# design 1

==> design_1/placement_by_type.png <==
Fill, decap, tap and diode cells in grey.
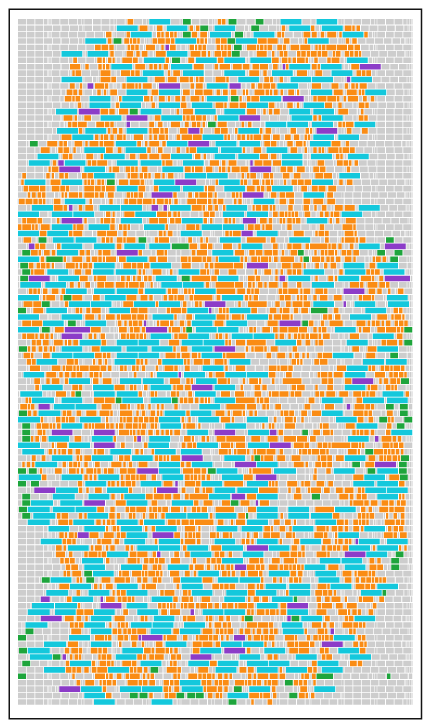

==> src/rtl/vic20_kbd_pkg.sv <==
// rtl/vic20_kbd_pkg.sv - shared VIC-20 keyboard types, companion codes and matrix indexing
package vic20_kbd_pkg;

    typedef struct packed {
        logic [2:0] row;
        logic [2:0] col;
    } key_pos_t;

    localparam logic [6:0] KC_LSHIFT = 7'h69;
    localparam logic [6:0] KC_RSHIFT = 7'h6D;
    localparam logic [6:0] KC_LCTRL  = 7'h68;
    localparam logic [6:0] KC_LALT   = 7'h6A;
    localparam logic [6:0] KC_NONE   = 7'h00;

    typedef enum logic [1:0] {
        EMIT_IDLE,
        EMIT_WALK,
        EMIT_PRESENT
    } emit_state_t;

    function automatic logic [5:0] matrix(input int row, input int col);
        return 6'(row * 8 + col);
    endfunction

endpackage

==> src/rtl/vic20_revmap.sv <==
// rtl/vic20_revmap.sv - matrix position to companion code, inverse of the forward keymap
module vic20_revmap
    import vic20_kbd_pkg::*;
(
    input  logic [5:0] idx,
    output logic [6:0] code
);

    key_pos_t pos;
    assign pos = idx;

    // Positions (5,6) '=' and (6,6) up-arrow have no companion code and stay silent.
    always_comb begin
        code = KC_NONE;
        case (matrix(int'(pos.row), int'(pos.col)))
            matrix(0, 0): code = 7'h1E;     matrix(0, 1): code = 7'h20;     matrix(0, 2): code = 7'h22;     matrix(0, 3): code = 7'h24;
            matrix(0, 4): code = 7'h26;     matrix(0, 5): code = 7'h2E;     matrix(0, 6): code = 7'h31;     matrix(0, 7): code = 7'h2A;
            matrix(1, 0): code = 7'h35;     matrix(1, 1): code = 7'h1A;     matrix(1, 2): code = 7'h15;     matrix(1, 3): code = 7'h1C;
            matrix(1, 4): code = 7'h0C;     matrix(1, 5): code = 7'h13;     matrix(1, 6): code = 7'h30;     matrix(1, 7): code = 7'h28;
            matrix(2, 0): code = KC_LCTRL;  matrix(2, 1): code = 7'h04;     matrix(2, 2): code = 7'h07;     matrix(2, 3): code = 7'h0A;
            matrix(2, 4): code = 7'h0D;     matrix(2, 5): code = 7'h0F;     matrix(2, 6): code = 7'h33;     matrix(2, 7): code = 7'h4F;
            matrix(3, 0): code = 7'h29;     matrix(3, 1): code = KC_LSHIFT; matrix(3, 2): code = 7'h1B;     matrix(3, 3): code = 7'h19;
            matrix(3, 4): code = 7'h11;     matrix(3, 5): code = 7'h36;     matrix(3, 6): code = 7'h38;     matrix(3, 7): code = 7'h51;
            matrix(4, 0): code = 7'h2C;     matrix(4, 1): code = 7'h1D;     matrix(4, 2): code = 7'h06;     matrix(4, 3): code = 7'h05;
            matrix(4, 4): code = 7'h10;     matrix(4, 5): code = 7'h37;     matrix(4, 6): code = KC_RSHIFT; matrix(4, 7): code = 7'h3A;
            matrix(5, 0): code = KC_LALT;   matrix(5, 1): code = 7'h16;     matrix(5, 2): code = 7'h09;     matrix(5, 3): code = 7'h0B;
            matrix(5, 4): code = 7'h0E;     matrix(5, 5): code = 7'h34;     matrix(5, 6): code = KC_NONE;   matrix(5, 7): code = 7'h3C;
            matrix(6, 0): code = 7'h14;     matrix(6, 1): code = 7'h08;     matrix(6, 2): code = 7'h17;     matrix(6, 3): code = 7'h18;
            matrix(6, 4): code = 7'h12;     matrix(6, 5): code = 7'h2F;     matrix(6, 6): code = KC_NONE;   matrix(6, 7): code = 7'h3E;
            matrix(7, 0): code = 7'h1F;     matrix(7, 1): code = 7'h21;     matrix(7, 2): code = 7'h23;     matrix(7, 3): code = 7'h25;
            matrix(7, 4): code = 7'h27;     matrix(7, 5): code = 7'h2D;     matrix(7, 6): code = 7'h4A;     matrix(7, 7): code = 7'h40;
            default:      code = KC_NONE;
        endcase
    end

endmodule

==> src/rtl/vic20_matrix_scanner.sv <==
// rtl/vic20_matrix_scanner.sv - VIC-20 matrix scan, per-key debounce and key event emitter
module vic20_matrix_scanner
    import vic20_kbd_pkg::*;
#(
    parameter int SCAN_DIV   = 2000,
    parameter int DEB_FRAMES = 3
) (
    input  logic        clk,
    input  logic        reset_n,
    output logic [7:0]  row_n,
    input  logic [7:0]  col_n,
    output logic        key_valid,
    input  logic        key_ready,
    output logic [6:0]  key_code,
    output logic        key_pressed,
    output logic [63:0] matrix_state
);

    localparam int SLOT_W = $clog2(SCAN_DIV);

    logic [7:0]        col_meta, col_sync;
    logic [2:0]        row_idx;
    logic [SLOT_W-1:0] slot_cnt;
    logic [63:0]       raw;
    logic              frame_done;
    logic              scanning, slot_end;
    logic [3:0]        deb_cnt [64];

    // row_n is all-high only in the first cycle out of reset.
    assign scanning = (row_n != 8'hFF);
    assign slot_end = scanning && (slot_cnt == SLOT_W'(SCAN_DIV - 1));

    always_ff @(posedge clk or negedge reset_n) begin
        if (!reset_n) begin
            row_n      <= 8'hFF;
            col_meta   <= 8'hFF;
            col_sync   <= 8'hFF;
            row_idx    <= '0;
            slot_cnt   <= '0;
            raw        <= '0;
            frame_done <= 1'b0;
        end else begin
            col_meta   <= col_n;
            col_sync   <= col_meta;
            frame_done <= slot_end && (row_idx == 3'd7);
            if (!scanning) begin
                row_n <= 8'hFE;
            end else if (slot_end) begin
                raw[matrix(int'(row_idx), 0) +: 8] <= ~col_sync;
                slot_cnt <= '0;
                row_idx  <= row_idx + 3'd1;
                row_n    <= ~(8'b1 << (row_idx + 3'd1));
            end else begin
                slot_cnt <= slot_cnt + SLOT_W'(1);
            end
        end
    end

    always_ff @(posedge clk or negedge reset_n) begin
        if (!reset_n) begin
            matrix_state <= '0;
            for (int i = 0; i < 64; i++) deb_cnt[i] <= '0;
        end else if (frame_done) begin
            for (int i = 0; i < 64; i++) begin
                if (raw[i] != matrix_state[i]) begin
                    if (deb_cnt[i] + 4'd1 == 4'(DEB_FRAMES)) begin
                        matrix_state[i] <= raw[i];
                        deb_cnt[i]      <= '0;
                    end else begin
                        deb_cnt[i] <= deb_cnt[i] + 4'd1;
                    end
                end else begin
                    deb_cnt[i] <= '0;
                end
            end
        end
    end

    emit_state_t state, state_nxt;
    logic [5:0]  idx;
    logic [63:0] reported;
    logic        pending;
    logic [6:0]  rev_code;
    logic        differs, emit, handshake, last_idx;

    vic20_revmap u_revmap (
        .idx  (idx),
        .code (rev_code)
    );

    assign differs   = matrix_state[idx] != reported[idx];
    assign emit      = differs && (rev_code != KC_NONE);
    assign handshake = key_valid && key_ready;
    assign last_idx  = (idx == 6'd63);

    always_ff @(posedge clk or negedge reset_n) begin
        if (!reset_n) state <= EMIT_IDLE;
        else          state <= state_nxt;
    end

    always_comb begin
        state_nxt = state;
        case (state)
            EMIT_IDLE:    if (pending) state_nxt = EMIT_WALK;
            EMIT_WALK:    if (emit) state_nxt = EMIT_PRESENT;
                          else if (last_idx) state_nxt = EMIT_IDLE;
            EMIT_PRESENT: if (handshake) state_nxt = last_idx ? EMIT_IDLE : EMIT_WALK;
            default:      state_nxt = EMIT_IDLE;
        endcase
    end

    // reported follows the value actually handed out, so press/release strictly alternate.
    always_ff @(posedge clk or negedge reset_n) begin
        if (!reset_n) begin
            idx         <= '0;
            reported    <= '0;
            pending     <= 1'b0;
            key_valid   <= 1'b0;
            key_code    <= '0;
            key_pressed <= 1'b0;
        end else begin
            if (frame_done)                          pending <= 1'b1;
            else if (state == EMIT_IDLE && pending) pending <= 1'b0;
            case (state)
                EMIT_IDLE: idx <= '0;
                EMIT_WALK: begin
                    if (emit) begin
                        key_valid   <= 1'b1;
                        key_code    <= rev_code;
                        key_pressed <= matrix_state[idx];
                    end else begin
                        if (differs) reported[idx] <= matrix_state[idx];
                        idx <= idx + 6'd1;
                    end
                end
                EMIT_PRESENT: begin
                    if (handshake) begin
                        reported[idx] <= key_pressed;
                        key_valid     <= 1'b0;
                        idx           <= idx + 6'd1;
                    end
                end
                default: idx <= '0;
            endcase
        end
    end

endmodule
==> config.mk <==
export PLATFORM = sky130hd
export DESIGN_NAME = vic20_matrix_scanner
export DESIGN_NICKNAME = d
export VERILOG_FILES = /design/src/rtl/vic20_kbd_pkg.sv /design/src/rtl/vic20_revmap.sv /design/src/rtl/vic20_matrix_scanner.sv
export SDC_FILE = /design/constraint.sdc
export NUM_CORES = 1
export LEC_CHECK = 0
export ABC_CLOCK_PERIOD_IN_PS = 5600
export CAP_MARGIN = 20
export CORE_ASPECT_RATIO = 1.75
export CORE_MARGIN = 3
export CORE_UTILIZATION = 58
export DETAILED_ROUTE_END_ITERATION = 8
export PLACE_DENSITY = 0.76
export RECOVER_POWER = 50
export SLEW_MARGIN = 20
export SYNTH_ARGS = -nofsm -noshare
export SYNTH_HDL_FRONTEND = slang
export SYNTH_SLANG_ARGS = --single-unit
==> constraint.sdc <==
create_clock -name clk -period 5.6 [get_ports clk]
set_input_delay 1.4 -clock clk [delete_from_list [all_inputs] [get_ports clk]]
set_output_delay 1.4 -clock clk [all_outputs]
set_load 0.02 [all_outputs]
# design 2

<file path="src/rtl/lsu_pkg.sv">
// Shared encodings, FSM states and latched-request layout for the load/store unit.
package lsu_pkg;

  localparam int unsigned XLEN = 32;

  localparam logic [1:0] SZ_BYTE = 2'b00;
  localparam logic [1:0] SZ_HALF = 2'b01;
  localparam logic [1:0] SZ_WORD = 2'b10;
  localparam logic [1:0] SZ_RSVD = 2'b11;

  typedef enum logic [2:0] {
    ST_IDLE,
    ST_LOAD,
    ST_READ,
    ST_STORE,
    ST_RSP
  } state_t;

  // Fields of an accepted request still needed after the word address is issued.
  typedef struct packed {
    logic [1:0]      size;
    logic            sgn;
    logic [1:0]      lane;
    logic [XLEN-1:0] wdata;
  } lsu_req_t;

  // Reserved size always faults; alignment faults only when checking is enabled.
  function automatic logic lsu_misaligned(input logic [1:0] size,
                                          input logic [1:0] lane,
                                          input logic       check);
    logic mis;
    mis = 1'b0;
    case (size)
      SZ_BYTE: mis = 1'b0;
      SZ_HALF: mis = check & lane[0];
      SZ_WORD: mis = check & (lane != 2'b00);
      SZ_RSVD: mis = 1'b1;
      default: mis = 1'b1;
    endcase
    return mis;
  endfunction

endpackage

</file>
<file path="src/rtl/lsu_align.sv">
// Lane steering: extracts/extends load data and merges sub-word store data into the old word.
module lsu_align
  import lsu_pkg::*;
(
  input  logic [1:0]      size,
  input  logic            sgn,
  input  logic [1:0]      lane,
  input  logic [XLEN-1:0] rdata,
  input  logic [XLEN-1:0] wdata,
  output logic [XLEN-1:0] load_data_c,
  output logic [XLEN-1:0] store_word_c
);

  logic [7:0]      byte_c;
  logic [15:0]     half_c;
  logic [4:0]      shamt_c;
  logic [XLEN-1:0] mask_c;
  logic [XLEN-1:0] ins_c;

  always_comb begin
    byte_c      = 8'(rdata >> {lane, 3'b000});
    half_c      = lane[1] ? rdata[31:16] : rdata[15:0];
    load_data_c = rdata;
    shamt_c     = 5'd0;
    mask_c      = '1;
    ins_c       = wdata;
    case (size)
      SZ_BYTE: begin
        load_data_c = {{24{sgn & byte_c[7]}}, byte_c};
        shamt_c     = {lane, 3'b000};
        mask_c      = 32'h0000_00FF << shamt_c;
        ins_c       = {24'd0, wdata[7:0]} << shamt_c;
      end
      SZ_HALF: begin
        load_data_c = {{16{sgn & half_c[15]}}, half_c};
        shamt_c     = {lane[1], 4'b0000};
        mask_c      = 32'h0000_FFFF << shamt_c;
        ins_c       = {16'd0, wdata[15:0]} << shamt_c;
      end
      default: ;
    endcase
    // Word size leaves mask all-ones, so the store data passes through whole.
    store_word_c = (rdata & ~mask_c) | (ins_c & mask_c);
  end

endmodule

</file>
<file path="src/rtl/lsu.sv">
// Single-outstanding load/store unit: one request at a time, read-modify-write for sub-word stores.
module lsu
  import lsu_pkg::*;
#(
  parameter bit CHECK_ALIGN = 1'b1
) (
  input  logic            clock,
  input  logic            reset,
  input  logic            req_valid,
  output logic            req_ready,
  input  logic            req_wr,
  input  logic [1:0]      req_size,
  input  logic            req_signed,
  input  logic [XLEN-1:0] req_addr,
  input  logic [XLEN-1:0] req_wdata,
  output logic            rsp_valid,
  input  logic            rsp_ready,
  output logic [XLEN-1:0] rsp_rdata,
  output logic            rsp_err,
  output logic [XLEN-1:0] mem_addr,
  output logic [XLEN-1:0] mem_wdata,
  output logic            mem_wren,
  input  logic [XLEN-1:0] mem_rdata
);

  state_t          state;
  lsu_req_t        lat;
  logic            misalign_c;
  logic [XLEN-1:0] load_data_c;
  logic [XLEN-1:0] store_word_c;

  assign misalign_c = lsu_misaligned(req_size, req_addr[1:0], 1'(CHECK_ALIGN));

  lsu_align u_align (
    .size         (lat.size),
    .sgn          (lat.sgn),
    .lane         (lat.lane),
    .rdata        (mem_rdata),
    .wdata        (lat.wdata),
    .load_data_c  (load_data_c),
    .store_word_c (store_word_c)
  );

  // Control FSM; every output is a register so memory/response ports are glitch-free.
  always_ff @(posedge clock or negedge reset) begin
    if (!reset) begin
      state     <= ST_IDLE;
      lat       <= '0;
      req_ready <= 1'b1;
      rsp_valid <= 1'b0;
      rsp_rdata <= '0;
      rsp_err   <= 1'b0;
      mem_addr  <= '0;
      mem_wdata <= '0;
      mem_wren  <= 1'b0;
    end else begin
      mem_wren  <= 1'b0;
      mem_wdata <= '0;
      case (state)
        ST_IDLE: begin
          if (req_valid) begin
            lat <= '{size: req_size, sgn: req_signed, lane: req_addr[1:0], wdata: req_wdata};
            req_ready <= 1'b0;
            if (misalign_c) begin
              rsp_valid <= 1'b1;
              rsp_err   <= 1'b1;
              state     <= ST_RSP;
            end else begin
              mem_addr <= {req_addr[XLEN-1:2], 2'b00};
              if (!req_wr) begin
                state <= ST_LOAD;
              end else if (req_size == SZ_WORD) begin
                mem_wren  <= 1'b1;
                mem_wdata <= req_wdata;
                state     <= ST_STORE;
              end else begin
                state <= ST_READ;
              end
            end
          end
        end
        ST_LOAD: begin
          rsp_rdata <= load_data_c;
          rsp_valid <= 1'b1;
          state     <= ST_RSP;
        end
        // Old word is on mem_rdata now; the merged word becomes the write data.
        ST_READ: begin
          mem_wren  <= 1'b1;
          mem_wdata <= store_word_c;
          state     <= ST_STORE;
        end
        ST_STORE: begin
          rsp_valid <= 1'b1;
          state     <= ST_RSP;
        end
        ST_RSP: begin
          if (rsp_ready) begin
            rsp_valid <= 1'b0;
            rsp_rdata <= '0;
            rsp_err   <= 1'b0;
            mem_addr  <= '0;
            lat       <= '0;
            req_ready <= 1'b1;
            state     <= ST_IDLE;
          end
        end
        default: begin
          req_ready <= 1'b1;
          state     <= ST_IDLE;
        end
      endcase
    end
  end

endmodule

</file>
<file path="config.mk">
export PLATFORM = sky130hd
export DESIGN_NAME = lsu
export DESIGN_NICKNAME = d
export VERILOG_FILES = /design/src/rtl/lsu_pkg.sv /design/src/rtl/lsu_align.sv /design/src/rtl/lsu.sv
export SDC_FILE = /design/constraint.sdc
export NUM_CORES = 1
export LEC_CHECK = 0
export ABC_CLOCK_PERIOD_IN_PS = 2310
export CORE_UTILIZATION = 34
export CTS_BUF_LIST = sky130_fd_sc_hd__clkbuf_8 sky130_fd_sc_hd__clkbuf_16
export DETAILED_ROUTE_END_ITERATION = 10
export PLACE_DENSITY = 0.7
export SYNTH_ARGS = -nofsm -noshare
export SYNTH_HDL_FRONTEND = slang
export SYNTH_HIERARCHICAL = 1
export SYNTH_SLANG_ARGS = --single-unit
</file>
<file path="constraint.sdc">
create_clock -name clock -period 2.31 [get_ports clock]
set_clock_uncertainty 0.05 [all_clocks]
set_input_delay 0.5775 -clock clock [delete_from_list [all_inputs] [get_ports clock]]
set_output_delay 0.5775 -clock clock [all_outputs]
set_load 0.02 [all_outputs]
</file>

==> screenshots <==
Cell outlines without signal wires.
Plate I
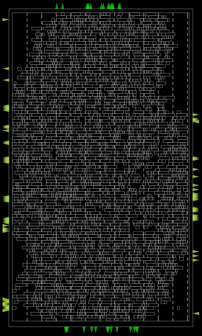
Plate II
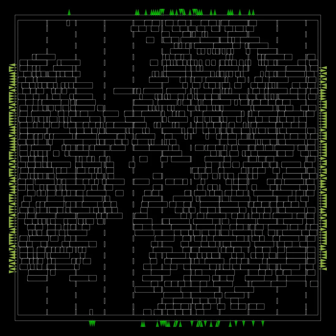
Of these, highest utilization: Plate I
- design 2 = Plate II
- design 1 = Plate I

==> design_2/clk_routes.png <==
Bar = 50 um.
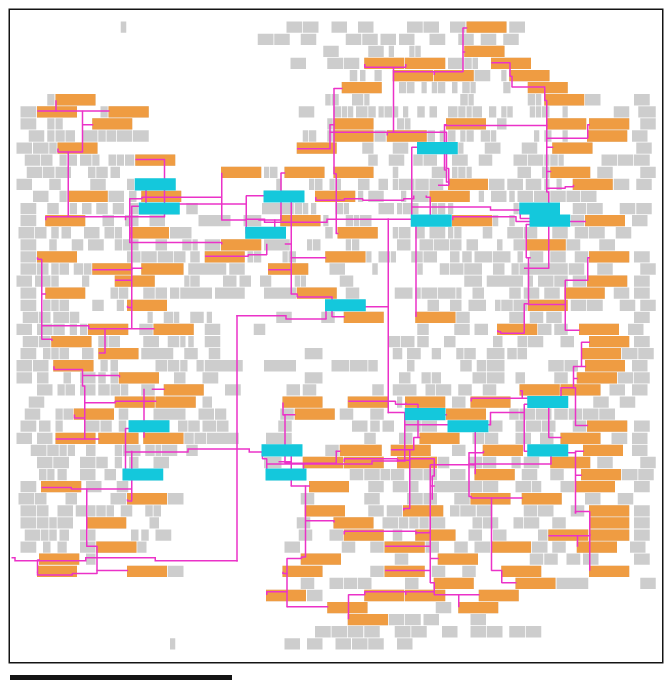
- orange: flip-flops (count 138)
- magenta: clock wires (length 1910 um)
- cyan: clock drivers (count 17)
- routed clock nets: 18
- flops lie: all over the die
P_clk: 2910 uW
clk latency late pin: 0.42 ns

==> Slide: Implementation Results, design 2 <==
Implementation Results

Power and ir drop
  • Sw Share: 0.405
  • Combinational share of power: 0.470
  • Power per standard cell area: 1270 nW/um^2
  • Total power: 12900 uW

Global routing
  • GR Util met1: 0.295
  • Largest net degree at the start of global routing: roughly 46
  • GRT busiest layer: met2
  • Global-route wire length before repair: 37.7 mm

Layout
  • Non-Filler Instances: 1173
  • Commonest Layout Cell: clkdlybuf4s50_1
  • Commonest non-fill, non-tap cells in the layout: 200 x clkdlybuf4s50_1, 136 x dfrtp_1, 77 x a22o_1
  • Layout cell share with drive strength beyond 1: 0.120
  • Fill cells: 1855
  • Post-layout util: 0.501
  • Area Overhead vs Synth: 43.5%

Synthesis
  • Synth top area share: 0.482
  • Synth top cell by count: dfrtp_1
  • Synth Cell Area: 7120 sq um
  • Leading area contributor after synthesis: dfrtp_1
  • Synth Area in Simple Gates: 0.150
  • Post-Synth Adder-Cell Area: 0
  • Unique cell types: 55
  • Post-synthesis sequential area ratio: 0.485
  • Yosys Instances: 702
  • Avg Cell Area, Syn: 10.1 sq um
  • Comb area leader: AND-OR/OR-AND gates

STA
  • Final Max Slew Viols: 0
  • Fin crit period: 2.21 ns
  • Final hold slack: 0.0336 ns
  • Rel. slew slack: 0.450
  • Unrepaired setup endpoints after global routing: false
  • Fmax: 0.452 GHz

Clock network
  • Setup Buffers After CTS: 0
  • Post_cts resized: 0
  • CTS H-tree lvls: 4
  • Clock Pin Slew Worst Setup and Hold Paths: 0.07 ns

Floorplan
  • Ports: between 200 and 250
  • Die width: around 150 um
  • Total core area: 20400 sq um

Route
  • DR pass1 iterations: 6
  • DR vias/cell: between 5 and 6
  • Top Metal Used: met5
  • Met2 WL: 11.2 mm
  • Drt wl/cell: 20.9 um

Hold path
  • Hold Crit Class: primary input to asynchronous set/reset pin

Placed design
  • Placed inst area: 9570 sq um
  • Buffers on Ports: ~200

Setup path
  • CP max FO: 3
  • Top Family by Delay on Critical Path: buffers and inverters

Run status
  • Status: finished clean
## design 2: layout make-up
class / instances / area, sq um / share of cell area
Sequential cell: 138 / 3460 / 0.339
Multi-Input combinational cell: 476 / 3290 / 0.323
Timing Repair Buffer: 244 / 2450 / 0.240
Clock buffer: 17 / 425 / 0.0417
Tap cell: 270 / 338 / 0.0331
Clock inverter: 15 / 199 / 0.0195
Inverter: 12 / 45.0 / 0.00441
Antenna cell: 1 / 2.50 / 0.000245
==> design_1/clk_routes.png <==
Bar = 50 um.
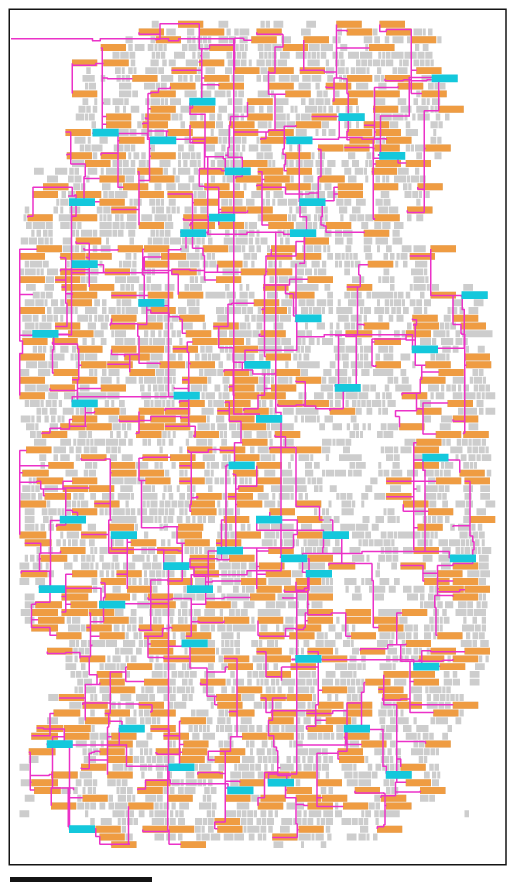
- orange: flip-flops (count 505)
- magenta: clock wires (length 6380 um)
- cyan: clock drivers (count 49)
- routed clock nets: 50

About design_1/placement_by_type.png:
- green: remaining buffers and delay cells (cells 107; share of their area 3.5%)
- cyan: sequential cells (cells 505; share of their area 41%)
- orange: combinational and other logic (cells 2305; share of their area 50%)
- purple: clock drivers and dummy loads (cells 92; share of their area 5.2%)
total core area: 48700 sq um
Seq/total area: 0.401

==> Slide: Implementation Results, design 1 <==
Implementation Results

Setup path
  • Setup crit end: reported[19]$_DFFE_PN0P_
  • Critical path required time: 5.99 ns
  • Critical path class: register to register
  • Worst Setup End Kind: register

Floorplan
  • Die width: 174 um
  • Tapcells: 654

STA
  • Unrepaired setup endpoints after global routing: false
  • Tightest Pin Transition: 2.73 ns
  • Final hold violation count: 0
  • Final Cycle Share: 0.795
  • Final Max Slew Viols: 464
  • Fmax: 0.225 GHz

Clock network
  • Clk buf depth: 3
  • Cts-stage hold buffer count: 0
  • Clk latency late pin: 0.58 ns

Route
  • DR pass1 iterations: 6
  • Vias post-DR: 22300
  • DRT iter0 DRCs: around 1600
  • Final WL: just over 70 mm
  • Drt wl/cell: 19.4 um

Synthesis
  • Yosys aoi share: 0.128
  • Synth cell count leaders: 481 x dfrtp_1, 383 x nand2_1, 265 x o21ai_0
  • Post-synthesis cell count: a little under 3000
  • Avg Cell Area, Syn: 9.78 sq um
  • Synth Cell Area: 28700 sq um
  • Post-Synth Adder-Cell Area: 0.0668
  • Unique cell types: ~81
  • Synth top cell by count: dfrtp_1
  • Synth top area share: 0.420
  • Leading area contributor after synthesis: dfrtp_1

Layout
  • Final instance area: ~32000 sq um
  • Multi-input gate share of the layout cell area: 0.471
  • Clkbuf count: 68
  • Non-Filler Instances: 3663
  • Layout cell share with drive strength beyond 1: 0.119
  • Nets: 3132
  • Fill cells: 3906

Global routing
  • Gr usage total: 0.269
  • Global-route wire length before repair: 116 mm

Run status
  • Failing checks: max-capacitance violations, max-slew violations
  • Status: finished, violations left

Power and ir drop
  • Clock group share of total power: 0.469
  • P_clk: 3320 uW
  • Int Pwr: 5510 uW
  • P_seq: ~3700 uW

Run
  • Maxcap violations: 5

Placed design
  • Final HPWL DP: 50.5 mm

Hold path
  • Hold depth: 0
design 1: layer usage:
metal / global-route usage / wire, um
met5: 0 / 0
met4: 0.124 / 3730
met3: 0.0379 / 3360
met2: 0.495 / 37100
met1: 0.307 / 26900
design 1: critical path, cell delays in order, from the launching register on:
cell	delay [ns]
dfrtp_2	0.55
buf_4	0.58
mux4_2	0.61
a22oi_1	0.20
a31oi_1	0.11
nor4_1	0.30
nand2_1	0.23
mux2_2	0.53
inv_1	0.84
o21ai_0	0.28

# design 3

==> design_3/wires.png <==
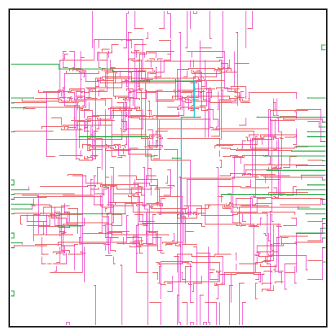

**config.mk**
```make
export PLATFORM = sky130hd
export DESIGN_NAME = matmul_sequencer
export DESIGN_NICKNAME = d
export VERILOG_FILES = /design/src/rtl/matmul_pkg.sv /design/src/rtl/matmul_sequencer.sv
export SDC_FILE = /design/constraint.sdc
export NUM_CORES = 1
export LEC_CHECK = 0
export ABC_AREA = 1
export ABC_CLOCK_PERIOD_IN_PS = 1820
export CORE_MARGIN = 3
export CORE_UTILIZATION = 31
export DETAILED_ROUTE_END_ITERATION = 10
export GPL_ROUTABILITY_DRIVEN = 0
export HOLD_SLACK_MARGIN = 0.06
export MAX_ROUTING_LAYER = met4
export SYNTH_ARGS = -nofsm -noshare
export SYNTH_HDL_FRONTEND = slang
export SYNTH_SLANG_ARGS = --single-unit
```
**constraint.sdc**
```tcl
create_clock -name wb_clk_i -period 1.82 [get_ports wb_clk_i]
set_input_delay 0.182 -clock wb_clk_i [delete_from_list [all_inputs] [get_ports wb_clk_i]]
set_output_delay 0.182 -clock wb_clk_i [all_outputs]
set_load 0.03 [all_outputs]
```
**src/rtl/matmul_pkg.sv**
```systemverilog
// rtl/matmul_pkg.sv - shared state type and sizing constants for the matmul sequencer
package matmul_pkg;

  // Controller phases: collect operands, capture first product, stream products out
  typedef enum logic [1:0] {
    LOAD   = 2'd0,
    SETTLE = 2'd1,
    DRAIN  = 2'd2
  } mm_state_t;

  localparam int NUM_OPERANDS = 8;
  localparam int NUM_RESULTS  = 4;
  localparam int MM_DATA_W    = 8;
  localparam int MM_RES_W     = 2 * MM_DATA_W + 1;

endpackage

```
**src/rtl/matmul_sequencer.sv**
```systemverilog
// rtl/matmul_sequencer.sv - streams 8 operand bytes into the 2x2 matrix_multiply datapath and 4 products out
module matmul_sequencer
  import matmul_pkg::*;
#(
  parameter int DATA_W = MM_DATA_W,
  parameter int RES_W  = 2 * DATA_W + 1,
  parameter int CNT_W  = 16
) (
  input  logic              wb_clk_i,
  input  logic              wb_rst_i,
  input  logic              abort,
  input  logic              in_valid,
  output logic              in_ready,
  input  logic [DATA_W-1:0] in_data,
  output logic              out_valid,
  input  logic              out_ready,
  output logic [RES_W-1:0]  out_data,
  output logic [1:0]        out_idx,
  output logic              out_last,
  output logic [2:0]        mm_sel_in,
  output logic [DATA_W-1:0] mm_input_val,
  output logic              mm_execute,
  output logic [1:0]        mm_sel_out,
  input  logic [RES_W-1:0]  mm_result,
  output logic              busy,
  output logic              done,
  output logic [CNT_W-1:0]  op_count
);

  localparam logic [2:0] LAST_LD  = 3'(NUM_OPERANDS - 1);
  localparam logic [1:0] LAST_RES = 2'(NUM_RESULTS - 1);

  mm_state_t  state;
  mm_state_t  state_nxt;
  logic [2:0] ld_cnt;
  logic [1:0] rd_ptr;
  logic       in_hs;
  logic       out_hs;
  logic       last_hs;

  assign in_hs   = in_valid && in_ready;
  assign out_hs  = out_valid && out_ready;
  assign last_hs = out_hs && (out_idx == LAST_RES);

  // The datapath writes whenever execute is low, so only an accepted byte may drop it
  assign mm_execute   = !in_hs;
  assign mm_sel_in    = ld_cnt;
  assign mm_input_val = in_data;
  assign out_last     = out_valid && (out_idx == LAST_RES);
  assign busy         = (state != LOAD) || (ld_cnt != 3'd0);

  // State register
  always_ff @(posedge wb_clk_i) begin
    if (wb_rst_i) state <= LOAD;
    else          state <= state_nxt;
  end

  // Next-state: abort always returns to LOAD
  always_comb begin
    state_nxt = state;
    if (abort) begin
      state_nxt = LOAD;
    end else begin
      case (state)
        LOAD:    if (in_hs && (ld_cnt == LAST_LD)) state_nxt = SETTLE;
        SETTLE:  state_nxt = DRAIN;
        DRAIN:   if (last_hs) state_nxt = LOAD;
        default: state_nxt = LOAD;
      endcase
    end
  end

  // Handshake and read-select outputs; in_ready is held low during reset and abort so nothing is written
  always_comb begin
    in_ready   = 1'b0;
    mm_sel_out = 2'd0;
    case (state)
      LOAD:    in_ready = !wb_rst_i && !abort;
      SETTLE:  mm_sel_out = 2'd0;
      DRAIN:   mm_sel_out = rd_ptr;
      default: ;
    endcase
  end

  // Operand counter, result pointer, registered result stream and operation counter
  always_ff @(posedge wb_clk_i) begin
    if (wb_rst_i) begin
      ld_cnt    <= 3'd0;
      rd_ptr    <= 2'd0;
      out_valid <= 1'b0;
      out_data  <= '0;
      out_idx   <= 2'd0;
      done      <= 1'b0;
      op_count  <= '0;
    end else if (abort) begin
      ld_cnt    <= 3'd0;
      rd_ptr    <= 2'd0;
      out_valid <= 1'b0;
      done      <= 1'b0;
    end else begin
      done <= 1'b0;
      case (state)
        LOAD: begin
          if (in_hs) ld_cnt <= (ld_cnt == LAST_LD) ? 3'd0 : ld_cnt + 3'd1;
        end
        SETTLE: begin
          out_data  <= mm_result;
          out_idx   <= 2'd0;
          out_valid <= 1'b1;
          rd_ptr    <= 2'd1;
        end
        DRAIN: begin
          if (out_hs) begin
            if (out_idx != LAST_RES) begin
              out_data <= mm_result;
              out_idx  <= rd_ptr;
              rd_ptr   <= rd_ptr + 2'd1;
            end else begin
              out_valid <= 1'b0;
              done      <= 1'b1;
              op_count  <= op_count + CNT_W'(1);
              rd_ptr    <= 2'd0;
            end
          end
        end
        default: ;
      endcase
    end
  end

endmodule

```
# design 4

<file path="config.mk">
export PLATFORM = sky130hd
export DESIGN_NAME = sd_block_reader
export DESIGN_NICKNAME = d
export VERILOG_FILES = /design/src/rtl/sd_block_reader.sv
export SDC_FILE = /design/constraint.sdc
export NUM_CORES = 1
export LEC_CHECK = 0
export ABC_CLOCK_PERIOD_IN_PS = 3100
export CORE_MARGIN = 1.5
export CORE_UTILIZATION = 45
export CTS_CLUSTER_DIAMETER = 30
export DETAILED_ROUTE_END_ITERATION = 10
export PLACE_DENSITY = 0.74
export SLEW_MARGIN = 20
export SYNTH_ARGS = -nofsm -noshare
export SYNTH_HDL_FRONTEND = slang
export SYNTH_SLANG_ARGS = --single-unit
</file>
<file path="constraint.sdc">
create_clock -name clk -period 3.1 [get_ports clk]
set_input_delay 0.62 -clock clk [delete_from_list [all_inputs] [get_ports clk]]
set_output_delay 0.62 -clock clk [all_outputs]
set_load 0.01 [all_outputs]
</file>
<file path="src/rtl/sd_block_reader.sv">
// sd_block_reader: reads n_blocks SD blocks of BLOCK_BYTES bytes through an
// SD SPI host. It uses either repeated single-block reads (CMD17) or one
// multi-block read (CMD18).
//
// Optional feature: define SD_BLOCK_READER_CHECKSUM_EN to add a running
// 32-bit byte sum on 'checksum'. Without it, 'checksum' is tied to zero.
//
// Host handshake: a request (spi_r_block / spi_r_multi_block / spi_r_byte)
// is a level. The host acknowledges it by raising spi_busy. The operation
// completes when spi_busy falls. On that fall, spi_data_out carries the byte
// for a byte request. Requests stay asserted until the acknowledge is seen.
// They never drop while the host is busy, except on abort, error or reset.
`timescale 1ns/1ps

module sd_block_reader #(
  parameter logic [31:0] BASE_ADDR   = 32'h00100000,
  parameter int unsigned BLOCK_BYTES = 512
) (
  input  logic        clk,
  input  logic        rst,
  input  logic        start,
  input  logic [31:0] n_blocks,
  input  logic [4:0]  sclk_speed,
  input  logic        cmd18,
  input  logic        spi_busy,
  input  logic        spi_err,
  input  logic [7:0]  spi_data_out,
  output logic [31:0] spi_block_addr,
  output logic        spi_r_block,
  output logic        spi_r_multi_block,
  output logic        spi_r_byte,
  output logic [4:0]  spi_sclk_speed,
  output logic        finish,
  output logic        err,
  output logic [31:0] blocks_done,
  output logic [31:0] checksum,
  output logic [2:0]  dbg_state
);

  typedef enum logic [2:0] {
    S_IDLE      = 3'd0,
    S_START_BLK = 3'd1,
    S_WAIT_BLK  = 3'd2,
    S_REQ_BYTE  = 3'd3,
    S_WAIT_BYTE = 3'd4,
    S_NEXT_BLK  = 3'd5,
    S_DONE      = 3'd6,
    S_ERROR     = 3'd7
  } state_t;

  // The byte counter is 10 bits wide, so the block length is compared in that width.
  localparam logic [9:0] LP_BLOCK_BYTES = 10'(BLOCK_BYTES);

  state_t      r_state;
  logic [31:0] r_n_blocks;
  logic        r_cmd18;
  logic [4:0]  r_sclk;
  logic [9:0]  r_byte_cnt;
  logic [31:0] r_blocks_done;
  logic [31:0] r_addr;
  logic        r_req_block;
  logic        r_req_multi;
  logic        r_req_byte;
  logic        r_finish;
  logic        r_err;

  logic        w_leave_idle;
  logic        w_consume;
  logic        w_block_end;
  logic [31:0] w_blocks_inc;

  // A new test begins when start is seen in IDLE.
  assign w_leave_idle = (r_state == S_IDLE) && start;

  // A byte is consumed when the host finishes a byte read. Abort and error take precedence.
  assign w_consume = (r_state == S_WAIT_BYTE) && start && !spi_err && !spi_busy;

  // The last byte of the current block has been consumed.
  assign w_block_end = w_consume && (r_byte_cnt == LP_BLOCK_BYTES);

  // The completed-block count saturates instead of wrapping.
  assign w_blocks_inc = (r_blocks_done == 32'hFFFF_FFFF) ? r_blocks_done
                                                         : r_blocks_done + 32'd1;

  // Main sequencer: state, latched test parameters, counters and registered host requests.
  always_ff @(posedge clk) begin
    if (rst) begin
      r_state       <= S_IDLE;
      r_n_blocks    <= '0;
      r_cmd18       <= 1'b0;
      r_sclk        <= '0;
      r_byte_cnt    <= '0;
      r_blocks_done <= '0;
      r_addr        <= '0;
      r_req_block   <= 1'b0;
      r_req_multi   <= 1'b0;
      r_req_byte    <= 1'b0;
      r_finish      <= 1'b0;
      r_err         <= 1'b0;
    end else begin
      case (r_state)
        S_IDLE: begin
          if (start) begin
            r_n_blocks    <= n_blocks;
            r_cmd18       <= cmd18;
            r_sclk        <= sclk_speed;
            r_byte_cnt    <= '0;
            r_blocks_done <= '0;
            r_addr        <= BASE_ADDR;
            r_err         <= 1'b0;
            if (n_blocks == 32'd0) begin
              r_state  <= S_DONE;
              r_finish <= 1'b1;
            end else begin
              r_state     <= S_START_BLK;
              r_req_block <= !cmd18;
              r_req_multi <= cmd18;
            end
          end
        end

        // Both terminal states hold their flags until the requester lets go.
        S_DONE, S_ERROR: begin
          if (!start) begin
            r_state  <= S_IDLE;
            r_finish <= 1'b0;
            r_err    <= 1'b0;
          end
        end

        default: begin
          if (!start) begin
            // Abort: drop every request. Progress counters keep their values.
            r_state     <= S_IDLE;
            r_req_block <= 1'b0;
            r_req_multi <= 1'b0;
            r_req_byte  <= 1'b0;
          end else if (spi_err) begin
            r_state     <= S_ERROR;
            r_req_block <= 1'b0;
            r_req_multi <= 1'b0;
            r_req_byte  <= 1'b0;
            r_finish    <= 1'b1;
            r_err       <= 1'b1;
          end else begin
            case (r_state)
              S_START_BLK: begin
                if (spi_busy) r_state <= S_WAIT_BLK;
              end

              S_WAIT_BLK: begin
                if (!spi_busy) begin
                  r_state    <= S_REQ_BYTE;
                  r_req_byte <= 1'b1;
                end
              end

              S_REQ_BYTE: begin
                if (spi_busy) begin
                  r_state    <= S_WAIT_BYTE;
                  r_req_byte <= 1'b0;
                  r_byte_cnt <= r_byte_cnt + 10'd1;
                end
              end

              S_WAIT_BYTE: begin
                if (w_block_end) begin
                  r_state       <= S_NEXT_BLK;
                  r_byte_cnt    <= '0;
                  r_blocks_done <= w_blocks_inc;
                  if (!r_cmd18) begin
                    // Single-block mode releases the request between blocks.
                    r_req_block <= 1'b0;
                    r_addr      <= BASE_ADDR + w_blocks_inc;
                  end
                end else if (w_consume) begin
                  r_state    <= S_REQ_BYTE;
                  r_req_byte <= 1'b1;
                end
              end

              S_NEXT_BLK: begin
                if (r_blocks_done == r_n_blocks) begin
                  r_state     <= S_DONE;
                  r_req_block <= 1'b0;
                  r_req_multi <= 1'b0;
                  r_finish    <= 1'b1;
                end else if (!r_cmd18) begin
                  r_state     <= S_START_BLK;
                  r_req_block <= 1'b1;
                end else if (spi_busy) begin
                  // Multi-block mode: the host signals the next data token.
                  r_state <= S_WAIT_BLK;
                end
              end

              default: begin
                r_state     <= S_IDLE;
                r_req_block <= 1'b0;
                r_req_multi <= 1'b0;
                r_req_byte  <= 1'b0;
              end
            endcase
          end
        end
      endcase
    end
  end

`ifdef SD_BLOCK_READER_CHECKSUM_EN
  logic [31:0] r_checksum;

  // Running zero-extended byte sum, cleared at the start of each test.
  always_ff @(posedge clk) begin
    if (rst) begin
      r_checksum <= '0;
    end else if (w_leave_idle) begin
      r_checksum <= '0;
    end else if (w_consume) begin
      r_checksum <= r_checksum + {24'h0, spi_data_out};
    end
  end

  assign checksum = r_checksum;
`else
  logic w_unused_sum;

  // Without the accumulator, the byte data and its consume strobe have no sink.
  assign w_unused_sum = ^{spi_data_out, w_consume, w_leave_idle};
  assign checksum     = 32'h0;
`endif

  assign spi_block_addr    = r_addr;
  assign spi_r_block       = r_req_block;
  assign spi_r_multi_block = r_req_multi;
  assign spi_r_byte        = r_req_byte;
  assign spi_sclk_speed    = r_sclk;
  assign finish            = r_finish;
  assign err               = r_err;
  assign blocks_done       = r_blocks_done;
  assign dbg_state         = r_state;

endmodule

</file>
# design 5

--- src/rtl/mips_pkg.sv ---
// -----------------------------------------------------------------------------
// mips_pkg
// Definitions shared by the 5-stage MIPS pipeline:
//   - bit positions of the control field carried through the pipeline
//     registers (ID/EX, EX/MEM, MEM/WB),
//   - MEM-stage sequencer state encoding.
// -----------------------------------------------------------------------------
package mips_pkg;

   // Control field layout, identical in every pipeline register.
   localparam int CTL_REGWRITE = 0;
   localparam int CTL_MEMTOREG = 1;
   localparam int CTL_MEMREAD  = 2;
   localparam int CTL_MEMWRITE = 3;
   localparam int CTL_W        = 4;

   // MEM-stage sequencer states.
   typedef enum logic [1:0] {
      IDLE   = 2'd0,
      ACCESS = 2'd1,
      DONE   = 2'd2
   } state_t;

endpackage : mips_pkg

--- src/rtl/mem_stage_ctrl.sv ---
// -----------------------------------------------------------------------------
// mem_stage_ctrl
// MEM-stage sequencer. Converts the memory control bits, address and store
// data leaving EX/MEM into a req/ready transaction on a multi-cycle data
// memory, stalls the pipeline while the access is outstanding, returns load
// data with a one-cycle strobe, and reports misaligned accesses and timeouts.
//
// Ports
//   clk, rst_n      pipeline clock (rising edge), async active-low reset
//   control_in      EX/MEM control field (RegWrite, MemtoReg, MemRead, MemWrite)
//   alu_result_in   effective address
//   rd2_in          store data
//   mem_req         request to data memory (high for the whole ACCESS phase)
//   mem_we          1 = write, 0 = read; valid while mem_req is high
//   mem_addr        word address; valid while mem_req is high
//   mem_wdata       store data; valid while mem_req is high
//   mem_ready       memory completion, sampled only in ACCESS
//   mem_rdata       read data, valid with mem_ready
//   stall           combinational: hold the front of the pipeline
//   load_data       last captured read data
//   load_valid      one-cycle pulse in DONE for a completed read
//   align_err       one-cycle pulse after a misaligned access was rejected
//   bus_err         one-cycle pulse in DONE for an access aborted on timeout
//   dbg_state       current sequencer state (mips_pkg::state_t encoding)
//
// Handshake: mem_req rises on entry to ACCESS and stays high, with address,
// data and direction frozen, until the first ACCESS cycle in which mem_ready
// is high (the transfer completes in that cycle) or the timeout limit is
// reached (the request is withdrawn without completion). mem_ready seen in
// any other state is ignored.
// -----------------------------------------------------------------------------
module mem_stage_ctrl
   import mips_pkg::*;
#(
   parameter int unsigned TIMEOUT_CYCLES = 16
) (
   input  logic               clk,
   input  logic               rst_n,
   input  logic [CTL_W-1:0]   control_in,
   input  logic [31:0]        alu_result_in,
   input  logic [31:0]        rd2_in,
   output logic               mem_req,
   output logic               mem_we,
   output logic [31:0]        mem_addr,
   output logic [31:0]        mem_wdata,
   input  logic               mem_ready,
   input  logic [31:0]        mem_rdata,
   output logic               stall,
   output logic [31:0]        load_data,
   output logic               load_valid,
   output logic               align_err,
   output logic               bus_err,
   output logic [1:0]         dbg_state
);

   localparam logic [7:0] TMO_LIMIT = 8'(TIMEOUT_CYCLES);

   // ---------------------------------------------------------------------------
   // Decode of the EX/MEM control field
   // ---------------------------------------------------------------------------
   logic mem_op;
   logic is_write;
   logic aligned;
   logic ctl_unused;

   assign mem_op     = control_in[CTL_MEMREAD] | control_in[CTL_MEMWRITE];
   // MemRead and MemWrite both set is resolved as a write.
   assign is_write   = control_in[CTL_MEMWRITE];
   assign aligned    = (alu_result_in[1:0] == 2'b00);
   // Register-file controls travel through this stage untouched.
   assign ctl_unused = control_in[CTL_REGWRITE] ^ control_in[CTL_MEMTOREG];

   // ---------------------------------------------------------------------------
   // State and registered outputs
   // ---------------------------------------------------------------------------
   state_t      state_q,      state_d;
   logic [7:0]  cnt_q,        cnt_d;
   logic        req_q,        req_d;
   logic        we_q,         we_d;
   logic [31:0] addr_q,       addr_d;
   logic [31:0] wdata_q,      wdata_d;
   logic [31:0] load_data_q,  load_data_d;
   logic        load_valid_q, load_valid_d;
   logic        align_err_q,  align_err_d;
   logic        bus_err_q,    bus_err_d;
   logic        stall_c;
   logic [7:0]  cnt_inc;

   assign cnt_inc = cnt_q + 8'd1;

   always_ff @(posedge clk or negedge rst_n) begin
      if (!rst_n) begin
         state_q      <= IDLE;
         cnt_q        <= 8'd0;
         req_q        <= 1'b0;
         we_q         <= 1'b0;
         addr_q       <= 32'd0;
         wdata_q      <= 32'd0;
         load_data_q  <= 32'd0;
         load_valid_q <= 1'b0;
         align_err_q  <= 1'b0;
         bus_err_q    <= 1'b0;
      end else begin
         state_q      <= state_d;
         cnt_q        <= cnt_d;
         req_q        <= req_d;
         we_q         <= we_d;
         addr_q       <= addr_d;
         wdata_q      <= wdata_d;
         load_data_q  <= load_data_d;
         load_valid_q <= load_valid_d;
         align_err_q  <= align_err_d;
         bus_err_q    <= bus_err_d;
      end
   end

   always_comb begin
      state_d      = state_q;
      cnt_d        = cnt_q;
      req_d        = req_q;
      we_d         = we_q;
      addr_d       = addr_q;
      wdata_d      = wdata_q;
      load_data_d  = load_data_q;
      load_valid_d = 1'b0;
      align_err_d  = 1'b0;
      bus_err_d    = 1'b0;
      stall_c      = 1'b0;

      case (state_q)
         IDLE: begin
            if (mem_op) begin
               if (aligned) begin
                  // Stall already in this cycle so EX/MEM keeps the
                  // instruction while the request is launched.
                  stall_c = 1'b1;
                  state_d = ACCESS;
                  req_d   = 1'b1;
                  we_d    = is_write;
                  addr_d  = alu_result_in;
                  wdata_d = rd2_in;
                  cnt_d   = 8'd0;
               end else begin
                  align_err_d = 1'b1;
               end
            end
         end

         ACCESS: begin
            stall_c = 1'b1;
            if (mem_ready) begin
               // Completion takes priority over a timeout hit in the same cycle.
               state_d = DONE;
               req_d   = 1'b0;
               if (!we_q) begin
                  load_data_d  = mem_rdata;
                  load_valid_d = 1'b1;
               end
            end else if (cnt_inc == TMO_LIMIT) begin
               state_d   = DONE;
               req_d     = 1'b0;
               bus_err_d = 1'b1;
               cnt_d     = cnt_inc;
            end else begin
               cnt_d = cnt_inc;
            end
         end

         DONE: begin
            // The mem_op still visible here is the instruction just served;
            // the pipeline moves past it at the end of this cycle.
            state_d = IDLE;
         end

         default: begin
            state_d = IDLE;
            req_d   = 1'b0;
         end
      endcase
   end

   // ---------------------------------------------------------------------------
   // Outputs
   // ---------------------------------------------------------------------------
   // Gated with rst_n so an asserted reset releases the pipeline at once,
   // even if EX/MEM still presents a memory instruction.
   assign stall      = stall_c & rst_n;
   assign mem_req    = req_q;
   assign mem_we     = we_q;
   assign mem_addr   = addr_q;
   assign mem_wdata  = wdata_q;
   assign load_data  = load_data_q;
   assign load_valid = load_valid_q;
   assign align_err  = align_err_q;
   assign bus_err    = bus_err_q;
   assign dbg_state  = state_q;

   // ---------------------------------------------------------------------------
   // Invariants
   // ---------------------------------------------------------------------------
   a_req_only_in_access: assert property (@(posedge clk) disable iff (!rst_n)
      req_q == (state_q == ACCESS));

   a_done_flags_exclusive: assert property (@(posedge clk) disable iff (!rst_n)
      !(load_valid_q && bus_err_q));

endmodule : mem_stage_ctrl

--- config.mk ---
export PLATFORM = sky130hd
export DESIGN_NAME = mem_stage_ctrl
export DESIGN_NICKNAME = d
export VERILOG_FILES = /design/src/rtl/mips_pkg.sv /design/src/rtl/mem_stage_ctrl.sv
export SDC_FILE = /design/constraint.sdc
export NUM_CORES = 1
export LEC_CHECK = 0
export ABC_CLOCK_PERIOD_IN_PS = 2650
export CORE_MARGIN = 2
export CORE_UTILIZATION = 41
export DETAILED_ROUTE_END_ITERATION = 12
export GPL_ROUTABILITY_DRIVEN = 0
export PLACE_DENSITY = 0.8
export SYNTH_ARGS = -nofsm -noshare
export SYNTH_HDL_FRONTEND = slang
export SYNTH_SLANG_ARGS = --single-unit
--- constraint.sdc ---
create_clock -name clk -period 2.65 [get_ports clk]
set_input_delay 0.795 -clock clk [delete_from_list [all_inputs] [get_ports clk]]
set_output_delay 0.795 -clock clk [all_outputs]
set_load 0.01 [all_outputs]
# design 6

## src/rtl/vertex_buffer_multi_pkg.sv

```systemverilog
// rtl/vertex_buffer_multi_pkg.sv - shared widths, defaults and entry type for the vertex output buffer
`ifndef Num_Vertex_Unit
`define Num_Vertex_Unit 4
`endif

package vertex_buffer_multi_pkg;

  localparam int VB_NUM_CH = `Num_Vertex_Unit;
  localparam int VB_DEPTH  = 8;
  localparam int VB_VID_W  = 10;
  localparam int VB_DATA_W = 16;

  typedef struct packed {
    logic [VB_VID_W-1:0]  vid;
    logic [VB_DATA_W-1:0] data;
  } vb_entry_t;

endpackage

```

## src/rtl/vertex_buffer_chan.sv

```systemverilog
// rtl/vertex_buffer_chan.sv - one channel FIFO with tail merging and flush draining
module vertex_buffer_chan
  import vertex_buffer_multi_pkg::*;
#(
  parameter int DEPTH  = VB_DEPTH,
  parameter int DATA_W = VB_DATA_W,
  parameter int VID_W  = VB_VID_W
) (
  input  logic              clk,
  input  logic              reset,
  input  logic              in_valid,
  input  logic [VID_W-1:0]  in_vid,
  input  logic [DATA_W-1:0] in_data,
  output logic              in_ready,
  input  logic              mode_accum,
  input  logic              flush,
  input  logic              req_grant,
  output logic              out_req,
  output logic [VID_W-1:0]  out_vid,
  output logic [DATA_W-1:0] out_data,
  output logic              busy
);

  localparam int PTR_W = $clog2(DEPTH);
  localparam int CNT_W = $clog2(DEPTH + 1);
  localparam logic [CNT_W-1:0] FULL_CNT = CNT_W'(DEPTH);
  localparam logic [CNT_W-1:0] ONE_CNT  = CNT_W'(1);

  logic [VID_W-1:0]  vid_mem  [DEPTH];
  logic [DATA_W-1:0] data_mem [DEPTH];

  logic [PTR_W-1:0] wr_ptr;
  logic [PTR_W-1:0] rd_ptr;
  logic [PTR_W-1:0] tail_ptr;
  logic [CNT_W-1:0] count;
  logic [CNT_W-1:0] count_nxt;
  logic             flush_pend;
  logic             nonempty;
  logic             pop;
  logic             wr_acc;
  logic             merge;
  logic             push;

  assign nonempty = (count != '0);
  assign tail_ptr = wr_ptr - PTR_W'(1);
  assign in_ready = (count != FULL_CNT);
  assign busy     = nonempty;
  assign out_vid  = vid_mem[rd_ptr];
  assign out_data = data_mem[rd_ptr];

  // In accumulate mode a lone tail stays open for merges unless a flush is pending.
  assign out_req = mode_accum ? ((count > ONE_CNT) | ((count == ONE_CNT) & flush_pend))
                              : nonempty;

  assign pop    = out_req & req_grant;
  assign wr_acc = in_valid & in_ready;
  // A tail being popped this cycle cannot absorb a merge; the write starts a new entry.
  assign merge  = wr_acc & mode_accum & nonempty & (in_vid == vid_mem[tail_ptr])
                & ~((count == ONE_CNT) & pop);
  assign push   = wr_acc & ~merge;

  always_comb begin
    count_nxt = count;
    if (push & ~pop) begin
      count_nxt = count + ONE_CNT;
    end else if (pop & ~push) begin
      count_nxt = count - ONE_CNT;
    end
  end

  always_ff @(posedge clk or posedge reset) begin
    if (reset) begin
      wr_ptr     <= '0;
      rd_ptr     <= '0;
      count      <= '0;
      flush_pend <= 1'b0;
    end else begin
      if (push) begin
        wr_ptr <= wr_ptr + PTR_W'(1);
      end
      if (pop) begin
        rd_ptr <= rd_ptr + PTR_W'(1);
      end
      count <= count_nxt;
      if (count_nxt == '0) begin
        flush_pend <= 1'b0;
      end else if (flush & nonempty) begin
        flush_pend <= 1'b1;
      end
    end
  end

  always_ff @(posedge clk) begin
    if (push) begin
      vid_mem[wr_ptr]  <= in_vid;
      data_mem[wr_ptr] <= in_data;
    end else if (merge) begin
      data_mem[tail_ptr] <= data_mem[tail_ptr] + in_data;
    end
  end

endmodule

```

## src/rtl/vertex_buffer_multi.sv

```systemverilog
// rtl/vertex_buffer_multi.sv - NUM_CH vertex output buffer channels with a global drain flag
module vertex_buffer_multi
  import vertex_buffer_multi_pkg::*;
#(
  parameter int NUM_CH = VB_NUM_CH,
  parameter int DEPTH  = VB_DEPTH,
  parameter int DATA_W = VB_DATA_W,
  parameter int VID_W  = VB_VID_W
) (
  input  logic                     clk,
  input  logic                     reset,
  input  logic [NUM_CH-1:0]        in_valid,
  input  logic [NUM_CH*VID_W-1:0]  in_vid,
  input  logic [NUM_CH*DATA_W-1:0] in_data,
  output logic [NUM_CH-1:0]        in_ready,
  input  logic                     mode_accum,
  input  logic                     flush,
  input  logic [NUM_CH-1:0]        req_grant,
  output logic [NUM_CH-1:0]        out_req,
  output logic [NUM_CH*VID_W-1:0]  out_vid,
  output logic [NUM_CH*DATA_W-1:0] out_data,
  output logic                     busy,
  output logic                     empty
);

  logic [NUM_CH-1:0] ch_busy;

  for (genvar i = 0; i < NUM_CH; i++) begin : g_chan
    vertex_buffer_chan #(
      .DEPTH  (DEPTH),
      .DATA_W (DATA_W),
      .VID_W  (VID_W)
    ) u_chan (
      .clk        (clk),
      .reset      (reset),
      .in_valid   (in_valid[i]),
      .in_vid     (in_vid[i*VID_W +: VID_W]),
      .in_data    (in_data[i*DATA_W +: DATA_W]),
      .in_ready   (in_ready[i]),
      .mode_accum (mode_accum),
      .flush      (flush),
      .req_grant  (req_grant[i]),
      .out_req    (out_req[i]),
      .out_vid    (out_vid[i*VID_W +: VID_W]),
      .out_data   (out_data[i*DATA_W +: DATA_W]),
      .busy       (ch_busy[i])
    );
  end

  assign busy  = |ch_busy;
  assign empty = ~busy;

endmodule
```

## config.mk

```make
export PLATFORM = sky130hd
export DESIGN_NAME = vertex_buffer_multi
export DESIGN_NICKNAME = d
export VERILOG_FILES = /design/src/rtl/vertex_buffer_multi_pkg.sv /design/src/rtl/vertex_buffer_chan.sv /design/src/rtl/vertex_buffer_multi.sv
export SDC_FILE = /design/constraint.sdc
export NUM_CORES = 1
export LEC_CHECK = 0
export CORE_MARGIN = 2
export CORE_UTILIZATION = 61
export DETAILED_ROUTE_END_ITERATION = 8
export PLACE_DENSITY_LB_ADDON = 0.15
export RECOVER_POWER = 50
export SLEW_MARGIN = 0
export SYNTH_ARGS = -nofsm -noshare
export SYNTH_HDL_FRONTEND = slang
export SYNTH_SLANG_ARGS = --single-unit
```

## constraint.sdc

```tcl
create_clock -name clk -period 8.7 [get_ports clk]
set_input_delay 1.305 -clock clk [delete_from_list [all_inputs] [get_ports clk]]
set_output_delay 1.305 -clock clk [all_outputs]
set_load 0.02 [all_outputs]
```

==> design_3/placement_by_type.png <==
Fill, decap, tap and diode cells in grey.
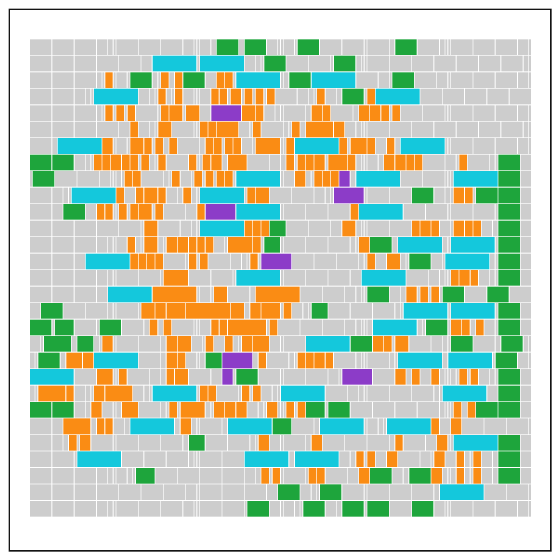
- green: remaining buffers and delay cells (cells 72; share of their area 25%)
- purple: clock drivers and dummy loads (cells 8; share of their area 3.3%)
- cyan: sequential cells (cells 44; share of their area 31%)
- orange: combinational and other logic (cells 234; share of their area 41%)
final instance area: 2930 sq um
row cnt: 29
post-layout util: 0.448
Seq/total area: 0.301

Notes on design_3/wires.png above:
- green: metal 3 (wire length 352 um)
- magenta: metal 2 (wire length 2240 um)
- cyan: metal 4 (wire length 63.9 um)
- red: metal 1 (wire length 2510 um)

==> Slide: Implementation Results, design 3 <==
Implementation Results

Power and ir drop
  • Leakage power: about 0.0012 uW
  • Combinational cell power: between 100 and 150 uW
  • Clock group share of total power: 0.373

Route
  • Metal3 WL: roughly 350 um
  • Vias post-DR: 1995
  • DR pass1 iterations: 5

Clock network
  • Setup Buffers After CTS: 0
  • TritonCTS clock tree: yes
  • Cts-stage hold buffer count: 0
  • Total CTS buffers: 5

Synthesis
  • Post-Synth Adder-Cell Area: 0.0234
  • Post-synthesis cell count: 292
  • Most used flip-flop cell: dfxtp_1

Setup path
  • Crit start category: register
  • WP data arrival: approximately 1.4 ns

Hold path
  • Hold path startpoint: in_data[0]
  • Hold Crit Class: primary input to primary output

Global routing
  • Met3 Track Usage GR: 0.0359
  • Largest net degree at the start of global routing: 23

Run status
  • Status: finished clean

Placed design
  • Placed inst area: 2840 sq um
  • Placed Cells: between 400 and 500

Floorplan
  • Die width: about 89 um

STA
  • Layout Skew: about 0.0048 ns
## design 3: registers in the layout, indices dropped and copies added, names as in the netlist
| name | cells |
|---|---|
| out_data | 17 |
| op_count | 16 |
| mm_sel_in | 3 |
| out_idx | 2 |
| rd_ptr | 2 |
| state | 2 |
| done | 1 |
| out_valid | 1 |
## design 3: worst reg2reg max path: stages, from the launching register on
cell and delay, ns:
dfxtp_1 0.36, nand2_1 0.14, nor2_1 0.27, nand2_4 0.14, nor2_2 0.22, nand4_1 0.11
nand2_1 0.07, nor2_1 0.03
==> design_6/io_placement.png <==
Pins as bars across the die edge, other pins in grey.
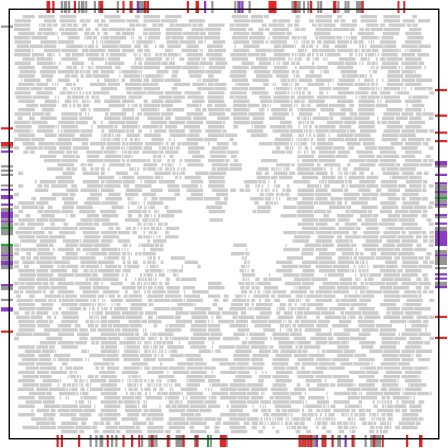
- purple: out_vid (pins 40; direction output; edge 19 right, 15 left, 4 top, 2 bottom)
- red: out_data (pins 64; direction output; edge 29 bottom, 25 top, 6 right, 4 left)
- green: in_valid (pins 4; direction input; edge 2 left, 1 right, 1 bottom)
- all pins by edge: 71 bottom, 66 top, 47 right, 46 left
die width: 275 um
Buffers on Ports: 229
Chip Height: 275 um

==> design_6/placement_by_type.png <==
Fill, decap, tap and diode cells in grey.
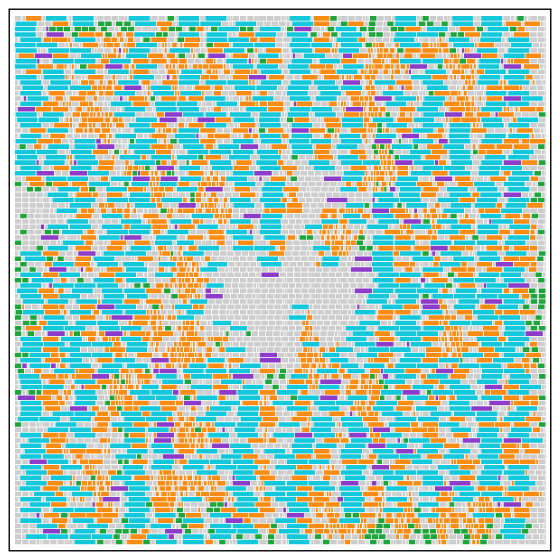
- orange: combinational and other logic (cells 1716; share of their area 36%)
- purple: clock drivers and dummy loads (cells 165; share of their area 6.0%)
- green: remaining buffers and delay cells (cells 291; share of their area 5.5%)
- cyan: sequential cells (cells 876; share of their area 52%)

==> Slide: Implementation Results, design 6 <==
Implementation Results

Floorplan
  • Row cnt: 99
  • Chip area: 75600 sq um

Layout
  • Area Overhead vs Synth: 14.2%
  • Storage cell area: 26100 sq um
  • Antenna Cells: 10
  • Nonclk inv count: about 75
  • Commonest non-fill, non-tap cells in the layout: 832 x edfxtp_1, 414 x mux4_2, 332 x nand2_1
  • Max reg flops: 512
  • Signal buffers share of area: 0.0534
  • Clkbuf count: approximately 120
  • Seq/total area: 0.511
  • Reg with most FFs: g_chan.u_chan.data_mem
  • Nets: 3178
  • Biggest regs: g_chan.u_chan.data_mem x512, g_chan.u_chan.vid_mem x320, g_chan.u_chan.count x16

Route
  • Final WL: 106 mm
  • Vias post-DR: 26900
  • DR vias/cell: around 6.7
  • DRC viols: 0

Synthesis
  • XOR/XNOR Area Share: 0.0264
  • Register bit total from synthesis: 876
  • Count of library flops with an enable pin: 832
  • Synth cell count leaders: 832 x edfxtp_1, 414 x mux4_2, 332 x nand2_1
  • Comb area leader: multiplexers
  • Synth Cell Area: 44800 sq um
  • Synth top cell by count: edfxtp_1
  • Unique cell types: 77
  • Synth top area share: 0.558
  • Avg Cell Area, Syn: 16.3 sq um
  • Synth Warn #: 0
  • Yosys Instances: about 2800
  • Leading area contributor after synthesis: edfxtp_1

STA
  • Rel. slew slack: -1.53
  • Setup Viol. Count Final: 0
  • Final Cycle Share: 0.846
  • Final Max Slew Viols: 419
  • Tightest Pin Transition: 3.79 ns
  • Unrepaired setup endpoints after global routing: false
  • Layout Skew: 0.0215 ns

Clock network
  • Clock Pin Slew Worst Setup and Hold Paths: roughly 0.060 ns
  • Setup Buffers After CTS: 0
  • Post_cts resized: 0
  • Clk buf depth: 3
  • Root Driver: clkbuf_16

Setup path
  • Critical path class: register to register
  • CP max FO: 29
  • Worst Setup End Kind: register
  • WP data arrival: 7.63 ns
  • Slowest cell on the critical path: ha_1

Run status
  • Status: finished, violations left
  • Failing checks: max-capacitance violations, max-slew violations

Power and ir drop
  • Largest Pwr Group: combinational logic
  • Combinational cell power: 11400 uW
  • P_seq: 6080 uW
  • Clock group share of total power: 0.182
  • Int Pwr: 13000 uW
  • Peak supply drop: 0.275 mV

Global routing
  • Vias in the first global route: 27800
  • Largest net degree at the start of global routing: 55
  • Final global-route overflow total: 0
  • Gr usage total: 0.287

Run
  • Tool warnings: 38
  • Maxcap violations: 10
[design 6: layer usage]
metal / vias up / part of all wire / GRT usage
met5: - / 0.00039 / 0
met4: 6 / 0.024 / 0.0865
met3: 208 / 0.088 / 0.0558
met2: 1296 / 0.50 / 0.471
met1: 13900 / 0.39 / 0.396
li1: 11500 / - / -
[design 6: metrics by stage]
step	setup WS (ns)	area, sq um	instances	hold WS, ns
after floorplan	2.04	44800	2751	0.488
after global placement	2.48	48200	3842	0.461
after detailed placement	2.19	48200	3842	0.479
after CTS	2.16	51200	4007	0.488
after global routing	0.903	51100	4011	0.518
final	1.34	51100	4017	0.482
==> design_4/placement_by_type.png <==
Fill, decap, tap and diode cells in grey.
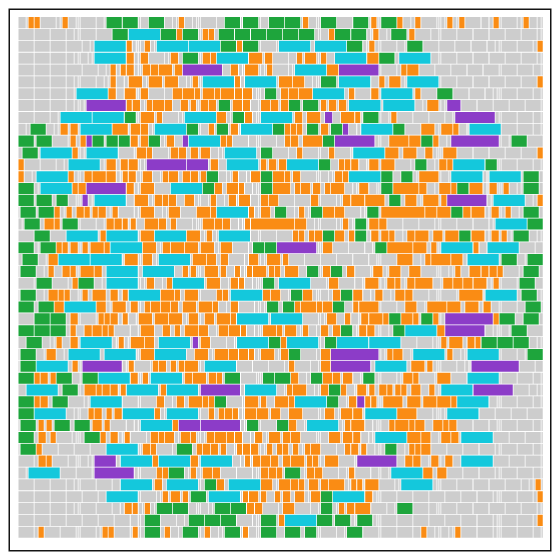
- cyan: sequential cells (cells 120; share of their area 28%)
- green: remaining buffers and delay cells (cells 188; share of their area 20%)
- purple: clock drivers and dummy loads (cells 32; share of their area 7.3%)
- orange: combinational and other logic (cells 680; share of their area 45%)
Seq/total area: 0.274
total core area: 14400 sq um
row cnt: 44
post-layout util: 0.608

==> design_4/placement.png <==
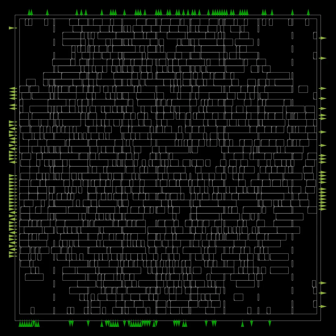
Tapcells: 184
Non-Filler Instances: 1204
flop count: 120

==> Slide: Implementation Results, design 4 <==
Implementation Results

Synthesis
  • Register bit total from synthesis: 120
  • Synth Cell Area: 6580 sq um
  • Yosys chip area: 6580 sq um
  • Fraction of registers with async set/reset: 0
  • Synth top area share: 0.365
  • Post-synthesis cell count: 864
  • Unique cell types: 61

Clock network
  • CTS H-tree lvls: 4
  • TritonCTS clock tree: yes
  • Root Driver: clkbuf_16
  • Post_cts resized: 0

Route
  • Vias post-DR: 6619
  • DR pass1 iterations: 5
  • Met1 WL: around 8.6 mm
  • Met2 WL: 9.35 mm
  • Top Metal Used: met4
  • DR vias/cell: about 5.5

Global routing
  • GRT busiest layer: met2
  • Vias in the first global route: 6095
  • Antenna violations before repair: 0

Setup path
  • Worst setup path start: blocks_done[14]$_SDFFE_PP0P_
  • WP data arrival: 3.19 ns
  • CP max FO: 6
  • Number of stages on the worst setup path: 9
  • Slowest cell on the critical path: or4_1
  • Worst R2R End: spi_block_addr[30]$_SDFFE_PP0P_

Layout
  • Fill cells: 1300
  • Commonest Layout Cell: nand2_1
  • Final instance area: 8770 sq um
  • Commonest non-fill, non-tap cells in the layout: 146 x nand2_1, 120 x dfxtp_1, 118 x clkdlybuf4s50_1
  • Antenna Cells: 0

Power and ir drop
  • Int Pwr: around 3700 uW
  • Leakage power: about 0.0032 uW
  • Clock group share of total power: 0.377
  • Sw Share: 0.332
  • P_clk: 2100 uW
  • Peak supply drop: 0.394 mV

STA
  • Layout Skew: between 0.007 and 0.008 ns
  • Rel. slew slack: 0.475
  • Setup Viol. Count Final: 0
  • Final hold violation count: 0
  • Fmax: 0.346 GHz
  • Final setup margin: approximately 0.21 ns
  • Final Cycle Share: 0.932

Hold path
  • Hold Crit Class: register to register
  • Hold depth: 2
  • Hold Path End: spi_block_addr[27]$_SDFFE_PP0P_
  • Hold path startpoint: spi_block_addr[27]$_SDFFE_PP0P_

Run status
  • Status: finished clean

Placed design
  • Placed inst area: 8130 sq um

Floorplan
  • Chip Height: 124 um
  • Ports: roughly 160
==> design 4: final cells by class <==
class	count	area [sq um]	share of cell area
multi-input combinational	672	3780	0.431
sequential	120	2400	0.274
timing repair buffer	188	1710	0.195
clock buffer	25	485	0.0553
tap	184	230	0.0262
clock inverter	7	139	0.0158
inverter	8	30.0	0.00342
==> design 4: synthesized netlist by cell type, drive strengths merged (6+ instances only) <==
cell type    n
a21oi       89
a22oi       21
a311oi       6
a31oi        6
and3        12
buf         50
clkbuf      45
dfxtp      120
inv          8
nand2      146
nand3       30
nand4       24
nor2        79
nor3        15
nor4        24
o21ai       42
or3         13
xnor2       47
xor2        25
==> design_5/io_placement.png <==
Pins as bars across the die edge, other pins in grey.
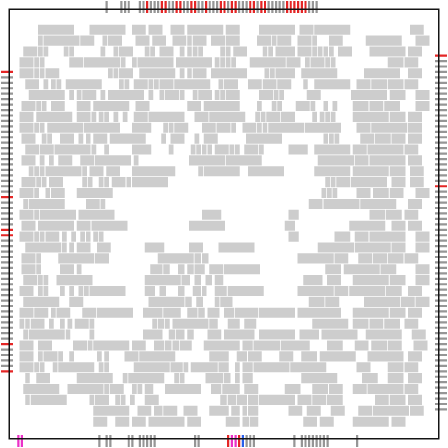
- blue: stall (pins 1; direction output; edge bottom)
- red: alu_result_in (pins 32; direction input; edge 22 top, 6 left, 2 bottom, 2 right)
- magenta: control_in (pins 4; direction input; edge bottom)

==> Slide: Implementation Results, design 5 <==
Implementation Results

Setup path
  • Number of stages on the worst setup path: 6
  • Worst reg2reg path startpoint: dbg_state[0]$_DFFE_PN0P_
  • Worst Setup End Kind: primary output
  • Setup crit end: stall
  • Worst setup path start: alu_result_in[1]

Synthesis
  • Synth top cell by count: nand2_1
  • Leading area contributor after synthesis: dfrtp_1
  • Count of library flops with an enable pin: 0
  • Post-synthesis sequential area ratio: 0.639
  • Syn nets: 509
  • Yosys Instances: 405

Hold path
  • Hold depth: 2
  • Hold Path End: mem_addr[27]$_DFFE_PN0P_

STA
  • Final Cycle Share: 0.961
  • Rel. slew slack: 0.391

Clock network
  • # clock sinks: ~110
  • TritonCTS clock tree: yes
  • Clk latency late pin: 0.37 ns
  • Total CTS buffers: 9

Route
  • Met2 WL: 5.49 mm
  • DR vias/cell: 4.79

Power and ir drop
  • Power per standard cell area: 843 nW/um^2
  • Int Pwr: 4080 uW
  • Leakage power: 0.00314 uW
  • Combinational share of power: 0.367

Global routing
  • Largest net degree at the start of global routing: about 73
  • GR Util met1: 0.242
  • Met3 Track Usage GR: 0.0498

Layout
  • Combinational Area: between 1000 and 1500 sq um
  • Nets: roughly 700
  • Post-layout util: 0.657

Run status
  • Status: finished clean

Placed design
  • Final HPWL DP: 8.00 mm

Floorplan
  • Total core area: 10300 sq um
  • Row cnt: 37
-- design 5: area by class of cell --
class | count | area share
Timing Repair Buffer | 217 | 0.315
Inverter | 2 | 0.00111
Multi-Input combinational cell | 274 | 0.217
Tap cell | 136 | 0.0251
Sequential cell | 111 | 0.409
Clock inverter | 3 | 0.00995
Clock buffer | 11 | 0.0223
-- design 5: state kept, by name, summed over array words and instances, names as in the netlist --
name	cells
load_data	32
mem_addr	32
mem_wdata	32
cnt_q	8
dbg_state	2
align_err	1
bus_err	1
load_valid	1
mem_req	1
mem_we	1

==> layout pictures side by side <==
Clock network drawn from the DEF.
image #1
Bar = 20 um.
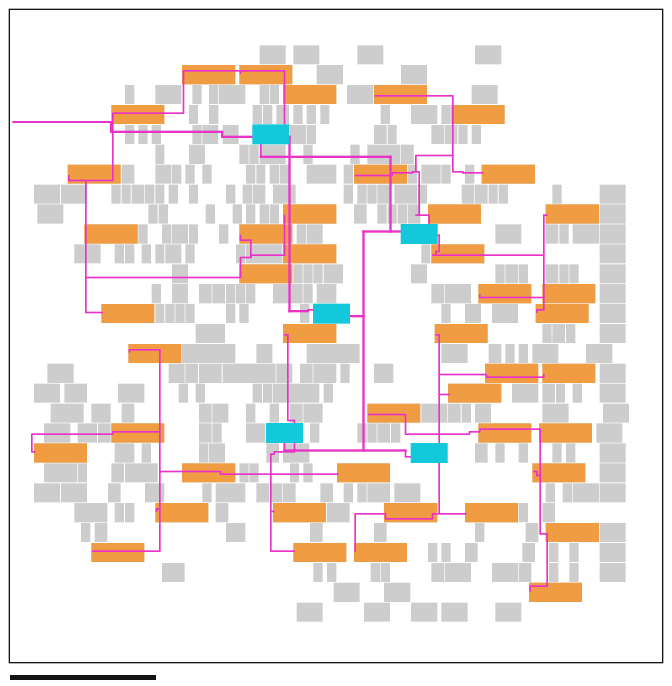
image #2
Bar = 20 um.
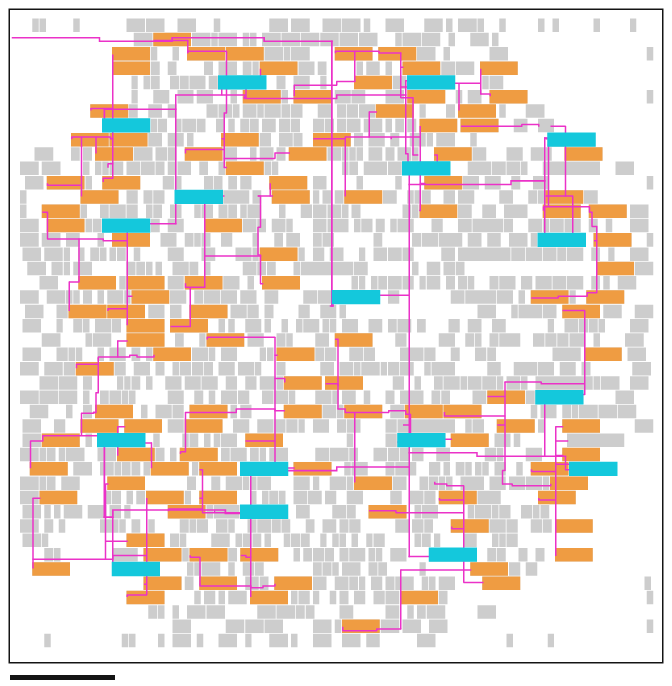
image #3
Bar = 100 um.
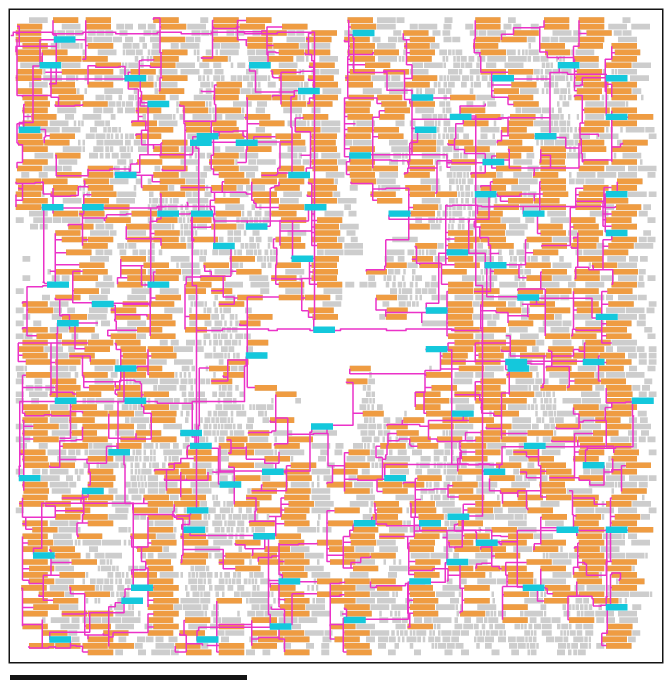
image #4
Bar = 20 um.
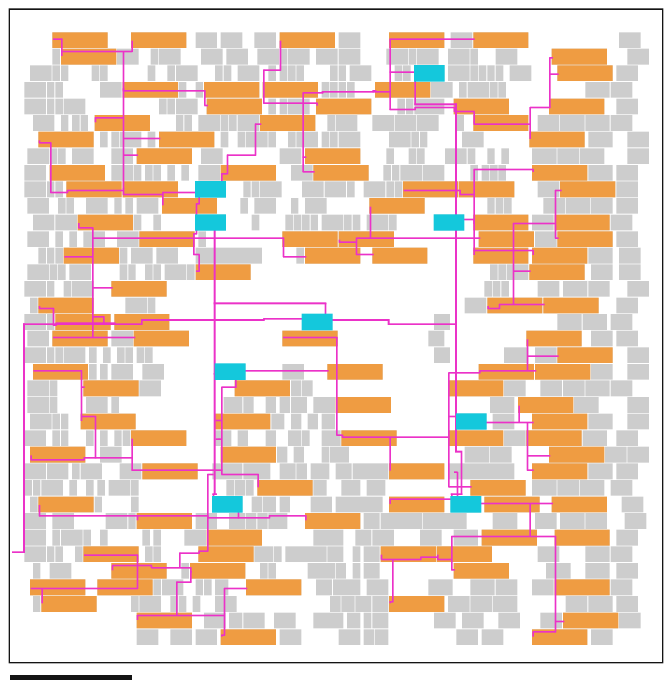
| picture | from |
|---|---|
| image #1 | design 3 |
| image #2 | design 4 |
| image #3 | design 6 |
| image #4 | design 5 |
- most sequential cells: image #3
- largest die: image #3

Key to image #3:
- orange: flip-flops (count 876)
- magenta: clock wires (length 9940 um)
- cyan: clock drivers (count 89)
- flops lie: all over the die
- routed clock nets: 90



==> notes/layouts.md <==
Pictures saved along the way, in no particular order.

Cell outlines without signal wires.
panel A
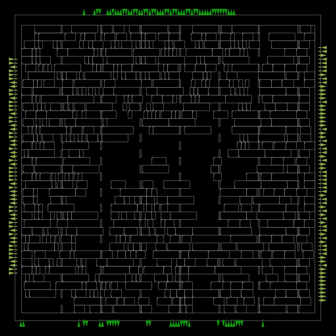
panel B
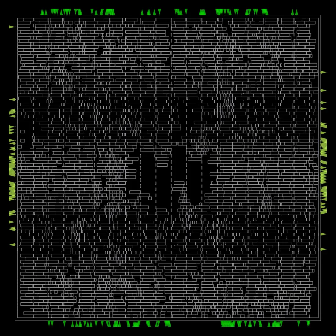
panel C
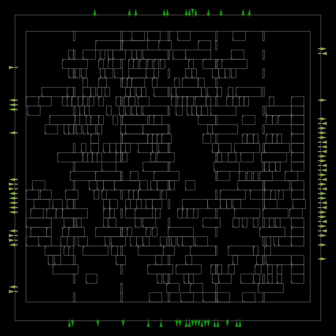
panel A: design 5
panel B: design 6
panel C: design 3


## Gallery

Pin map.
Pins as bars across the die edge, other pins in grey.
shot_01.png
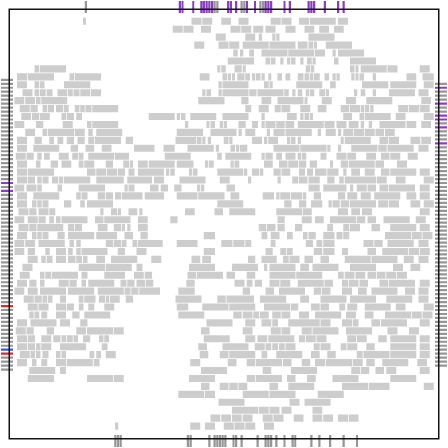
shot_02.png
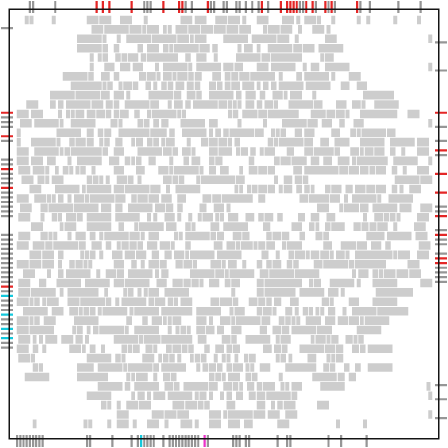
shot_03.png
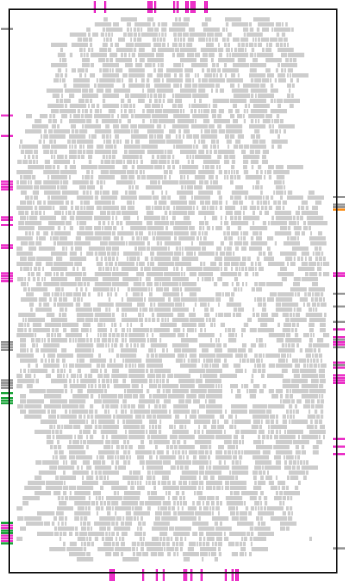
shot_04.png
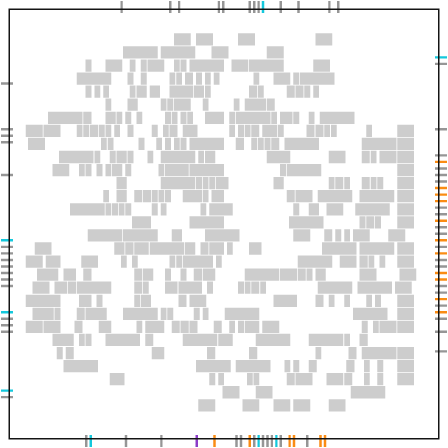
shot_04.png is design 3.
shot_01.png is design 2.
shot_03.png is design 1.
shot_02.png is design 4.
The one with the most pins is shot_01.png.

Power is estimated from default activity; no workload was simulated.
